######## design 1 ########
### Metal 2, design 1

Drawn at 3 px/um. Cells faint in the background.
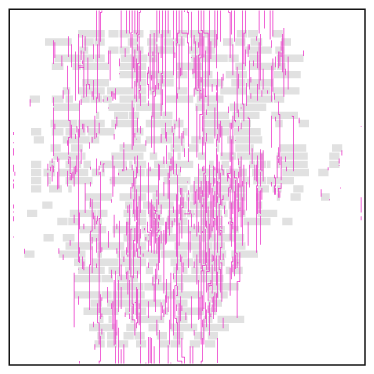

$ cat src/rtl/icache_pkg.sv
// Shared types and geometry for the icache tag-array write controller.
// Geometry is fixed here; all icache tag-path blocks import this package.
package icache_pkg;

  localparam int unsigned NUM_WAYS            = 4;
  localparam int unsigned NUM_BANKS           = 4;
  localparam int unsigned SETS_PER_BANK_WIDTH = 8;
  localparam int unsigned TAG_WIDTH           = 20;
  localparam int unsigned VALID_WIDTH         = 1;

  localparam int unsigned BANK_SEL_W  = $clog2(NUM_BANKS);
  localparam int unsigned WAY_IDX_W   = $clog2(NUM_WAYS);
  localparam int unsigned FLUSH_CNT_W = BANK_SEL_W + SETS_PER_BANK_WIDTH;

  // Sweep counter {bank, set}: set is the fast-moving field.
  typedef logic [FLUSH_CNT_W-1:0] flush_cnt_t;

  typedef enum logic [1:0] {
    StIdle,
    StRefill,
    StFlush
  } tag_wr_state_e;

endpackage

$ cat src/rtl/icache_victim_sel.sv
// Combinational refill victim choice: lowest-index invalid way, else the
// round-robin pointer supplied by the parent.
module icache_victim_sel
  import icache_pkg::*;
(
  input  logic [NUM_WAYS-1:0]  way_valid_i,
  input  logic [WAY_IDX_W-1:0] rr_i,
  output logic [WAY_IDX_W-1:0] victim_o,
  output logic                 all_valid_o
);

  always_comb begin
    all_valid_o = &way_valid_i;
    victim_o    = rr_i;
    // Scan downwards so the lowest invalid way is the last to overwrite.
    for (int w = NUM_WAYS - 1; w >= 0; w--) begin
      if (!way_valid_i[w]) begin
        victim_o = WAY_IDX_W'(w);
      end
    end
  end

endmodule

$ cat src/rtl/icache_tag_wr_ctrl.sv
// Sole owner of the icache tag-array write port: serialises line refills and
// invalidate-all sweeps. Define ICACHE_TAG_RESET_SWEEP_EN to sweep after reset.
module icache_tag_wr_ctrl
  import icache_pkg::*;
(
  input  logic                           clk_i,
  input  logic                           rst_ni,
  input  logic                           flush_req_i,
  output logic                           flush_done_o,
  output logic                           busy_o,
  input  logic                           refill_valid_i,
  output logic                           refill_ready_o,
  input  logic [SETS_PER_BANK_WIDTH-1:0] refill_bank_addr_i,
  input  logic [BANK_SEL_W-1:0]          refill_bank_sel_i,
  input  logic [TAG_WIDTH-1:0]           refill_tag_i,
  input  logic [NUM_WAYS-1:0]            refill_way_valid_i,
  output logic                           refill_done_o,
  output logic [WAY_IDX_W-1:0]           refill_way_o,
  output logic [SETS_PER_BANK_WIDTH-1:0] w_bank_addr_o,
  output logic [BANK_SEL_W-1:0]          w_bank_sel_o,
  output logic [NUM_WAYS-1:0]            we_way_mask_o,
  output logic [TAG_WIDTH-1:0]           wdata_tag_o,
  output logic [VALID_WIDTH-1:0]         wdata_valid_o
);

`ifdef ICACHE_TAG_RESET_SWEEP_EN
  localparam logic FlushPendRst = 1'b1;
`else
  localparam logic FlushPendRst = 1'b0;
`endif

  tag_wr_state_e                  state_q, state_d;
  flush_cnt_t                     cnt_q, cnt_d;
  logic                           flush_pend_q, flush_pend_d;
  logic [WAY_IDX_W-1:0]           rr_q, rr_d;

  logic [SETS_PER_BANK_WIDTH-1:0] ref_addr_q, ref_addr_d;
  logic [BANK_SEL_W-1:0]          ref_bank_q, ref_bank_d;
  logic [TAG_WIDTH-1:0]           ref_tag_q, ref_tag_d;
  logic [WAY_IDX_W-1:0]           ref_way_q, ref_way_d;

  logic [SETS_PER_BANK_WIDTH-1:0] w_addr_q, w_addr_d;
  logic [BANK_SEL_W-1:0]          w_sel_q, w_sel_d;
  logic [NUM_WAYS-1:0]            we_mask_q, we_mask_d;
  logic [TAG_WIDTH-1:0]           w_tag_q, w_tag_d;
  logic [VALID_WIDTH-1:0]         w_valid_q, w_valid_d;
  logic                           refill_done_q, refill_done_d;
  logic [WAY_IDX_W-1:0]           refill_way_q, refill_way_d;
  logic                           flush_done_q, flush_done_d;

  logic [WAY_IDX_W-1:0]           victim;
  logic                           all_valid;

  icache_victim_sel u_victim_sel (
    .way_valid_i (refill_way_valid_i),
    .rr_i        (rr_q),
    .victim_o    (victim),
    .all_valid_o (all_valid)
  );

  assign refill_ready_o = (state_q == StIdle) & ~flush_pend_q & ~flush_req_i;
  assign busy_o         = (state_q != StIdle);

  always_comb begin
    state_d       = state_q;
    cnt_d         = cnt_q;
    flush_pend_d  = flush_pend_q;
    rr_d          = rr_q;
    ref_addr_d    = ref_addr_q;
    ref_bank_d    = ref_bank_q;
    ref_tag_d     = ref_tag_q;
    ref_way_d     = ref_way_q;
    w_addr_d      = w_addr_q;
    w_sel_d       = w_sel_q;
    w_tag_d       = w_tag_q;
    w_valid_d     = w_valid_q;
    refill_way_d  = refill_way_q;
    we_mask_d     = '0;
    refill_done_d = 1'b0;
    flush_done_d  = 1'b0;

    unique case (state_q)
      StIdle: begin
        if (flush_pend_q || flush_req_i) begin
          state_d      = StFlush;
          cnt_d        = '0;
          flush_pend_d = 1'b0;
        end else if (refill_valid_i) begin
          state_d    = StRefill;
          ref_addr_d = refill_bank_addr_i;
          ref_bank_d = refill_bank_sel_i;
          ref_tag_d  = refill_tag_i;
          ref_way_d  = victim;
          if (all_valid) begin
            rr_d = (rr_q == WAY_IDX_W'(NUM_WAYS - 1)) ? '0 : rr_q + WAY_IDX_W'(1);
          end
        end
      end
      StRefill: begin
        if (flush_req_i) flush_pend_d = 1'b1;
        w_addr_d      = ref_addr_q;
        w_sel_d       = ref_bank_q;
        w_tag_d       = ref_tag_q;
        w_valid_d     = '1;
        we_mask_d     = NUM_WAYS'(1) << ref_way_q;
        refill_way_d  = ref_way_q;
        refill_done_d = 1'b1;
        state_d       = StIdle;
      end
      StFlush: begin
        // Requests arriving mid-sweep are covered by this sweep and dropped.
        w_addr_d  = cnt_q[SETS_PER_BANK_WIDTH-1:0];
        w_sel_d   = cnt_q[FLUSH_CNT_W-1 -: BANK_SEL_W];
        w_tag_d   = '0;
        w_valid_d = '0;
        we_mask_d = '1;
        cnt_d     = cnt_q + flush_cnt_t'(1);
        if (&cnt_q) begin
          flush_done_d = 1'b1;
          state_d      = StIdle;
        end
      end
      default: state_d = StIdle;
    endcase
  end

  always_ff @(posedge clk_i or negedge rst_ni) begin
    if (!rst_ni) begin
      state_q       <= StIdle;
      cnt_q         <= '0;
      flush_pend_q  <= FlushPendRst;
      rr_q          <= '0;
      ref_addr_q    <= '0;
      ref_bank_q    <= '0;
      ref_tag_q     <= '0;
      ref_way_q     <= '0;
      w_addr_q      <= '0;
      w_sel_q       <= '0;
      we_mask_q     <= '0;
      w_tag_q       <= '0;
      w_valid_q     <= '0;
      refill_done_q <= 1'b0;
      refill_way_q  <= '0;
      flush_done_q  <= 1'b0;
    end else begin
      state_q       <= state_d;
      cnt_q         <= cnt_d;
      flush_pend_q  <= flush_pend_d;
      rr_q          <= rr_d;
      ref_addr_q    <= ref_addr_d;
      ref_bank_q    <= ref_bank_d;
      ref_tag_q     <= ref_tag_d;
      ref_way_q     <= ref_way_d;
      w_addr_q      <= w_addr_d;
      w_sel_q       <= w_sel_d;
      we_mask_q     <= we_mask_d;
      w_tag_q       <= w_tag_d;
      w_valid_q     <= w_valid_d;
      refill_done_q <= refill_done_d;
      refill_way_q  <= refill_way_d;
      flush_done_q  <= flush_done_d;
    end
  end

  assign w_bank_addr_o = w_addr_q;
  assign w_bank_sel_o  = w_sel_q;
  assign we_way_mask_o = we_mask_q;
  assign wdata_tag_o   = w_tag_q;
  assign wdata_valid_o = w_valid_q;
  assign refill_done_o = refill_done_q;
  assign refill_way_o  = refill_way_q;
  assign flush_done_o  = flush_done_q;

endmodule

$ cat config.mk
export PLATFORM = sky130hd
export DESIGN_NAME = icache_tag_wr_ctrl
export DESIGN_NICKNAME = d
export VERILOG_FILES = /design/src/rtl/icache_pkg.sv /design/src/rtl/icache_victim_sel.sv /design/src/rtl/icache_tag_wr_ctrl.sv
export SDC_FILE = /design/constraint.sdc
export NUM_CORES = 1
export LEC_CHECK = 0
export ABC_CLOCK_PERIOD_IN_PS = 1650
export CAP_MARGIN = 40
export CORE_MARGIN = 4
export CORE_UTILIZATION = 30
export DETAILED_ROUTE_END_ITERATION = 12
export GPL_TIMING_DRIVEN = 0
export SKIP_LAST_GASP = 1
export SLEW_MARGIN = 20
export SYNTH_ARGS = -nofsm -noshare
export SYNTH_HDL_FRONTEND = slang
export SYNTH_SLANG_ARGS = --single-unit
$ cat constraint.sdc
create_clock -name clk_i -period 1.65 [get_ports clk_i]
set_input_delay 0.33 -clock clk_i [delete_from_list [all_inputs] [get_ports clk_i]]
set_output_delay 0.33 -clock clk_i [all_outputs]
set_load 0.005 [all_outputs]
######## design 2 ########
File: config.mk
export PLATFORM = sky130hd
export DESIGN_NAME = modelbuf_read_arbiter
export DESIGN_NICKNAME = d
export VERILOG_FILES = /design/src/rtl/modelbuf_read_arbiter.sv
export SDC_FILE = /design/constraint.sdc
export NUM_CORES = 1
export LEC_CHECK = 0
export CORE_AREA = 2 2 111 113
export DETAILED_ROUTE_END_ITERATION = 8
export DIE_AREA = 0 0 113 115
export GPL_ROUTABILITY_DRIVEN = 0
export PLACE_DENSITY = 0.55
export SYNTH_ARGS = -nofsm -noshare
export SYNTH_HDL_FRONTEND = slang
export SYNTH_SLANG_ARGS = --single-unit
File: constraint.sdc
create_clock -name clk -period 3.94 [get_ports clk]
set_input_delay 0.788 -clock clk [delete_from_list [all_inputs] [get_ports clk]]
set_output_delay 0.788 -clock clk [all_outputs]
set_load 0.01 [all_outputs]
File: src/rtl/modelbuf_read_arbiter.sv
// Model-buffer read arbiter: round-robin sharing of the single model-buffer
// read port between NUM_REQ triangle-fetch requesters. A tag FIFO remembers
// which requester owns each outstanding read so that in-order responses can
// be steered back to their owner.

package modelbuf_read_arbiter_pkg;

  typedef struct packed {
    logic [7:0]  model_index;
    logic [15:0] triangle_index;
  } modelbuf_read_t;

  typedef struct packed {
    logic [31:0] v0;
    logic [31:0] v1;
    logic [31:0] v2;
  } triangle_t;

  typedef struct packed {
    logic last;
  } triangle_meta_t;

endpackage

module modelbuf_read_arbiter
  import modelbuf_read_arbiter_pkg::*;
#(
  parameter int NUM_REQ         = 2,
  parameter int MAX_OUTSTANDING = 4
) (
  input  logic                                     clk,
  input  logic                                     rstn,
  input  logic           [NUM_REQ-1:0]             req_valid,
  output logic           [NUM_REQ-1:0]             req_ready,
  input  modelbuf_read_t                           req_data [NUM_REQ],
  output logic                                     buf_req_valid,
  input  logic                                     buf_req_ready,
  output modelbuf_read_t                           buf_req_data,
  input  logic                                     buf_rsp_valid,
  output logic                                     buf_rsp_ready,
  input  triangle_t                                buf_rsp_data,
  input  triangle_meta_t                           buf_rsp_metadata,
  output logic           [NUM_REQ-1:0]             rsp_valid,
  input  logic           [NUM_REQ-1:0]             rsp_ready,
  output triangle_t                                rsp_data,
  output triangle_meta_t                           rsp_metadata,
  output logic           [$clog2(MAX_OUTSTANDING+1)-1:0] inflight,
  output logic                                     err_orphan
);

  localparam int TAG_W = $clog2(NUM_REQ);
  localparam int PTR_W = $clog2(MAX_OUTSTANDING);
  localparam int CNT_W = $clog2(MAX_OUTSTANDING + 1);

  localparam logic [CNT_W-1:0] CNT_MAX   = CNT_W'(MAX_OUTSTANDING);
  localparam logic [TAG_W-1:0] GRANT_RST = TAG_W'(NUM_REQ - 1);

  logic [TAG_W-1:0] last_grant_r;
  logic [TAG_W-1:0] grant_s;
  logic             grant_vld_s;
  logic [TAG_W-1:0] head_s;
  logic             not_empty_s;
  logic             not_full_s;
  logic             push_s;
  logic             pop_s;

  logic [TAG_W-1:0] tag_fifo_r [MAX_OUTSTANDING];
  logic [PTR_W-1:0] wr_ptr_r;
  logic [PTR_W-1:0] rd_ptr_r;
  logic [CNT_W-1:0] count_r;
  logic             err_orphan_r;

  // Round-robin search starting just after the previous winner.
  always_comb begin
    grant_s     = last_grant_r;
    grant_vld_s = 1'b0;
    for (int k = 1; k <= NUM_REQ; k++) begin
      if (!grant_vld_s && req_valid[(int'(last_grant_r) + k) % NUM_REQ]) begin
        grant_s     = TAG_W'((int'(last_grant_r) + k) % NUM_REQ);
        grant_vld_s = 1'b1;
      end else begin
        grant_vld_s = grant_vld_s;
      end
    end
  end

  assign not_empty_s = (count_r != {CNT_W{1'b0}});
  assign not_full_s  = (count_r < CNT_MAX);
  assign head_s      = tag_fifo_r[rd_ptr_r];

  assign buf_req_valid = grant_vld_s && not_full_s;
  assign buf_req_data  = req_data[grant_s];
  assign buf_rsp_ready = not_empty_s && rsp_ready[head_s];

  assign push_s = buf_req_valid && buf_req_ready;
  assign pop_s  = buf_rsp_valid && buf_rsp_ready;

  assign rsp_data     = buf_rsp_data;
  assign rsp_metadata = buf_rsp_metadata;
  assign inflight     = count_r;
  assign err_orphan   = err_orphan_r;

  // Per-requester request accept and one-hot response steering to the head owner.
  always_comb begin
    req_ready = {NUM_REQ{1'b0}};
    rsp_valid = {NUM_REQ{1'b0}};
    for (int i = 0; i < NUM_REQ; i++) begin
      req_ready[i] = (grant_s == TAG_W'(i)) && buf_req_valid && buf_req_ready;
      rsp_valid[i] = buf_rsp_valid && not_empty_s && (head_s == TAG_W'(i));
    end
  end

  // Arbitration history: remember the winner of each accepted request.
  always_ff @(posedge clk or negedge rstn) begin
    if (!rstn) begin
      last_grant_r <= GRANT_RST;
    end else if (push_s) begin
      last_grant_r <= grant_s;
    end else begin
      last_grant_r <= last_grant_r;
    end
  end

  // Tag FIFO storage and write pointer: record owner of each issued read.
  always_ff @(posedge clk or negedge rstn) begin
    if (!rstn) begin
      for (int i = 0; i < MAX_OUTSTANDING; i++) begin
        tag_fifo_r[i] <= {TAG_W{1'b0}};
      end
      wr_ptr_r <= {PTR_W{1'b0}};
    end else if (push_s) begin
      tag_fifo_r[wr_ptr_r] <= grant_s;
      wr_ptr_r             <= wr_ptr_r + PTR_W'(1);
    end else begin
      wr_ptr_r <= wr_ptr_r;
    end
  end

  // Tag FIFO read pointer: retire the head when its response is consumed.
  always_ff @(posedge clk or negedge rstn) begin
    if (!rstn) begin
      rd_ptr_r <= {PTR_W{1'b0}};
    end else if (pop_s) begin
      rd_ptr_r <= rd_ptr_r + PTR_W'(1);
    end else begin
      rd_ptr_r <= rd_ptr_r;
    end
  end

  // Occupancy count; simultaneous push and pop leaves it unchanged.
  always_ff @(posedge clk or negedge rstn) begin
    if (!rstn) begin
      count_r <= {CNT_W{1'b0}};
    end else begin
      case ({push_s, pop_s})
        2'b10:   count_r <= count_r + CNT_W'(1);
        2'b01:   count_r <= count_r - CNT_W'(1);
        default: count_r <= count_r;
      endcase
    end
  end

  // Sticky flag for a response arriving with no outstanding read to own it.
  always_ff @(posedge clk or negedge rstn) begin
    if (!rstn) begin
      err_orphan_r <= 1'b0;
    end else if (buf_rsp_valid && !not_empty_s) begin
      err_orphan_r <= 1'b1;
    end else begin
      err_orphan_r <= err_orphan_r;
    end
  end

endmodule

######## design 3 ########
File: src/rtl/stopwatch_bcd_core_if.sv
// Signal bundle between the stopwatch core and its neighbours: the run
// switch and clear going in, packed BCD digits and status flags coming out.
interface stopwatch_bcd_core_if;
  logic        SW_in;
  logic        CLR_in;
  logic [15:0] bcd_out;
  logic        tick_out;
  logic        run_out;
  logic        ovf_out;

  // Driver side: owns the switch and clear, observes the count.
  modport master (
    output SW_in,
    output CLR_in,
    input  bcd_out,
    input  tick_out,
    input  run_out,
    input  ovf_out
  );

  // Core side.
  modport slave (
    input  SW_in,
    input  CLR_in,
    output bcd_out,
    output tick_out,
    output run_out,
    output ovf_out
  );
endinterface

File: src/rtl/stopwatch_bcd_core.sv
// Four-digit BCD stopwatch core: synchronises and debounces the run switch,
// divides the clock down to a count tick, and advances a 0000-9999 BCD
// count with a sticky wrap flag. Clear zeroes the count path only.
module stopwatch_bcd_core #(
  parameter int TICK_DIV   = 500000,
  parameter int DEB_CYCLES = 1000000
) (
  input logic                 CLK,
  input logic                 RST_N,
  stopwatch_bcd_core_if.slave bus
);

  localparam int PCNT_W = 19;
  localparam int DCNT_W = 20;
  localparam logic [PCNT_W-1:0] PCNT_MAX = PCNT_W'(TICK_DIV - 1);
  localparam logic [DCNT_W-1:0] DCNT_MAX = DCNT_W'(DEB_CYCLES - 1);

  typedef enum logic [1:0] {
    S_LOW    = 2'd0,
    S_PEND_H = 2'd1,
    S_HIGH   = 2'd2,
    S_PEND_L = 2'd3
  } deb_state_e;

  logic              r_sw_s1;
  logic              r_sw_s2;
  deb_state_e        r_state;
  deb_state_e        w_state_nxt;
  logic [DCNT_W-1:0] r_dcnt;
  logic [DCNT_W-1:0] w_dcnt_nxt;
  logic              w_run;

  logic [PCNT_W-1:0] r_pcnt;
  logic              w_advance;
  logic              w_tick;

  logic [15:0]       r_bcd;
  logic [15:0]       w_bcd_inc;
  logic              w_carry;
  logic              r_tick;
  logic              r_ovf;

  // Two-flop synchroniser for the asynchronous switch.
  always_ff @(posedge CLK or negedge RST_N) begin
    // NOTE: every clocked block uses non-blocking assignments so that all
    // registers sample pre-edge values; blocking here would collapse the
    // two synchroniser stages into one.
    if (!RST_N) begin
      r_sw_s1 <= 1'b0;
      r_sw_s2 <= 1'b0;
    end else begin
      r_sw_s1 <= bus.SW_in;
      r_sw_s2 <= r_sw_s1;
    end
  end

  // Debounce FSM state and qualification counter register.
  always_ff @(posedge CLK or negedge RST_N) begin
    if (!RST_N) begin
      r_state <= S_LOW;
      r_dcnt  <= '0;
    end else begin
      r_state <= w_state_nxt;
      r_dcnt  <= w_dcnt_nxt;
    end
  end

  // Debounce next state: a new level must hold for DEB_CYCLES cycles; any
  // return to the old level restarts qualification from zero.
  always_comb begin
    // NOTE: defaults first so every path assigns every output of this
    // block; a missing branch would otherwise infer a latch.
    w_state_nxt = r_state;
    w_dcnt_nxt  = r_dcnt;
    unique case (r_state)
      S_LOW: begin
        if (r_sw_s2) begin
          w_state_nxt = S_PEND_H;
          w_dcnt_nxt  = '0;
        end
      end
      S_PEND_H: begin
        if (!r_sw_s2) begin
          w_state_nxt = S_LOW;
          w_dcnt_nxt  = '0;
        end else if (r_dcnt == DCNT_MAX) begin
          w_state_nxt = S_HIGH;
          w_dcnt_nxt  = '0;
        end else begin
          w_dcnt_nxt  = r_dcnt + DCNT_W'(1);
        end
      end
      S_HIGH: begin
        if (!r_sw_s2) begin
          w_state_nxt = S_PEND_L;
          w_dcnt_nxt  = '0;
        end
      end
      S_PEND_L: begin
        if (r_sw_s2) begin
          w_state_nxt = S_HIGH;
          w_dcnt_nxt  = '0;
        end else if (r_dcnt == DCNT_MAX) begin
          w_state_nxt = S_LOW;
          w_dcnt_nxt  = '0;
        end else begin
          w_dcnt_nxt  = r_dcnt + DCNT_W'(1);
        end
      end
      default: begin
        w_state_nxt = S_LOW;
        w_dcnt_nxt  = '0;
      end
    endcase
  end

  // Debounce output: the accepted level is a decode of the registered state.
  always_comb begin
    w_run = (r_state == S_HIGH) || (r_state == S_PEND_L);
  end

  assign w_advance = w_run && !bus.CLR_in;
  assign w_tick    = w_advance && (r_pcnt == PCNT_MAX);

  // Prescaler: holds while paused so a resume finishes the partial period.
  always_ff @(posedge CLK or negedge RST_N) begin
    if (!RST_N) begin
      r_pcnt <= '0;
    end else if (bus.CLR_in) begin
      r_pcnt <= '0;
    end else if (w_advance) begin
      r_pcnt <= w_tick ? '0 : r_pcnt + PCNT_W'(1);
    end
  end

  // Ripple BCD increment; w_carry left set means 9999 rolled to 0000.
  always_comb begin
    w_bcd_inc = r_bcd;
    w_carry   = 1'b1;
    for (int i = 0; i < 4; i++) begin
      if (w_carry) begin
        if (r_bcd[4*i +: 4] >= 4'd9) begin
          w_bcd_inc[4*i +: 4] = 4'd0;
        end else begin
          w_bcd_inc[4*i +: 4] = r_bcd[4*i +: 4] + 4'd1;
          w_carry             = 1'b0;
        end
      end
    end
  end

  // Count, tick pulse and sticky overflow; clear beats a coinciding tick.
  always_ff @(posedge CLK or negedge RST_N) begin
    if (!RST_N) begin
      r_bcd  <= 16'h0000;
      r_tick <= 1'b0;
      r_ovf  <= 1'b0;
    end else if (bus.CLR_in) begin
      r_bcd  <= 16'h0000;
      r_tick <= 1'b0;
      r_ovf  <= 1'b0;
    end else begin
      r_tick <= w_tick;
      if (w_tick) begin
        r_bcd <= w_bcd_inc;
        if (w_carry) begin
          r_ovf <= 1'b1;
        end
      end
    end
  end

  assign bus.bcd_out  = r_bcd;
  assign bus.tick_out = r_tick;
  assign bus.run_out  = w_run;
  assign bus.ovf_out  = r_ovf;

endmodule
File: src/flat_wrapper.sv
// flat-port wrapper written by rule: the top's interface ports become plain ports
module stopwatch_bcd_core_flat 
#(
  parameter int TICK_DIV   = 500000,
  parameter int DEB_CYCLES = 1000000
)
  (CLK, RST_N, bus_SW_in, bus_CLR_in, bus_bcd_out, bus_tick_out, bus_run_out, bus_ovf_out);
  stopwatch_bcd_core_if bus_i ();
  input logic CLK;
  input logic RST_N;
  input wire logic [$bits(bus_i.SW_in)-1:0] bus_SW_in;
  input wire logic [$bits(bus_i.CLR_in)-1:0] bus_CLR_in;
  output wire logic [$bits(bus_i.bcd_out)-1:0] bus_bcd_out;
  output wire logic [$bits(bus_i.tick_out)-1:0] bus_tick_out;
  output wire logic [$bits(bus_i.run_out)-1:0] bus_run_out;
  output wire logic [$bits(bus_i.ovf_out)-1:0] bus_ovf_out;
  assign bus_i.SW_in = bus_SW_in;
  assign bus_i.CLR_in = bus_CLR_in;
  assign bus_bcd_out = bus_i.bcd_out;
  assign bus_tick_out = bus_i.tick_out;
  assign bus_run_out = bus_i.run_out;
  assign bus_ovf_out = bus_i.ovf_out;
  stopwatch_bcd_core #(.TICK_DIV(TICK_DIV), .DEB_CYCLES(DEB_CYCLES)) u_core (.CLK(CLK), .RST_N(RST_N), .bus(bus_i));
endmodule
File: config.mk
export PLATFORM = sky130hd
export DESIGN_NAME = stopwatch_bcd_core_flat
export DESIGN_NICKNAME = d
export VERILOG_FILES = /design/src/rtl/stopwatch_bcd_core_if.sv /design/src/rtl/stopwatch_bcd_core.sv /design/src/flat_wrapper.sv
export SDC_FILE = /design/constraint.sdc
export NUM_CORES = 1
export LEC_CHECK = 0
export ABC_AREA = 1
export ABC_CLOCK_PERIOD_IN_PS = 3550
export CAP_MARGIN = 20
export CORE_UTILIZATION = 40
export CTS_CLUSTER_DIAMETER = 60
export DETAILED_ROUTE_END_ITERATION = 6
export PLACE_DENSITY = 0.63
export REMOVE_ABC_BUFFERS = 1
export SYNTH_ARGS = -nofsm -noshare
export SYNTH_HDL_FRONTEND = slang
export SYNTH_SLANG_ARGS = --single-unit
File: constraint.sdc
create_clock -name CLK -period 3.55 [get_ports CLK]
set_clock_uncertainty 0.05 [all_clocks]
set_input_delay 1.065 -clock CLK [delete_from_list [all_inputs] [get_ports CLK]]
set_output_delay 1.065 -clock CLK [all_outputs]
set_load 0.01 [all_outputs]
### Metal 2, design 3

Drawn at 4 px/um. Cells faint in the background.
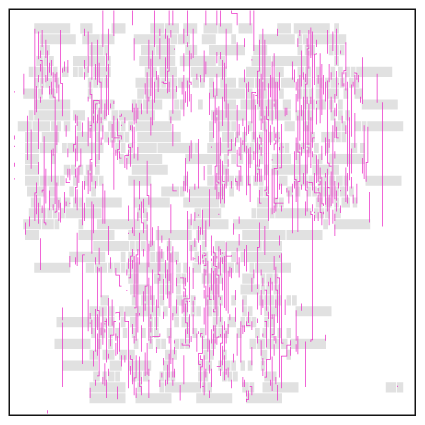
main direction: vertical
nets with wire on the layer: 448
longest straight run: 31.3 um
Post-Route WL: 8.96 mm
via count: 3523
global routing met2 resource utilization: 30.0%

==> reports/metrics.cfg, design 3 <==
[synthesis]
ys_sh_mux_pct = 0
ys_seq_share_pct = 38.8
synth_cell_types = 34
yosysWarnings = 0

[final_layout]
mostFrequentLayoutCells = nand2_1, nor2_1, inv_1
n_all_inverters = 73
clkCellAreaFrac_pct = 4.99
buf_share_pct = 4.96
final_common_cell = nand2_1
seq_cell_count = 61

[worst_setup_path]
worst-setup-path-type = reg -> out
cp_top_family = flip-flops

[pwr]
leakage_nw = 2.03
pg_clk_mw = 0.700
ir_drop_mv = 0.223
finalPower_mw = 1.89
p_comb_mw = 0.364

[sta]
min_period_ps = 2750
fin_crit_sh_pct = 77.3

[drt]
dr.first_iter.drc_count = 213
met3_length_um = 400

[clock_network]
cts.clk_slew.worst_paths_ps = 70

[global_routing]
antenna_found_initial = 0

[outcome]
status = completed

[placement]
dp.cells = 704

## design 3: final timing paths
kind | start | endpoint | slack, ps
hold reg to reg | u_core.r_sw_s1 | u_core.r_sw_s2 | 310
min in group asynchronous | RST_N | u_core.r_dcnt[18] | 830
max in group asynchronous | RST_N | u_core.bus.bcd_out[11] | 2090
hold / removal | u_core.r_sw_s1 | u_core.r_sw_s2 | 310
setup / recovery | register | bus_run_out | 800
setup reg to reg | u_core.r_dcnt[0] | register | 1660
## design 3: state kept, by name (all words and copies together) (netlist names), named ones only
name,flops
u_core.r_sw_s1,1
u_core.bus.ovf_out,1
u_core.r_dcnt,20
u_core.r_state,1
u_core.r_sw_s2,1
u_core.bus.tick_out,1
u_core.r_pcnt,19
u_core.bus.bcd_out,16
## design 3: cells in the mapped netlist, drive strengths merged
cell type	n	area, um^2
nand3b	1	7.51
clkbuf	1	3.75
o21bai	2	15.0
dfrtp	61	1530
a21oi	3	15.0
and2	2	12.5
nor3b	1	12.5
a21boi	1	7.51
buf	6	50.0
inv	73	274
nand4	13	81.3
xor2	8	70.1
ha	14	175
nand3	54	288
o22ai	6	37.5
nor2	102	438
nand2	173	674
nor3	4	25.0
a221oi	1	8.76
xnor2	9	86.3
o21ai	24	124
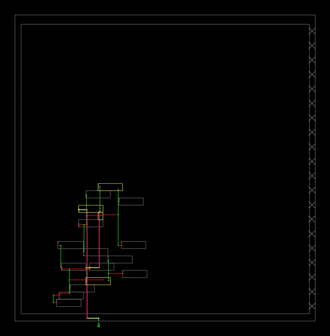
*Clock wiring as the flow saved it, design 2*
clk sink count: 13
clock latency (worst-skew pair): 240 ps
CTS buffer count: 3
clk pwr: 0.192 mW
flip-flops: 13

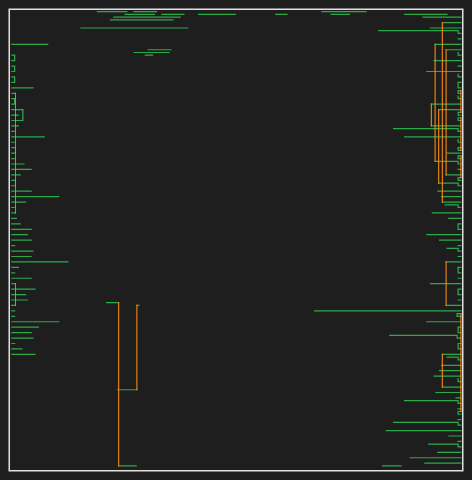
*Signal wires by layer, design 2*
Drawn at 4 px/um. Two of the layers only.
| layer | colour | wire length |
|---|---|---|
| met3 | green | 785 um |
| met4 | orange | 289 um |
Wirelength per Cell: 13.8 um
Post-Route WL: 5.20 mm
via count: 1336

==> reports/metrics.cfg, design 2 <==
[worst_setup_path]
crit_chain = clkdlybuf4s50_1 > nor2_1 > a21o_1 > buf_4 > nand2_1 > nand2_1 > clkdlybuf4s50_1
worst-setup-path-type = in -> out

[clock_network]
root_buffer = clkbuf_16
cts_resized = 0

[sta]
hold_slack_ps = 459
postLayoutSetupSlackWorst_ps = 625

[synthesis]
yosysWarnings = 0
ys_seq_elements = 13
synth-adder-area-share_pct = 4.79
yosys_area_mm2 = 0.00172
yosysCellCount = 236

[final_layout]
comb_share_pct = 29.2
mostFrequentLayoutCells = clkdlybuf4s50_1, nand2_1, dfrtp_1
combGateArea_um2 = 631

[outcome]
violations = DRC
status = complete, but fails checks

[pwr]
ir_drop_mv = 0.249
pg_seq_mw = 0.271
p_comb_share_pct = 63.9

[placement]
hpwl_mm = 4.31

[drt]
drc_errors = 20
drt_first_pass_iters = 6

[design 2: metal layers]
metal / wire [um] / track usage (%) / share of wire, %
met4: 289 / 6.26 / 5.6
met3: 785 / 3.00 / 15
met1: 1520 / 6.39 / 29
met2: 2610 / 12.1 / 50
met5: 0 / 0 / 0
[design 2: synthesized netlist by cell type (all sizes together) (2+ instances only)]
master  count
a21o        3
buf        98
clkbuf      4
dfrtp      12
ha          5
inv         6
mux2        4
mux2i       2
nand2      77
nor2        9
nor3b       2
xnor2       2
xor2        4
[design 2: through the flow]
step | util [%] | area, um^2
global placement | 17.6 | 2080
CTS | 18.3 | 2160
finish | 18.3 | 2160
global route | 18.3 | 2160
detailed placement | 17.6 | 2080
floorplan | - | 1720
[design 2: worst max-delay path by stage]
stage / start / endpoint / slack, ps / depth (start not counted)
after CTS: req_valid[1] / buf_req_data[23] / 590 / 7
final: req_valid[1] / buf_req_data[8] / 630 / 7
after detailed placement: req_valid[1] / buf_req_data[23] / 590 / 7
after floorplan: req_valid[1] / buf_req_data[12] / 1560 / 6
after global routing: req_valid[1] / buf_req_data[17] / 500 / 7
after global placement: req_valid[1] / buf_req_data[19] / 610 / 7
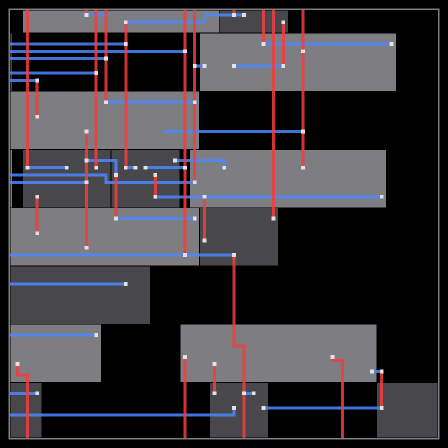
*Zoomed window, design 1*
Window x 79 to 99, y 79 to 99 um. Cells in grey, sequential cells in the stronger grey; small squares are vias.
| layer | colour |
|---|---|
| met2 | red |
| met1 | blue |
sequential cells in the window: 5
most frequent: dfrtp_1 (5), clkdlybuf4s50_1 (2)
cells with their middle in the window: 11
netlist names of flops here include: wdata_tag_o (3)

About 'Metal 2' of design 1:
wire length on this layer: 4500 um
share of all routed wire: 49%
Post-Route WL: 9.16 mm
global routing met2 resource utilization: 20.6%
via count: 2686

==> reports/metrics.cfg, design 1 <==
[job]
warning_count = 30

[sta]
rsz0062_at_grt = true
hold_slack_ps = 475
slew_violations = 0
setup-tns-final_ps = -352
hold_viol_final = 0
min_period_ps = 1740
postLayoutSetupSlackWorst_ps = -91.7
fin_crit_sh_pct = 106
setup_viol = 6

[clock_network]
root_buffer = clkbuf_16
cts_made_buffers = 9
clockBufferDepth = 2
cts.clk_slew.worst_paths_ps = 60

[worst_setup_path]
crit_chain = clkdlybuf4s50_1 > o21ai_0 > nor2_1 > or4_1
cp-startpoint = flush_req_i
cpMaxStageDelayCell = or4_1
reg2reg_depth = 6
regToRegStartpoint = state_q[1]
required_ps = 1850
critPathBufInv = 1

[die]
die_area_mm2 = 0.0139
die-width_um = 118
n_tap_cell = 143

[drt]
postRouteAntennaNets = 0
drc_errors = 0

[final_layout]
final_layout_size_suffix_gt1_share_pct = 27.9
flop_area_mm2 = 0.00215
layout.cells.non_filler = 544
clkCellAreaFrac_pct = 6.41
logic_gates = 173
fin_nets = 439

[outcome]
status = complete, but fails checks
violations = setup timing

[synthesis]
yosys_area_mm2 = 0.00364
yosysCellCount = 288
ys_seq_share_pct = 59.2

[global_routing]
grt_use_total_pct = 13.3
antenna_found_initial = 0

[pwr]
p_sw_share_pct = 19.3
p_switching_mw = 0.873
ir_drop_mv = 0.483
p_comb_share_pct = 3.3
finalPower_mw = 4.52

[placement]
dp.cells = 510

design 1: repair_timing:
| item | in CTS | in global routing |
|---|---|---|
| resized | 37 | 33 |
| pin swaps | 5 | 7 |
| endpoints found under the setup margin | 72 | 69 |
| hold endpoints to repair | 33 | 0 |
| setup buffers | 8 | 9 |
| hold buffers | 1 | 0 |
design 1: logic make-up after synthesis:
kind of cell / after synthesis
DFF: 86
AOI/OAI and AO/OA: 66
and+or+nand+nor: 55
muxes: 47
buffers and inverters: 29
adders and majority gates: 5
design 1: power by group through the flow:
stage	sequential, mW	clock, mW	combinational [mW]
finish	2.11	2.27	0.149
floorplan	2.15	0	0.00628
global placement	2.15	0	0.142
global route	2.11	2.42	0.166
detailed placement	2.15	0	0.151
CTS	2.11	2.31	0.153
design 1: routing by layer:
layer	GRT usage, %	vias up	part of all wire, %
met1	18.0	1352	46
met2	20.6	56	49
met4	4.18	0	1.2
met5	0	-	0
met3	3.60	11	3.9
li1	-	1267	-
design 1: cells in the final DEF (no fill, tap or decap), drive strengths merged, types with 13 or more instances in the layout:
master,count
a21oi,13
a22o,20
buf,31
clkbuf,18
clkdlybuf4s50,75
dfrtp,86
inv,13
mux2,33
mux2i,14
nor2,21
o21ai,13

######## design 4 ########
### Zoomed window, design 4

Window x 20 to 40, y 35 to 55 um. Cells in grey, sequential cells in the stronger grey; small squares are vias.
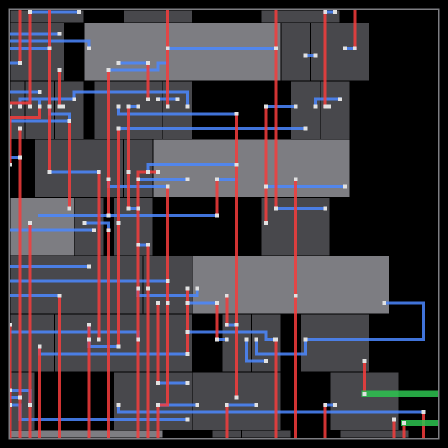

File: src/rtl/serial_deserializer.sv
`default_nettype none
// ============================================================================
// Module      : serial_deserializer
// Description : Serial-to-parallel word assembler with frame alignment,
//               valid/ready output holding register and sticky overrun flag.
//               Optional even-parity check enabled by defining PARITY_CHECK_EN.
// Revision    : 1.0 - initial release
// ============================================================================
module serial_deserializer #(
  parameter int WIDTH     = 8,
  parameter bit MSB_FIRST = 1'b1
) (
  input  logic             clk,
  input  logic             rst_n,
  input  logic             sin,
  input  logic             sin_valid,
  input  logic             start,
  output logic [WIDTH-1:0] dout,
  output logic             dout_valid,
  input  logic             dout_ready,
  output logic             busy,
  output logic             overrun,
  output logic             parity_err
);

`ifdef PARITY_CHECK_EN
  localparam int c_FRAME_LEN = WIDTH + 1;
`else
  localparam int c_FRAME_LEN = WIDTH;
`endif
  localparam int c_CNT_W = $clog2(WIDTH + 1);
  localparam logic [c_CNT_W-1:0] c_LAST = c_CNT_W'(c_FRAME_LEN - 1);

  localparam logic [0:0] c_IDLE  = 1'b0;
  localparam logic [0:0] c_SHIFT = 1'b1;

  logic [0:0]         r_state;
  logic [c_CNT_W-1:0] r_count;
  logic [WIDTH-1:0]   r_shift;
  logic [WIDTH-1:0]   r_dout;
  logic               r_dout_valid;
  logic               r_overrun;

  logic               w_take;
  logic               w_last;
  logic               w_complete;
  logic               w_load;
  logic [WIDTH-1:0]   w_shifted;
  logic [WIDTH-1:0]   w_word;

  // The bit presented on a start cycle is discarded, so start blocks sampling.
  assign w_take     = (r_state == c_SHIFT) && sin_valid && !start;
  assign w_last     = (r_count == c_LAST);
  assign w_complete = w_take && w_last;
  assign w_load     = w_complete && (!r_dout_valid || dout_ready);

  generate
    if (MSB_FIRST) begin : g_msb_first
      assign w_shifted = {r_shift[WIDTH-2:0], sin};
    end else begin : g_lsb_first
      assign w_shifted = {sin, r_shift[WIDTH-1:1]};
    end
  endgenerate

`ifdef PARITY_CHECK_EN
  // The final frame bit is parity; the data bits are already in r_shift.
  assign w_word = r_shift;
`else
  assign w_word = w_shifted;
`endif

  always_ff @(posedge clk or negedge rst_n) begin
    if (!rst_n) begin
      r_state      <= c_IDLE;
      r_count      <= '0;
      r_shift      <= '0;
      r_dout       <= '0;
      r_dout_valid <= 1'b0;
      r_overrun    <= 1'b0;
    end else begin
      if (start) begin
        r_state <= c_SHIFT;
        r_count <= '0;
        r_shift <= '0;
      end else if (w_take) begin
        if (w_last) begin
          r_count <= '0;
          r_shift <= '0;
        end else begin
          r_count <= r_count + c_CNT_W'(1);
          r_shift <= w_shifted;
        end
      end

      if (w_load) begin
        r_dout       <= w_word;
        r_dout_valid <= 1'b1;
      end else if (r_dout_valid && dout_ready) begin
        r_dout_valid <= 1'b0;
      end

      if (start) begin
        r_overrun <= 1'b0;
      end else if (w_complete && r_dout_valid && !dout_ready) begin
        r_overrun <= 1'b1;
      end
    end
  end

`ifdef PARITY_CHECK_EN
  logic r_parity_err;

  always_ff @(posedge clk or negedge rst_n) begin
    if (!rst_n) begin
      r_parity_err <= 1'b0;
    end else if (start) begin
      r_parity_err <= 1'b0;
    end else if (w_complete && (^{r_shift, sin})) begin
      r_parity_err <= 1'b1;
    end
  end

  assign parity_err = r_parity_err;
`else
  assign parity_err = 1'b0;
`endif

  assign dout       = r_dout;
  assign dout_valid = r_dout_valid;
  assign overrun    = r_overrun;
  assign busy       = (r_state == c_SHIFT) && (r_count != '0);

endmodule
`default_nettype wire
File: config.mk
export PLATFORM = sky130hd
export DESIGN_NAME = serial_deserializer
export DESIGN_NICKNAME = d
export VERILOG_FILES = /design/src/rtl/serial_deserializer.sv
export SDC_FILE = /design/constraint.sdc
export NUM_CORES = 1
export LEC_CHECK = 0
export ABC_AREA = 1
export ABC_CLOCK_PERIOD_IN_PS = 1200
export CAP_MARGIN = 20
export CORE_ASPECT_RATIO = 1.5
export CORE_UTILIZATION = 45
export CTS_BUF_LIST = sky130_fd_sc_hd__clkbuf_16
export DETAILED_ROUTE_END_ITERATION = 16
export GPL_TIMING_DRIVEN = 0
export PLACE_DENSITY = 0.73
export SYNTH_ARGS = -nofsm -noshare
export SYNTH_HDL_FRONTEND = slang
export SYNTH_SLANG_ARGS = --single-unit
File: constraint.sdc
create_clock -name clk -period 1.2 [get_ports clk]
set_input_delay 0.12 -clock clk [delete_from_list [all_inputs] [get_ports clk]]
set_output_delay 0.12 -clock clk [all_outputs]
set_load 0.02 [all_outputs]
######## design 5 ########
File: src/rtl/hci_core_memmap_demux.sv
// Address-decoding demultiplexer: one HCI slave port fanned out to NB_OUT master ports,
// with in-order response tracking and an internal error responder for unmapped addresses.
module hci_core_memmap_demux #(
   parameter int          NB_REGION       = 4,
   parameter int          NB_OUT          = 2,
   parameter int          AW              = 32,
   parameter int          DW              = 32,
   parameter int          MAX_OUTSTANDING = 4,
   parameter logic [31:0] ERR_DATA        = 32'hbadacce5,
   localparam int         PW              = (NB_OUT > 1) ? $clog2(NB_OUT) : 1,
   localparam int         CW              = $clog2(MAX_OUTSTANDING + 1)
) (
   input  logic                             clk_i,
   input  logic                             rst_ni,
   input  logic                             clear_i,
   input  logic [NB_REGION-1:0][AW-1:0]     region_start_addr_i,
   input  logic [NB_REGION-1:0][AW-1:0]     region_end_addr_i,
   input  logic [NB_REGION-1:0][PW-1:0]     region_port_i,
   input  logic [NB_REGION-1:0]             region_en_i,
   input  logic                             s_req_i,
   output logic                             s_gnt_o,
   input  logic [AW-1:0]                    s_add_i,
   input  logic                             s_wen_i,
   input  logic [DW-1:0]                    s_data_i,
   input  logic [DW/8-1:0]                  s_be_i,
   output logic                             s_r_valid_o,
   output logic [DW-1:0]                    s_r_data_o,
   output logic                             s_r_opc_o,
   output logic [NB_OUT-1:0]                m_req_o,
   input  logic [NB_OUT-1:0]                m_gnt_i,
   output logic [NB_OUT-1:0][AW-1:0]        m_add_o,
   output logic [NB_OUT-1:0]                m_wen_o,
   output logic [NB_OUT-1:0][DW-1:0]        m_data_o,
   output logic [NB_OUT-1:0][DW/8-1:0]      m_be_o,
   input  logic [NB_OUT-1:0]                m_r_valid_i,
   input  logic [NB_OUT-1:0][DW-1:0]        m_r_data_i,
   input  logic [NB_OUT-1:0]                m_r_opc_i,
   output logic                             err_o,
   output logic [CW-1:0]                    outstanding_o
);

   localparam int                DEST_W   = $clog2(NB_OUT + 1);
   localparam logic [DEST_W-1:0] DEST_ERR = DEST_W'(NB_OUT);
   localparam int                ERR_REP  = (DW + 31) / 32;
   localparam logic [ERR_REP*32-1:0] ERR_WIDE = {ERR_REP{ERR_DATA}};
   localparam logic [DW-1:0]     ERR_WORD = ERR_WIDE[DW-1:0];

   typedef enum logic {IDLE, BUSY} state_t;

   state_t            r_state;
   logic [CW-1:0]     r_cnt;
   logic [DEST_W-1:0] r_cur_dest;
   logic              r_err_pending;

   logic              w_active;
   logic              w_hit;
   logic [DEST_W-1:0] w_dest;
   logic              w_dest_err;
   logic              w_stall;
   logic              w_gnt_sel;
   logic              w_accept;
   logic [CW-1:0]     w_cnt_next;

   // Reset and soft clear also mask the combinational outputs while they are held.
   assign w_active = rst_ni & ~clear_i;

   always_comb begin
      // NOTE: every always_comb output gets a default first so no path leaves it unassigned (no latch).
      w_dest = DEST_ERR;
      w_hit  = 1'b0;
      for (int i = 0; i < NB_REGION; i++) begin
         if (!w_hit && region_en_i[i] &&
             s_add_i >= region_start_addr_i[i] && s_add_i < region_end_addr_i[i]) begin
            w_hit = 1'b1;
            if (int'(region_port_i[i]) < NB_OUT) w_dest = DEST_W'(region_port_i[i]);
         end
      end
   end

   assign w_dest_err = (w_dest == DEST_ERR);
   // Only one destination may be in flight so responses come back in order.
   assign w_stall    = (r_cnt == CW'(MAX_OUTSTANDING)) ||
                       ((r_cnt != '0) && (w_dest != r_cur_dest));

   always_comb begin
      m_req_o   = '0;
      w_gnt_sel = 1'b0;
      for (int p = 0; p < NB_OUT; p++) begin
         m_req_o[p]  = w_active & s_req_i & (w_dest == DEST_W'(p)) & ~w_stall;
         if (w_dest == DEST_W'(p)) w_gnt_sel = m_gnt_i[p];
         m_add_o[p]  = s_add_i;
         m_wen_o[p]  = s_wen_i;
         m_data_o[p] = s_data_i;
         m_be_o[p]   = s_be_i;
      end
      s_gnt_o  = w_dest_err ? (w_active & s_req_i & ~w_stall) : (w_gnt_sel & (|m_req_o));
      w_accept = s_req_i & s_gnt_o;
   end

   always_comb begin
      s_r_valid_o = 1'b0;
      s_r_data_o  = '0;
      s_r_opc_o   = 1'b0;
      if (w_active && r_err_pending) begin
         s_r_valid_o = 1'b1;
         s_r_data_o  = ERR_WORD;
         s_r_opc_o   = 1'b1;
      end else if (w_active && r_state == BUSY) begin
         for (int p = 0; p < NB_OUT; p++) begin
            if (r_cur_dest == DEST_W'(p) && m_r_valid_i[p]) begin
               s_r_valid_o = 1'b1;
               s_r_data_o  = m_r_data_i[p];
               s_r_opc_o   = m_r_opc_i[p];
            end
         end
      end
   end

   always_comb begin
      w_cnt_next = r_cnt;
      if (w_accept && !s_r_valid_o)      w_cnt_next = r_cnt + CW'(1);
      else if (!w_accept && s_r_valid_o) w_cnt_next = r_cnt - CW'(1);
   end

   assign err_o         = w_active & r_err_pending;
   assign outstanding_o = w_active ? r_cnt : '0;

   always_ff @(posedge clk_i) begin
      // NOTE: sequential state uses non-blocking assignments only; the reset is synchronous.
      if (!rst_ni || clear_i) begin
         r_state       <= IDLE;
         r_cnt         <= '0;
         r_cur_dest    <= '0;
         r_err_pending <= 1'b0;
      end else begin
         r_cnt         <= w_cnt_next;
         r_err_pending <= w_accept & w_dest_err;
         if (w_accept) r_cur_dest <= w_dest;
         unique case (r_state)
            IDLE:    if (w_accept) r_state <= BUSY;
            BUSY:    if (w_cnt_next == '0) r_state <= IDLE;
            default: r_state <= IDLE;
         endcase
      end
   end

endmodule
File: config.mk
export PLATFORM = sky130hd
export DESIGN_NAME = hci_core_memmap_demux
export DESIGN_NICKNAME = d
export VERILOG_FILES = /design/src/rtl/hci_core_memmap_demux.sv
export SDC_FILE = /design/constraint.sdc
export NUM_CORES = 1
export LEC_CHECK = 0
export ABC_AREA = 1
export CORE_AREA = 4 4 228 230
export DETAILED_ROUTE_END_ITERATION = 6
export DIE_AREA = 0 0 232 234
export GPL_TIMING_DRIVEN = 0
export SETUP_SLACK_MARGIN = 0.5
export SYNTH_ARGS = -nofsm -noshare
export SYNTH_HDL_FRONTEND = slang
export SYNTH_SLANG_ARGS = --single-unit
File: constraint.sdc
create_clock -name clk_i -period 3.65 [get_ports clk_i]
set_input_delay 0.9125 -clock clk_i [delete_from_list [all_inputs] [get_ports clk_i]]
set_output_delay 0.9125 -clock clk_i [all_outputs]
set_load 0.005 [all_outputs]
######## design 6 ########
[src/rtl/tinyrv_spi_mem_if.sv]
// Core memory-port bundle between tinyrv and the SPI memory initiator.
interface tinyrv_spi_mem_if #(
  parameter int unsigned ADDR_W = 24
);
  logic              req_valid;
  logic              req_ready;
  logic              req_write;
  logic [ADDR_W-1:0] req_addr;
  logic [31:0]       req_wdata;
  logic [1:0]        req_size;
  logic              rsp_valid;
  logic [31:0]       rsp_rdata;

  modport master (
    output req_valid, req_write, req_addr, req_wdata, req_size,
    input  req_ready, rsp_valid, rsp_rdata
  );

  modport slave (
    input  req_valid, req_write, req_addr, req_wdata, req_size,
    output req_ready, rsp_valid, rsp_rdata
  );
endinterface

[src/rtl/tinyrv_spi_mem.sv]
// SPI SRAM initiator: one READ(0x03)/WRITE(0x02) transaction per core request,
// SPI mode 0 at clk/2, little-endian byte order on the data phase.
module tinyrv_spi_mem #(
  parameter int unsigned ADDR_W = 24
) (
  input  logic            clk,
  input  logic            rst,
  tinyrv_spi_mem_if.slave bus,
  output logic            spi_cs_n,
  output logic            spi_sck,
  output logic            spi_mosi,
  input  logic            spi_miso
);
  localparam int unsigned HDR_W = 8 + ADDR_W;
  localparam int unsigned TX_W  = HDR_W + 32;
  localparam int unsigned CNT_W = $clog2(TX_W + 1);

  typedef enum logic [1:0] {IDLE, SHIFT, DONE} state_t;

  state_t            state_q, state_d;
  logic              ready_q, ready_d;
  logic              rsp_valid_q, rsp_valid_d;
  logic [31:0]       rdata_q, rdata_d;
  logic              cs_n_q, cs_n_d;
  logic              sck_q, sck_d;
  logic              mosi_q, mosi_d;
  logic [TX_W-1:0]   tx_q, tx_d;
  logic [31:0]       rx_q, rx_d;
  logic [CNT_W-1:0]  cnt_q, cnt_d;
  logic [CNT_W-1:0]  nbits_q, nbits_d;
  logic              write_q, write_d;
  logic [1:0]        size_q, size_d;
  logic              accept;

  // Reverse byte order of the low 1/2/4 bytes, zero-filling the rest.
  function automatic logic [31:0] byte_swap(input logic [31:0] v, input logic [1:0] size);
    case (size)
      2'd0:    return {24'd0, v[7:0]};
      2'd1:    return {16'd0, v[7:0], v[15:8]};
      default: return {v[7:0], v[15:8], v[23:16], v[31:24]};
    endcase
  endfunction

  function automatic logic [CNT_W-1:0] frame_bits(input logic [1:0] size);
    case (size)
      2'd0:    return CNT_W'(HDR_W + 8);
      2'd1:    return CNT_W'(HDR_W + 16);
      default: return CNT_W'(HDR_W + 32);
    endcase
  endfunction

  assign accept = bus.req_valid & ready_q;

  always_comb begin
    state_d     = state_q;
    ready_d     = ready_q;
    rsp_valid_d = rsp_valid_q;
    rdata_d     = rdata_q;
    cs_n_d      = cs_n_q;
    sck_d       = sck_q;
    mosi_d      = mosi_q;
    tx_d        = tx_q;
    rx_d        = rx_q;
    cnt_d       = cnt_q;
    nbits_d     = nbits_q;
    write_d     = write_q;
    size_d      = size_q;

    case (state_q)
      IDLE: begin
        ready_d = 1'b1;
        if (accept) begin
          state_d = SHIFT;
          ready_d = 1'b0;
          write_d = bus.req_write;
          size_d  = bus.req_size;
          nbits_d = frame_bits(bus.req_size);
          cnt_d   = '0;
          rx_d    = '0;
          // Frame is left-aligned; only the first nbits_d bits are ever shifted out.
          tx_d    = {bus.req_write ? 8'h02 : 8'h03, bus.req_addr,
                     bus.req_write ? byte_swap(bus.req_wdata, 2'd2) : 32'd0};
          cs_n_d  = 1'b0;
          sck_d   = 1'b0;
          mosi_d  = tx_d[TX_W-1];
        end
      end

      SHIFT: begin
        if (!sck_q) begin
          sck_d = 1'b1;
        end else begin
          // Falling sck edge: sample miso during read data, then advance or finish.
          sck_d = 1'b0;
          if (!write_q && cnt_q >= CNT_W'(HDR_W)) begin
            rx_d = {rx_q[30:0], spi_miso};
          end
          if (cnt_q == nbits_q - CNT_W'(1)) begin
            state_d     = DONE;
            cs_n_d      = 1'b1;
            mosi_d      = 1'b0;
            rsp_valid_d = 1'b1;
            if (!write_q) begin
              rdata_d = byte_swap(rx_d, size_q);
            end
          end else begin
            cnt_d  = cnt_q + CNT_W'(1);
            tx_d   = tx_q << 1;
            mosi_d = tx_d[TX_W-1];
          end
        end
      end

      DONE: begin
        state_d     = IDLE;
        rsp_valid_d = 1'b0;
        ready_d     = 1'b1;
      end

      default: state_d = IDLE;
    endcase
  end

  always_ff @(posedge clk or posedge rst) begin
    if (rst) begin
      state_q     <= IDLE;
      ready_q     <= 1'b0;
      rsp_valid_q <= 1'b0;
      rdata_q     <= '0;
      cs_n_q      <= 1'b1;
      sck_q       <= 1'b0;
      mosi_q      <= 1'b0;
      tx_q        <= '0;
      rx_q        <= '0;
      cnt_q       <= '0;
      nbits_q     <= '0;
      write_q     <= 1'b0;
      size_q      <= '0;
    end else begin
      state_q     <= state_d;
      ready_q     <= ready_d;
      rsp_valid_q <= rsp_valid_d;
      rdata_q     <= rdata_d;
      cs_n_q      <= cs_n_d;
      sck_q       <= sck_d;
      mosi_q      <= mosi_d;
      tx_q        <= tx_d;
      rx_q        <= rx_d;
      cnt_q       <= cnt_d;
      nbits_q     <= nbits_d;
      write_q     <= write_d;
      size_q      <= size_d;
    end
  end

  assign bus.req_ready = ready_q;
  assign bus.rsp_valid = rsp_valid_q;
  assign bus.rsp_rdata = rdata_q;
  assign spi_cs_n      = cs_n_q;
  assign spi_sck       = sck_q;
  assign spi_mosi      = mosi_q;
endmodule
[src/flat_wrapper.sv]
// flat-port wrapper written by rule: the top's interface ports become plain ports
module tinyrv_spi_mem_flat 
#(
  parameter int unsigned ADDR_W = 24
)
  (clk, rst, spi_cs_n, spi_sck, spi_mosi, spi_miso, bus_req_valid, bus_req_write, bus_req_addr, bus_req_wdata, bus_req_size, bus_req_ready, bus_rsp_valid, bus_rsp_rdata);
  tinyrv_spi_mem_if #(.ADDR_W(ADDR_W)) bus_i ();
  input  logic clk;
  input  logic rst;
  output logic spi_cs_n;
  output logic spi_sck;
  output logic spi_mosi;
  input  logic spi_miso;
  input wire logic [$bits(bus_i.req_valid)-1:0] bus_req_valid;
  input wire logic [$bits(bus_i.req_write)-1:0] bus_req_write;
  input wire logic [$bits(bus_i.req_addr)-1:0] bus_req_addr;
  input wire logic [$bits(bus_i.req_wdata)-1:0] bus_req_wdata;
  input wire logic [$bits(bus_i.req_size)-1:0] bus_req_size;
  output wire logic [$bits(bus_i.req_ready)-1:0] bus_req_ready;
  output wire logic [$bits(bus_i.rsp_valid)-1:0] bus_rsp_valid;
  output wire logic [$bits(bus_i.rsp_rdata)-1:0] bus_rsp_rdata;
  assign bus_i.req_valid = bus_req_valid;
  assign bus_i.req_write = bus_req_write;
  assign bus_i.req_addr = bus_req_addr;
  assign bus_i.req_wdata = bus_req_wdata;
  assign bus_i.req_size = bus_req_size;
  assign bus_req_ready = bus_i.req_ready;
  assign bus_rsp_valid = bus_i.rsp_valid;
  assign bus_rsp_rdata = bus_i.rsp_rdata;
  tinyrv_spi_mem #(.ADDR_W(ADDR_W)) u_core (.clk(clk), .rst(rst), .bus(bus_i), .spi_cs_n(spi_cs_n), .spi_sck(spi_sck), .spi_mosi(spi_mosi), .spi_miso(spi_miso));
endmodule
[config.mk]
export PLATFORM = sky130hd
export DESIGN_NAME = tinyrv_spi_mem_flat
export DESIGN_NICKNAME = d
export VERILOG_FILES = /design/src/rtl/tinyrv_spi_mem_if.sv /design/src/rtl/tinyrv_spi_mem.sv /design/src/flat_wrapper.sv
export SDC_FILE = /design/constraint.sdc
export NUM_CORES = 1
export LEC_CHECK = 0
export CAP_MARGIN = 20
export CORE_UTILIZATION = 30
export DETAILED_ROUTE_END_ITERATION = 8
export RECOVER_POWER = 50
export SLEW_MARGIN = 20
export SYNTH_ARGS = -nofsm -noshare
export SYNTH_HDL_FRONTEND = slang
export SYNTH_SLANG_ARGS = --single-unit
export TNS_END_PERCENT = 100
[constraint.sdc]
create_clock -name clk -period 7.89 [get_ports clk]
set_input_delay 1.9725 -clock clk [delete_from_list [all_inputs] [get_ports clk]]
set_output_delay 1.9725 -clock clk [all_outputs]
set_load 0.01 [all_outputs]
######## design 7 ########
### src/rtl/cpu_pkg.sv
// Shared types and constants for the multi-cycle CPU sequencer.
// Holds the FSM state enum, instruction-type codes and the halt opcode.
package cpu_pkg;

    typedef enum logic [2:0] {
        S_IDLE,
        S_FETCH,
        S_DECODE,
        S_EXEC,
        S_MEM,
        S_WB,
        S_HALT
    } state_e;

    localparam logic [1:0] TYPE_ALU = 2'b00;
    localparam logic [1:0] TYPE_BR  = 2'b01;
    localparam logic [1:0] TYPE_IMM = 2'b10;
    localparam logic [1:0] TYPE_MEM = 2'b11;

    localparam logic [8:0] HALT_INSTR = 9'h1FF;

endpackage

### src/rtl/cpu_sequencer.sv
// Multi-cycle CPU control sequencer: FETCH/DECODE/EXEC/MEM/WB/HALT FSM
// plus program counter and instruction register.
// Ports: clk, reset (async, active high), start; imem_req/addr/ack/rdata
// fetch handshake; instr; branch_taken/target from the ALU; dmem_req/we/ack
// data handshake; reg_we, mem_to_reg writeback strobes; pc; retire pulse;
// done (HALT). Optional ack watchdog under SEQ_TIMEOUT_EN adds the
// TIMEOUT_CYC parameter and the sticky error output.
module cpu_sequencer
    import cpu_pkg::*;
#(
    parameter int PC_W = 8
`ifdef SEQ_TIMEOUT_EN
    ,
    parameter int TIMEOUT_CYC = 15
`endif
) (
    input  logic            clk,
    input  logic            reset,
    input  logic            start,
    output logic            imem_req,
    output logic [PC_W-1:0] imem_addr,
    input  logic            imem_ack,
    input  logic [8:0]      imem_rdata,
    output logic [8:0]      instr,
    input  logic            branch_taken,
    input  logic [PC_W-1:0] branch_target,
    output logic            dmem_req,
    output logic            dmem_we,
    input  logic            dmem_ack,
    output logic            reg_we,
    output logic            mem_to_reg,
    output logic [PC_W-1:0] pc,
    output logic            retire,
    output logic            done
`ifdef SEQ_TIMEOUT_EN
    ,
    output logic            error
`endif
);

    state_e          state_q, state_d;
    logic [PC_W-1:0] pc_q, pc_d;
    logic [8:0]      instr_q, instr_d;
    logic            retire_q, retire_d;
    logic [1:0]      itype;
    logic [PC_W-1:0] pc_inc;

    assign itype  = instr_q[8:7];
    assign pc_inc = pc_q + PC_W'(1);

`ifdef SEQ_TIMEOUT_EN
    localparam int CNT_W = $clog2(TIMEOUT_CYC + 1);

    logic [CNT_W-1:0] wd_cnt_q, wd_cnt_d;
    logic             error_q, error_d;
    logic             waiting;

    // A request state with no ack this cycle.
    assign waiting = (state_q == S_FETCH && !imem_ack) ||
                     (state_q == S_MEM && !dmem_ack);
`endif

    always_comb begin
        state_d  = state_q;
        pc_d     = pc_q;
        instr_d  = instr_q;
        retire_d = 1'b0;

        unique case (state_q)
            S_IDLE, S_HALT: begin
                if (start) begin
                    pc_d    = '0;
                    state_d = S_FETCH;
                end
            end
            S_FETCH: begin
                if (imem_ack) begin
                    instr_d = imem_rdata;
                    state_d = (imem_rdata == HALT_INSTR) ? S_HALT : S_DECODE;
                end
            end
            S_DECODE: state_d = S_EXEC;
            S_EXEC: begin
                unique case (itype)
                    TYPE_BR: begin
                        pc_d     = branch_taken ? branch_target : pc_inc;
                        retire_d = 1'b1;
                        state_d  = S_FETCH;
                    end
                    TYPE_MEM: state_d = S_MEM;
                    default:  state_d = S_WB;
                endcase
            end
            S_MEM: begin
                if (dmem_ack) begin
                    if (instr_q[6]) begin
                        pc_d     = pc_inc;
                        retire_d = 1'b1;
                        state_d  = S_FETCH;
                    end else begin
                        state_d = S_WB;
                    end
                end
            end
            S_WB: begin
                pc_d     = pc_inc;
                retire_d = 1'b1;
                state_d  = S_FETCH;
            end
            default: state_d = S_IDLE;
        endcase

`ifdef SEQ_TIMEOUT_EN
        wd_cnt_d = '0;
        error_d  = error_q;
        if ((state_q == S_IDLE || state_q == S_HALT) && start) begin
            error_d = 1'b0;
        end
        if (waiting) begin
            // Count reaching TIMEOUT_CYC abandons the access.
            if (wd_cnt_q == CNT_W'(TIMEOUT_CYC - 1)) begin
                state_d = S_HALT;
                error_d = 1'b1;
            end else begin
                wd_cnt_d = wd_cnt_q + CNT_W'(1);
            end
        end
`endif
    end

    // retire is registered so it is a clean one-cycle pulse following
    // the retiring transition, free of input-to-output paths.
    always_ff @(posedge clk or posedge reset) begin
        if (reset) begin
            state_q  <= S_IDLE;
            pc_q     <= '0;
            instr_q  <= '0;
            retire_q <= 1'b0;
        end else begin
            state_q  <= state_d;
            pc_q     <= pc_d;
            instr_q  <= instr_d;
            retire_q <= retire_d;
        end
    end

`ifdef SEQ_TIMEOUT_EN
    always_ff @(posedge clk or posedge reset) begin
        if (reset) begin
            wd_cnt_q <= '0;
            error_q  <= 1'b0;
        end else begin
            wd_cnt_q <= wd_cnt_d;
            error_q  <= error_d;
        end
    end

    assign error = error_q;
`endif

    assign imem_req   = (state_q == S_FETCH);
    assign imem_addr  = pc_q;
    assign dmem_req   = (state_q == S_MEM);
    assign dmem_we    = (state_q == S_MEM) && instr_q[6];
    assign reg_we     = (state_q == S_WB);
    assign mem_to_reg = (state_q == S_WB) && (itype == TYPE_MEM);
    assign pc         = pc_q;
    assign instr      = instr_q;
    assign retire     = retire_q;
    assign done       = (state_q == S_HALT);

endmodule

### config.mk
export PLATFORM = sky130hd
export DESIGN_NAME = cpu_sequencer
export DESIGN_NICKNAME = d
export VERILOG_FILES = /design/src/rtl/cpu_pkg.sv /design/src/rtl/cpu_sequencer.sv
export SDC_FILE = /design/constraint.sdc
export NUM_CORES = 1
export LEC_CHECK = 0
export CAP_MARGIN = 20
export CORE_ASPECT_RATIO = 0.8
export CORE_MARGIN = 3
export CORE_UTILIZATION = 30
export DETAILED_ROUTE_END_ITERATION = 16
export GPL_TIMING_DRIVEN = 0
export HOLD_SLACK_MARGIN = 0.06
export SYNTH_ARGS = -nofsm -noshare
export SYNTH_HDL_FRONTEND = slang
export SYNTH_SLANG_ARGS = --single-unit
### constraint.sdc
create_clock -name clk -period 2.3 [get_ports clk]
set_input_delay 0.46 -clock clk [delete_from_list [all_inputs] [get_ports clk]]
set_output_delay 0.46 -clock clk [all_outputs]
set_load 0.01 [all_outputs]
### Where the registers sit, design 5

Drawn at 1.5 px/um. Other sequential cells in the stronger grey, the rest of the logic in the fainter grey.
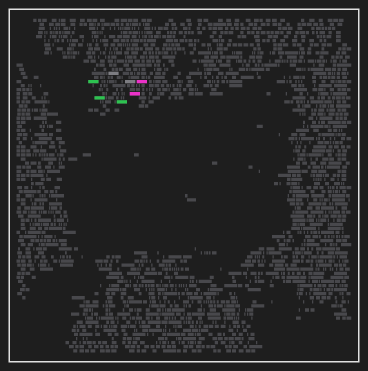
| signal | colour | placed flops |
|---|---|---|
| r_cnt | green | 3 |
| r_cur_dest | magenta | 2 |
sequential cell area: 140 um^2
Seq area share: 0.741%
Finished Core Util: 37.9%

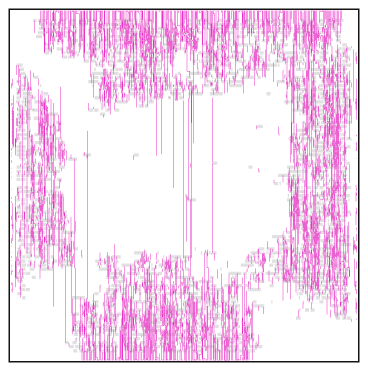
*Metal 2, design 5*
Drawn at 1.5 px/um. Cells faint in the background.
nets with wire on the layer: 2337
main direction: vertical
via count: 11500
global routing met2 resource utilization: 29.1%
Post-Route WL: 46.8 mm

==> reports/metrics.cfg, design 5 <==
[drt]
drt-met1-wl_mm = 18.9
drc_errors = 0

[pwr]
power.internal_mw = 1.35
p_comb_share_pct = 88.6
pg_clk_mw = 0.190
p_comb_mw = 2.10
seqPwrFrac_pct = 3.4

[outcome]
status = complete, but fails checks
violations = setup timing

[global_routing]
grt_pass1_vias = 12200
grt_first_pass_wirelength_mm = 67.2

[sta]
slew_violations = 0
postLayoutSetupSlackWorst_ps = -711
setup_viol = 10
hold_viol_final = 0
min_period_ps = 4360
clock_skew_ps = 4.25

[synthesis]
ys_seq_share_pct = 1.55
ys_seq_elements = 7

[worst_hold_path]
hp-class = reg -> reg

[final_layout]
clkbuf_count = 4
syn2layout_area_growth_pct = 110
fin_nets = 2707

-- design 5: stage by stage --
step	hold slack (ps)	power, mW
finish	504	2.37
global route	516	2.59
CTS	481	2.30
detailed placement	479	1.74
global placement	468	1.69
floorplan	458	0.856
-- design 5: layout by cell type (no fill, tap or decap), types with 15 or more instances in the layout --
master / count
a21oi_1: 77
a21oi_2: 57
buf_2: 20
buf_4: 195
buf_6: 34
clkdlybuf4s50_1: 260
dlygate4sd2_1: 200
dlymetal6s2s_1: 29
ha_1: 98
ha_4: 143
inv_1: 201
inv_2: 148
nand2_1: 158
nand2_2: 60
nand2_4: 32
nand4_1: 44
nor2_1: 38
nor2_2: 17
nor2_4: 15
o21ai_1: 20
o22ai_1: 18
-- design 5: logic make-up (layout without fill, tap and decap cells) --
family          count (synthesis)  count (layout)  synth area share (%)
other cells                     0               8                     0
fa+ha+maj                     254             254                  35.3
simple gates                  426             426                  21.9
compound gates                226             226                  13.9
buf+inv                       518            1131                  27.3
flops                           7               7                  1.55
xor+xnor                        1               1                0.0972
-- design 5: flip-flops by register name (all words and copies together) (netlist names) --
| name | flops |
|---|---|
| r_state | 1 |
| r_cur_dest | 2 |
| r_err_pending | 1 |
| r_cnt | 3 |
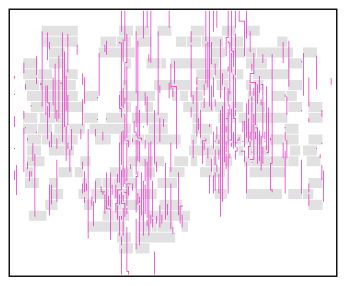
*Metal 2, design 7*
Drawn at 4 px/um. Cells faint in the background.
share of all routed wire: 47%
nets with wire on the layer: 195
wire length on this layer: 1770 um
longest straight run: 27.2 um
main direction: vertical
global routing met2 resource utilization: 23.5%
Post-Route WL: 3.76 mm
via count: 1288

==> reports/metrics.cfg, design 7 <==
[final_layout]
n_all_inverters = 8
design_area_mm2 = 0.00205

[outcome]
status = completed

[placement]
dp.cells = 244
io_buffers = 54

[synthesis]
top_logic_kind = AND-OR/OR-AND gates
edf_count = 0
top_cells_by_area = dfrtp_1, mux2_1, buf_4

[drt]
post_drt_wl_per_cell_um = 15.1

[die]
fp-utilization_pct = 31.9
n_tap_cell = 57
die_area_mm2 = 0.00541

[worst_setup_path]
crit_chain = buf_6 > nor3b_2 > clkdlybuf4s50_1
critPathBufInv = 2

[worst_hold_path]
hp-class = reg -> reg

[sta]
rsz0062_at_grt = false
clock_skew_ps = 3.29

design 7: power by group:
group	switching [mW]	internal, mW	leakage (nW)
Sequential	0.181	0.540	0.265
Clock	0.122	0.121	0.0255
Combinational	0.675	0.859	0.569
design 7: final timing paths:
check,cells past startpoint,to,slack [ps],from
min in group asynchronous,2,instr[6],660,reset
worst min register to register,1,instr[5],500,instr[5]
worst min-delay path,1,instr[5],500,instr[5]
worst max register to register,6,imem_addr[1],600,state_q[1]
max in group asynchronous,2,state_q[0],1080,reset
worst max-delay path,3,imem_req,170,state_q[2]
design 7: registers in the layout, indices dropped and copies added (netlist names):
signal	cells
imem_addr	8
instr	9
state_q	3
retire	1
design 7: synth_stat cells (all sizes together), types with 2 or more instances:
cell and number:
o2111a 2, nand3 4, nand2b 3, dfrtp 21, mux2 12, nor2 6, o22ai 4, nor2b 3
o2bb2ai 5, inv 8, buf 14, and2 4, a22oi 3, nand2 7, nor3b 2, nand4 3
a21oi 4, o2111ai 3, o32ai 2, a41oi 2, a32oi 2, o21ai 7
design 7: metal layers:
layer	track usage (%)	part of all wire, %	up-vias
met4	2.11	0.66	0
met3	5.04	8.7	4
li1	-	-	607
met1	19.4	44	620
met2	23.5	47	57
met5	0	0	-
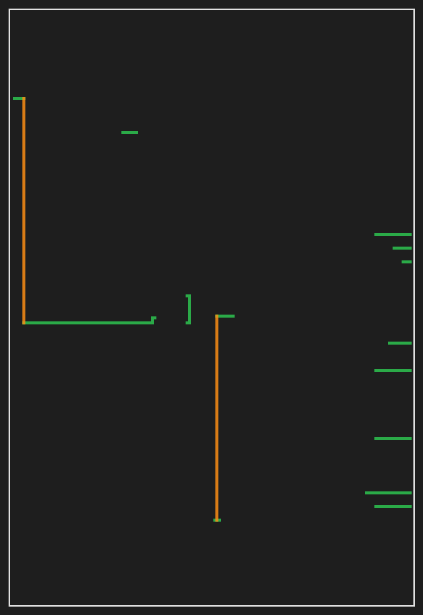
*Signal wires by layer, design 4*
Drawn at 10 px/um. Two of the layers only.
| layer | colour | wire length |
|---|---|---|
| met3 | green | 43.5 um |
| met4 | orange | 42.8 um |
via count: 792
Post-Route WL: 2.13 mm
GRT Util Overall: 20.0%
Wirelength per Cell: 13.9 um

## Picture notes: 'Zoomed window' of design 4
| layer | colour |
|---|---|
| met2 | red |
| met3 | green |
| met1 | blue |
sequential cells in the window: 3
most frequent: nand2_1 (7)
cells with their middle in the window: 28

==> reports/metrics.cfg, design 4 <==
[outcome]
status = complete, but fails checks
violations = setup timing

[job]
maxCapViolations = 0

[final_layout]
final_util_pct = 66.5
sh_seq_area_pct = 40.5
comb_share_pct = 30.3

[worst_setup_path]
critPathBufInv = 2
end_kind = output port
cp-startpoint = r_count[1]

[drt]
drt_first_pass_iters = 4

[sta]
hold_slack_ps = 42.6
slew_violations = 0
rsz0062_at_grt = true
postLayoutSetupSlackWorst_ps = -120
setup-tns-final_ps = -834
setup_viol = 13

[synthesis]
aoi_share_pct = 7.31
synthCells = 105
ys_seq_share_pct = 55.5
async_flop_share_pct = 100
most_common_cell = nand2_1
synth_top_area_share_pct = 55.5

[pwr]
seqPwrFrac_pct = 47.4
p_comb_share_pct = 9.6
pg_clk_mw = 0.692

[clock_network]
post_cts_buffers = 2

[design 4: cells in the final DEF (no fill, tap or decap)]
master	netlist	final
a31oi_1	1	1
buf_2	1	1
buf_4	2	7
buf_6	1	3
buf_8	0	1
clkbuf_16	0	3
clkdlybuf4s50_1	0	5
conb_1	1	1
dfrtp_1	22	21
dfrtp_2	0	1
dlygate4sd2_1	0	10
ha_4	0	2
inv_1	14	13
inv_2	0	1
nand2_1	29	26
nand2_2	2	4
nand2_4	1	2
nand3_1	4	3
nand3_2	1	1
nand3_4	0	1
nand4_1	9	9
nor2_4	2	3
o21ai_0	3	1
o21ai_1	1	3
o21ai_2	1	1
o22ai_1	6	6
xnor2_1	1	1
[design 4: registers in the layout, summed over array words and instances, names as in the netlist]
signal,flops
dout_valid,1
dout,8
overrun,1
r_state,1
r_shift,7
r_count,4
[design 4: routing by layer]
layer / global-route usage [%] / up-vias / share of wire [%]
li1: - / 397 / -
met1: 22.2 / 376 / 42
met2: 33.3 / 15 / 54
met3: 3.38 / 4 / 2.0
met4: 12.4 / 0 / 2.0
met5: 0 / - / 0
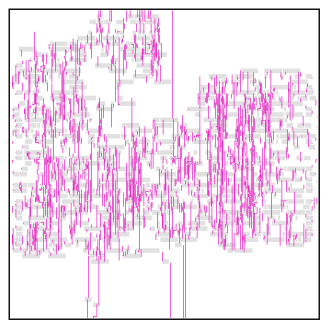
*Metal 2, design 6*
Drawn at 2 px/um. Cells faint in the background.
nets with wire on the layer: 641
longest straight run: 53.9 um
main direction: vertical
wire length on this layer: 6700 um
Post-Route WL: 15.9 mm
via count: 5223
global routing met2 resource utilization: 19.6%

==> reports/metrics.cfg, design 6 <==
[outcome]
status = complete, but fails checks
violations = capacitance limit, slew limit

[final_layout]
largest_register = u_core.tx_q
layout.cells.non_filler = 1054
largest_reg_flops = 63

[worst_setup_path]
reg2reg_slack_ps = 3990
critPathMaxFanout = 33
end_kind = register
worst-setup-path-type = in -> reg

[synthesis]
synth-adder-area-share_pct = 0.540
aoi_share_pct = 14.1
async_flop_share_pct = 100
synth_cell_types = 46

[placement]
dp_slack_ps = 2770

[clock_network]
cts_tree = yes
htreeDepth = 4
cts.clk_slew.worst_paths_ps = 60

[sta]
slew_violations = 168

[job]
maxCapViolations = 3

[drt]
drc_errors = 0

[global_routing]
antenna_found_initial = 1

-- design 6: report_power, final --
group | internal, mW | switching [mW]
sequential | 0.940 | 0.135
combinational | 0.367 | 0.474
clock | 0.494 | 0.315
-- design 6: cell families (layout without fill, tap and decap cells) --
group	after synthesis	count (layout)
AND/OR/NAND/NOR	219	219
flip-flops	148	148
multiplexers	89	89
buffers and inverters	59	143
XOR/XNOR	6	6
adder cells (fa/ha/maj)	3	3
AND-OR/OR-AND	161	161
-- design 6: cell usage in the layout, fill, tap and decap left out, types with 18 or more instances in the layout --
cell             synthesis  final
nor2_1                  23     22
dlygate4sd3_1            0     27
o21ai_0                 95     95
nand2b_1                19     18
nand3_1                 36     36
a22o_1                  30     30
mux2_2                  49     49
clkdlybuf4s50_1          0     71
mux2i_1                 40     40
nand2_1                121    121
dfrtp_1                147    146
-- design 6: critical path: cells and delay by family --
family,cells,cell delay [ps]
and+or+nand+nor,2,1930
muxes,1,440
buffers and inverters,2,950
AOI/OAI and AO/OA,1,450
-- design 6: final cells by class --
cell class	instances	share of cell area, %
flip-flops and latches	148	42.4
multi-input cells	478	34.6
repair buffers	106	12.1
clock buffers	21	5.04
well taps	285	4.08
clock inverters	10	1.53
inverters	6	0.272

==> notes/layouts.md <==
Pictures saved along the way, in no particular order.

Clock wiring as the flow saved it.
(a)
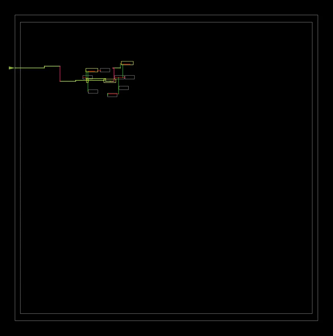
(b)
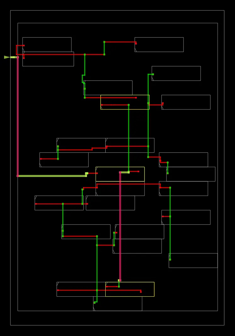
(c)
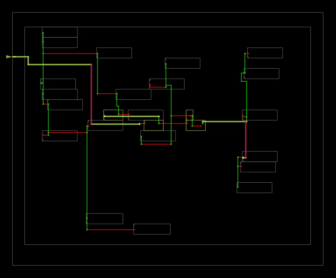
(d)
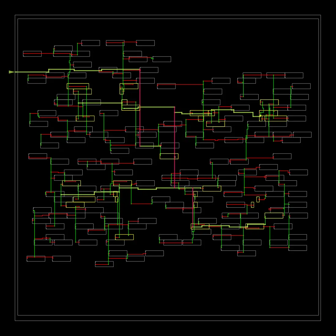
(b): design 4
(c): design 7
(d): design 6
(a): design 5
- fewest sequential cells: (a)
- most sequential cells: (d)



## Gallery

Signal wires by layer.
picture 1
Drawn at 8 px/um. Two of the layers only.
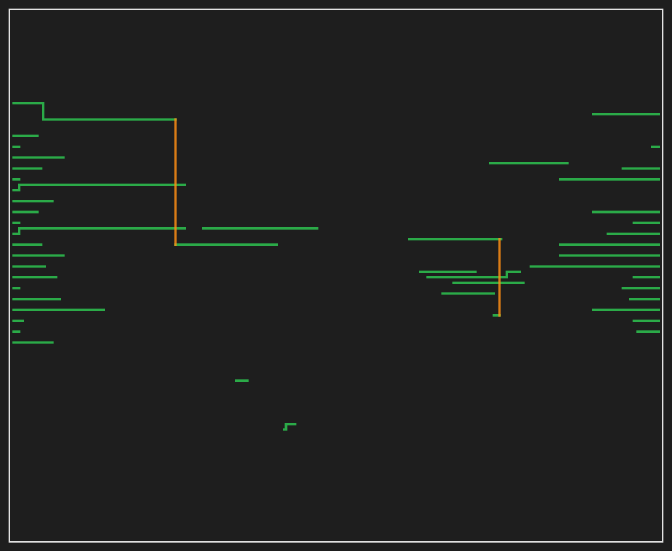
picture 2
Drawn at 2 px/um. Two of the layers only.
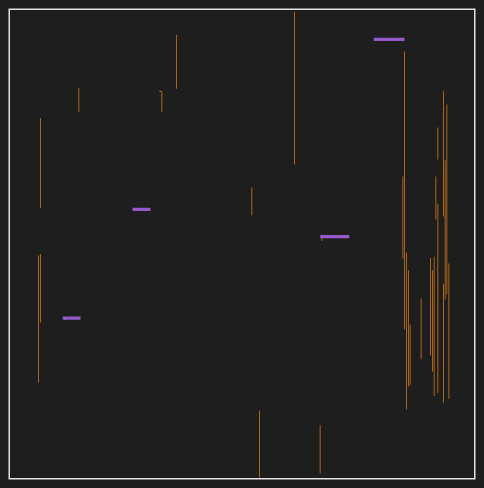
picture 3
Drawn at 4 px/um. Two of the layers only.
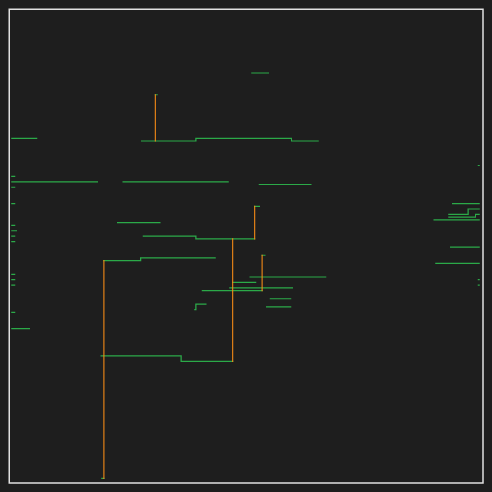
picture 4
Drawn at 6 px/um. Two of the layers only.
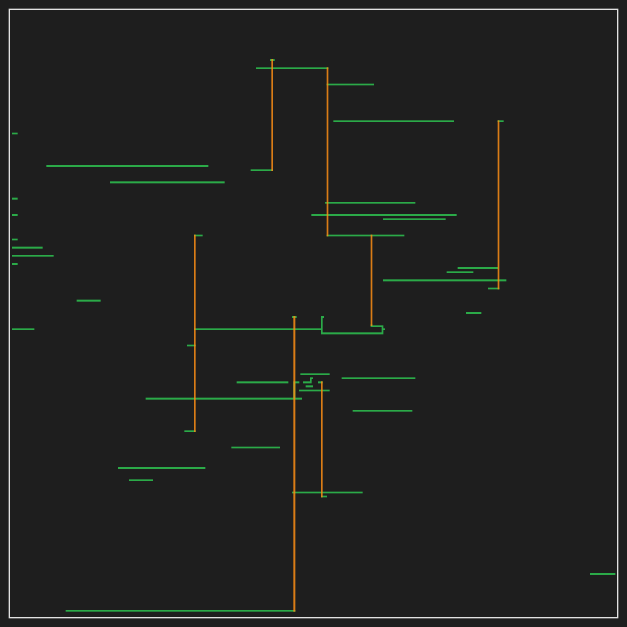
Of these, most wire: picture 2
Of these, smallest die: picture 1
design 1: picture 3
design 7: picture 1
design 5: picture 2
design 3: picture 4


==> layout pictures side by side <==
Wires at chosen ports, followed through buffers.
image #1
Drawn at 4 px/um.
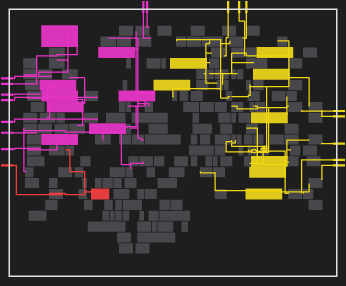
image #2
Drawn at 1.5 px/um.
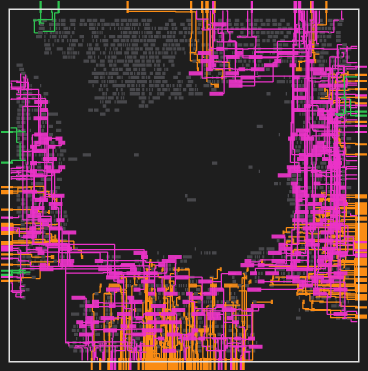
image #3
Drawn at 6 px/um.
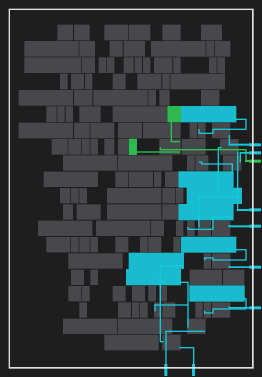
image #4
Drawn at 3 px/um.
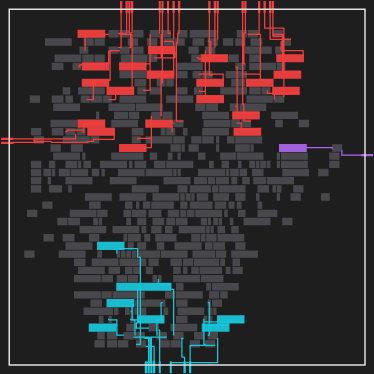
image #5
Drawn at 3 px/um.
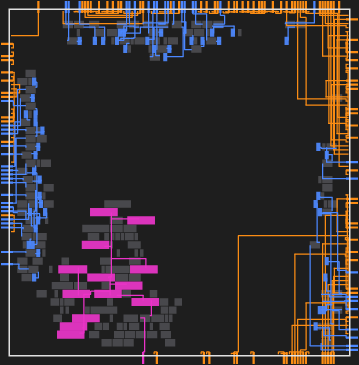
image #6
Drawn at 2 px/um.
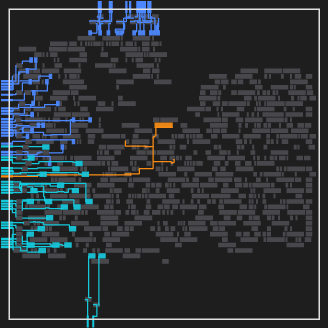
Image #6 is design 6.
Image #2 is design 5.
Image #5 is design 2.
Image #1 is design 7.
Image #4 is design 1.
Image #3 is design 4.
- most cells: image #2

Key to image #5:
| port | colour | direction | end cells | buffers | wire |
|---|---|---|---|---|---|
| req_data | blue | input | 48 | 48 | 833 um |
| rstn | magenta | input | 13 | 1 | 125 um |
| rsp_data | orange | output | 0 | 0 | 1470 um |

No activity file was given, so power comes from the tool's default toggle rates.
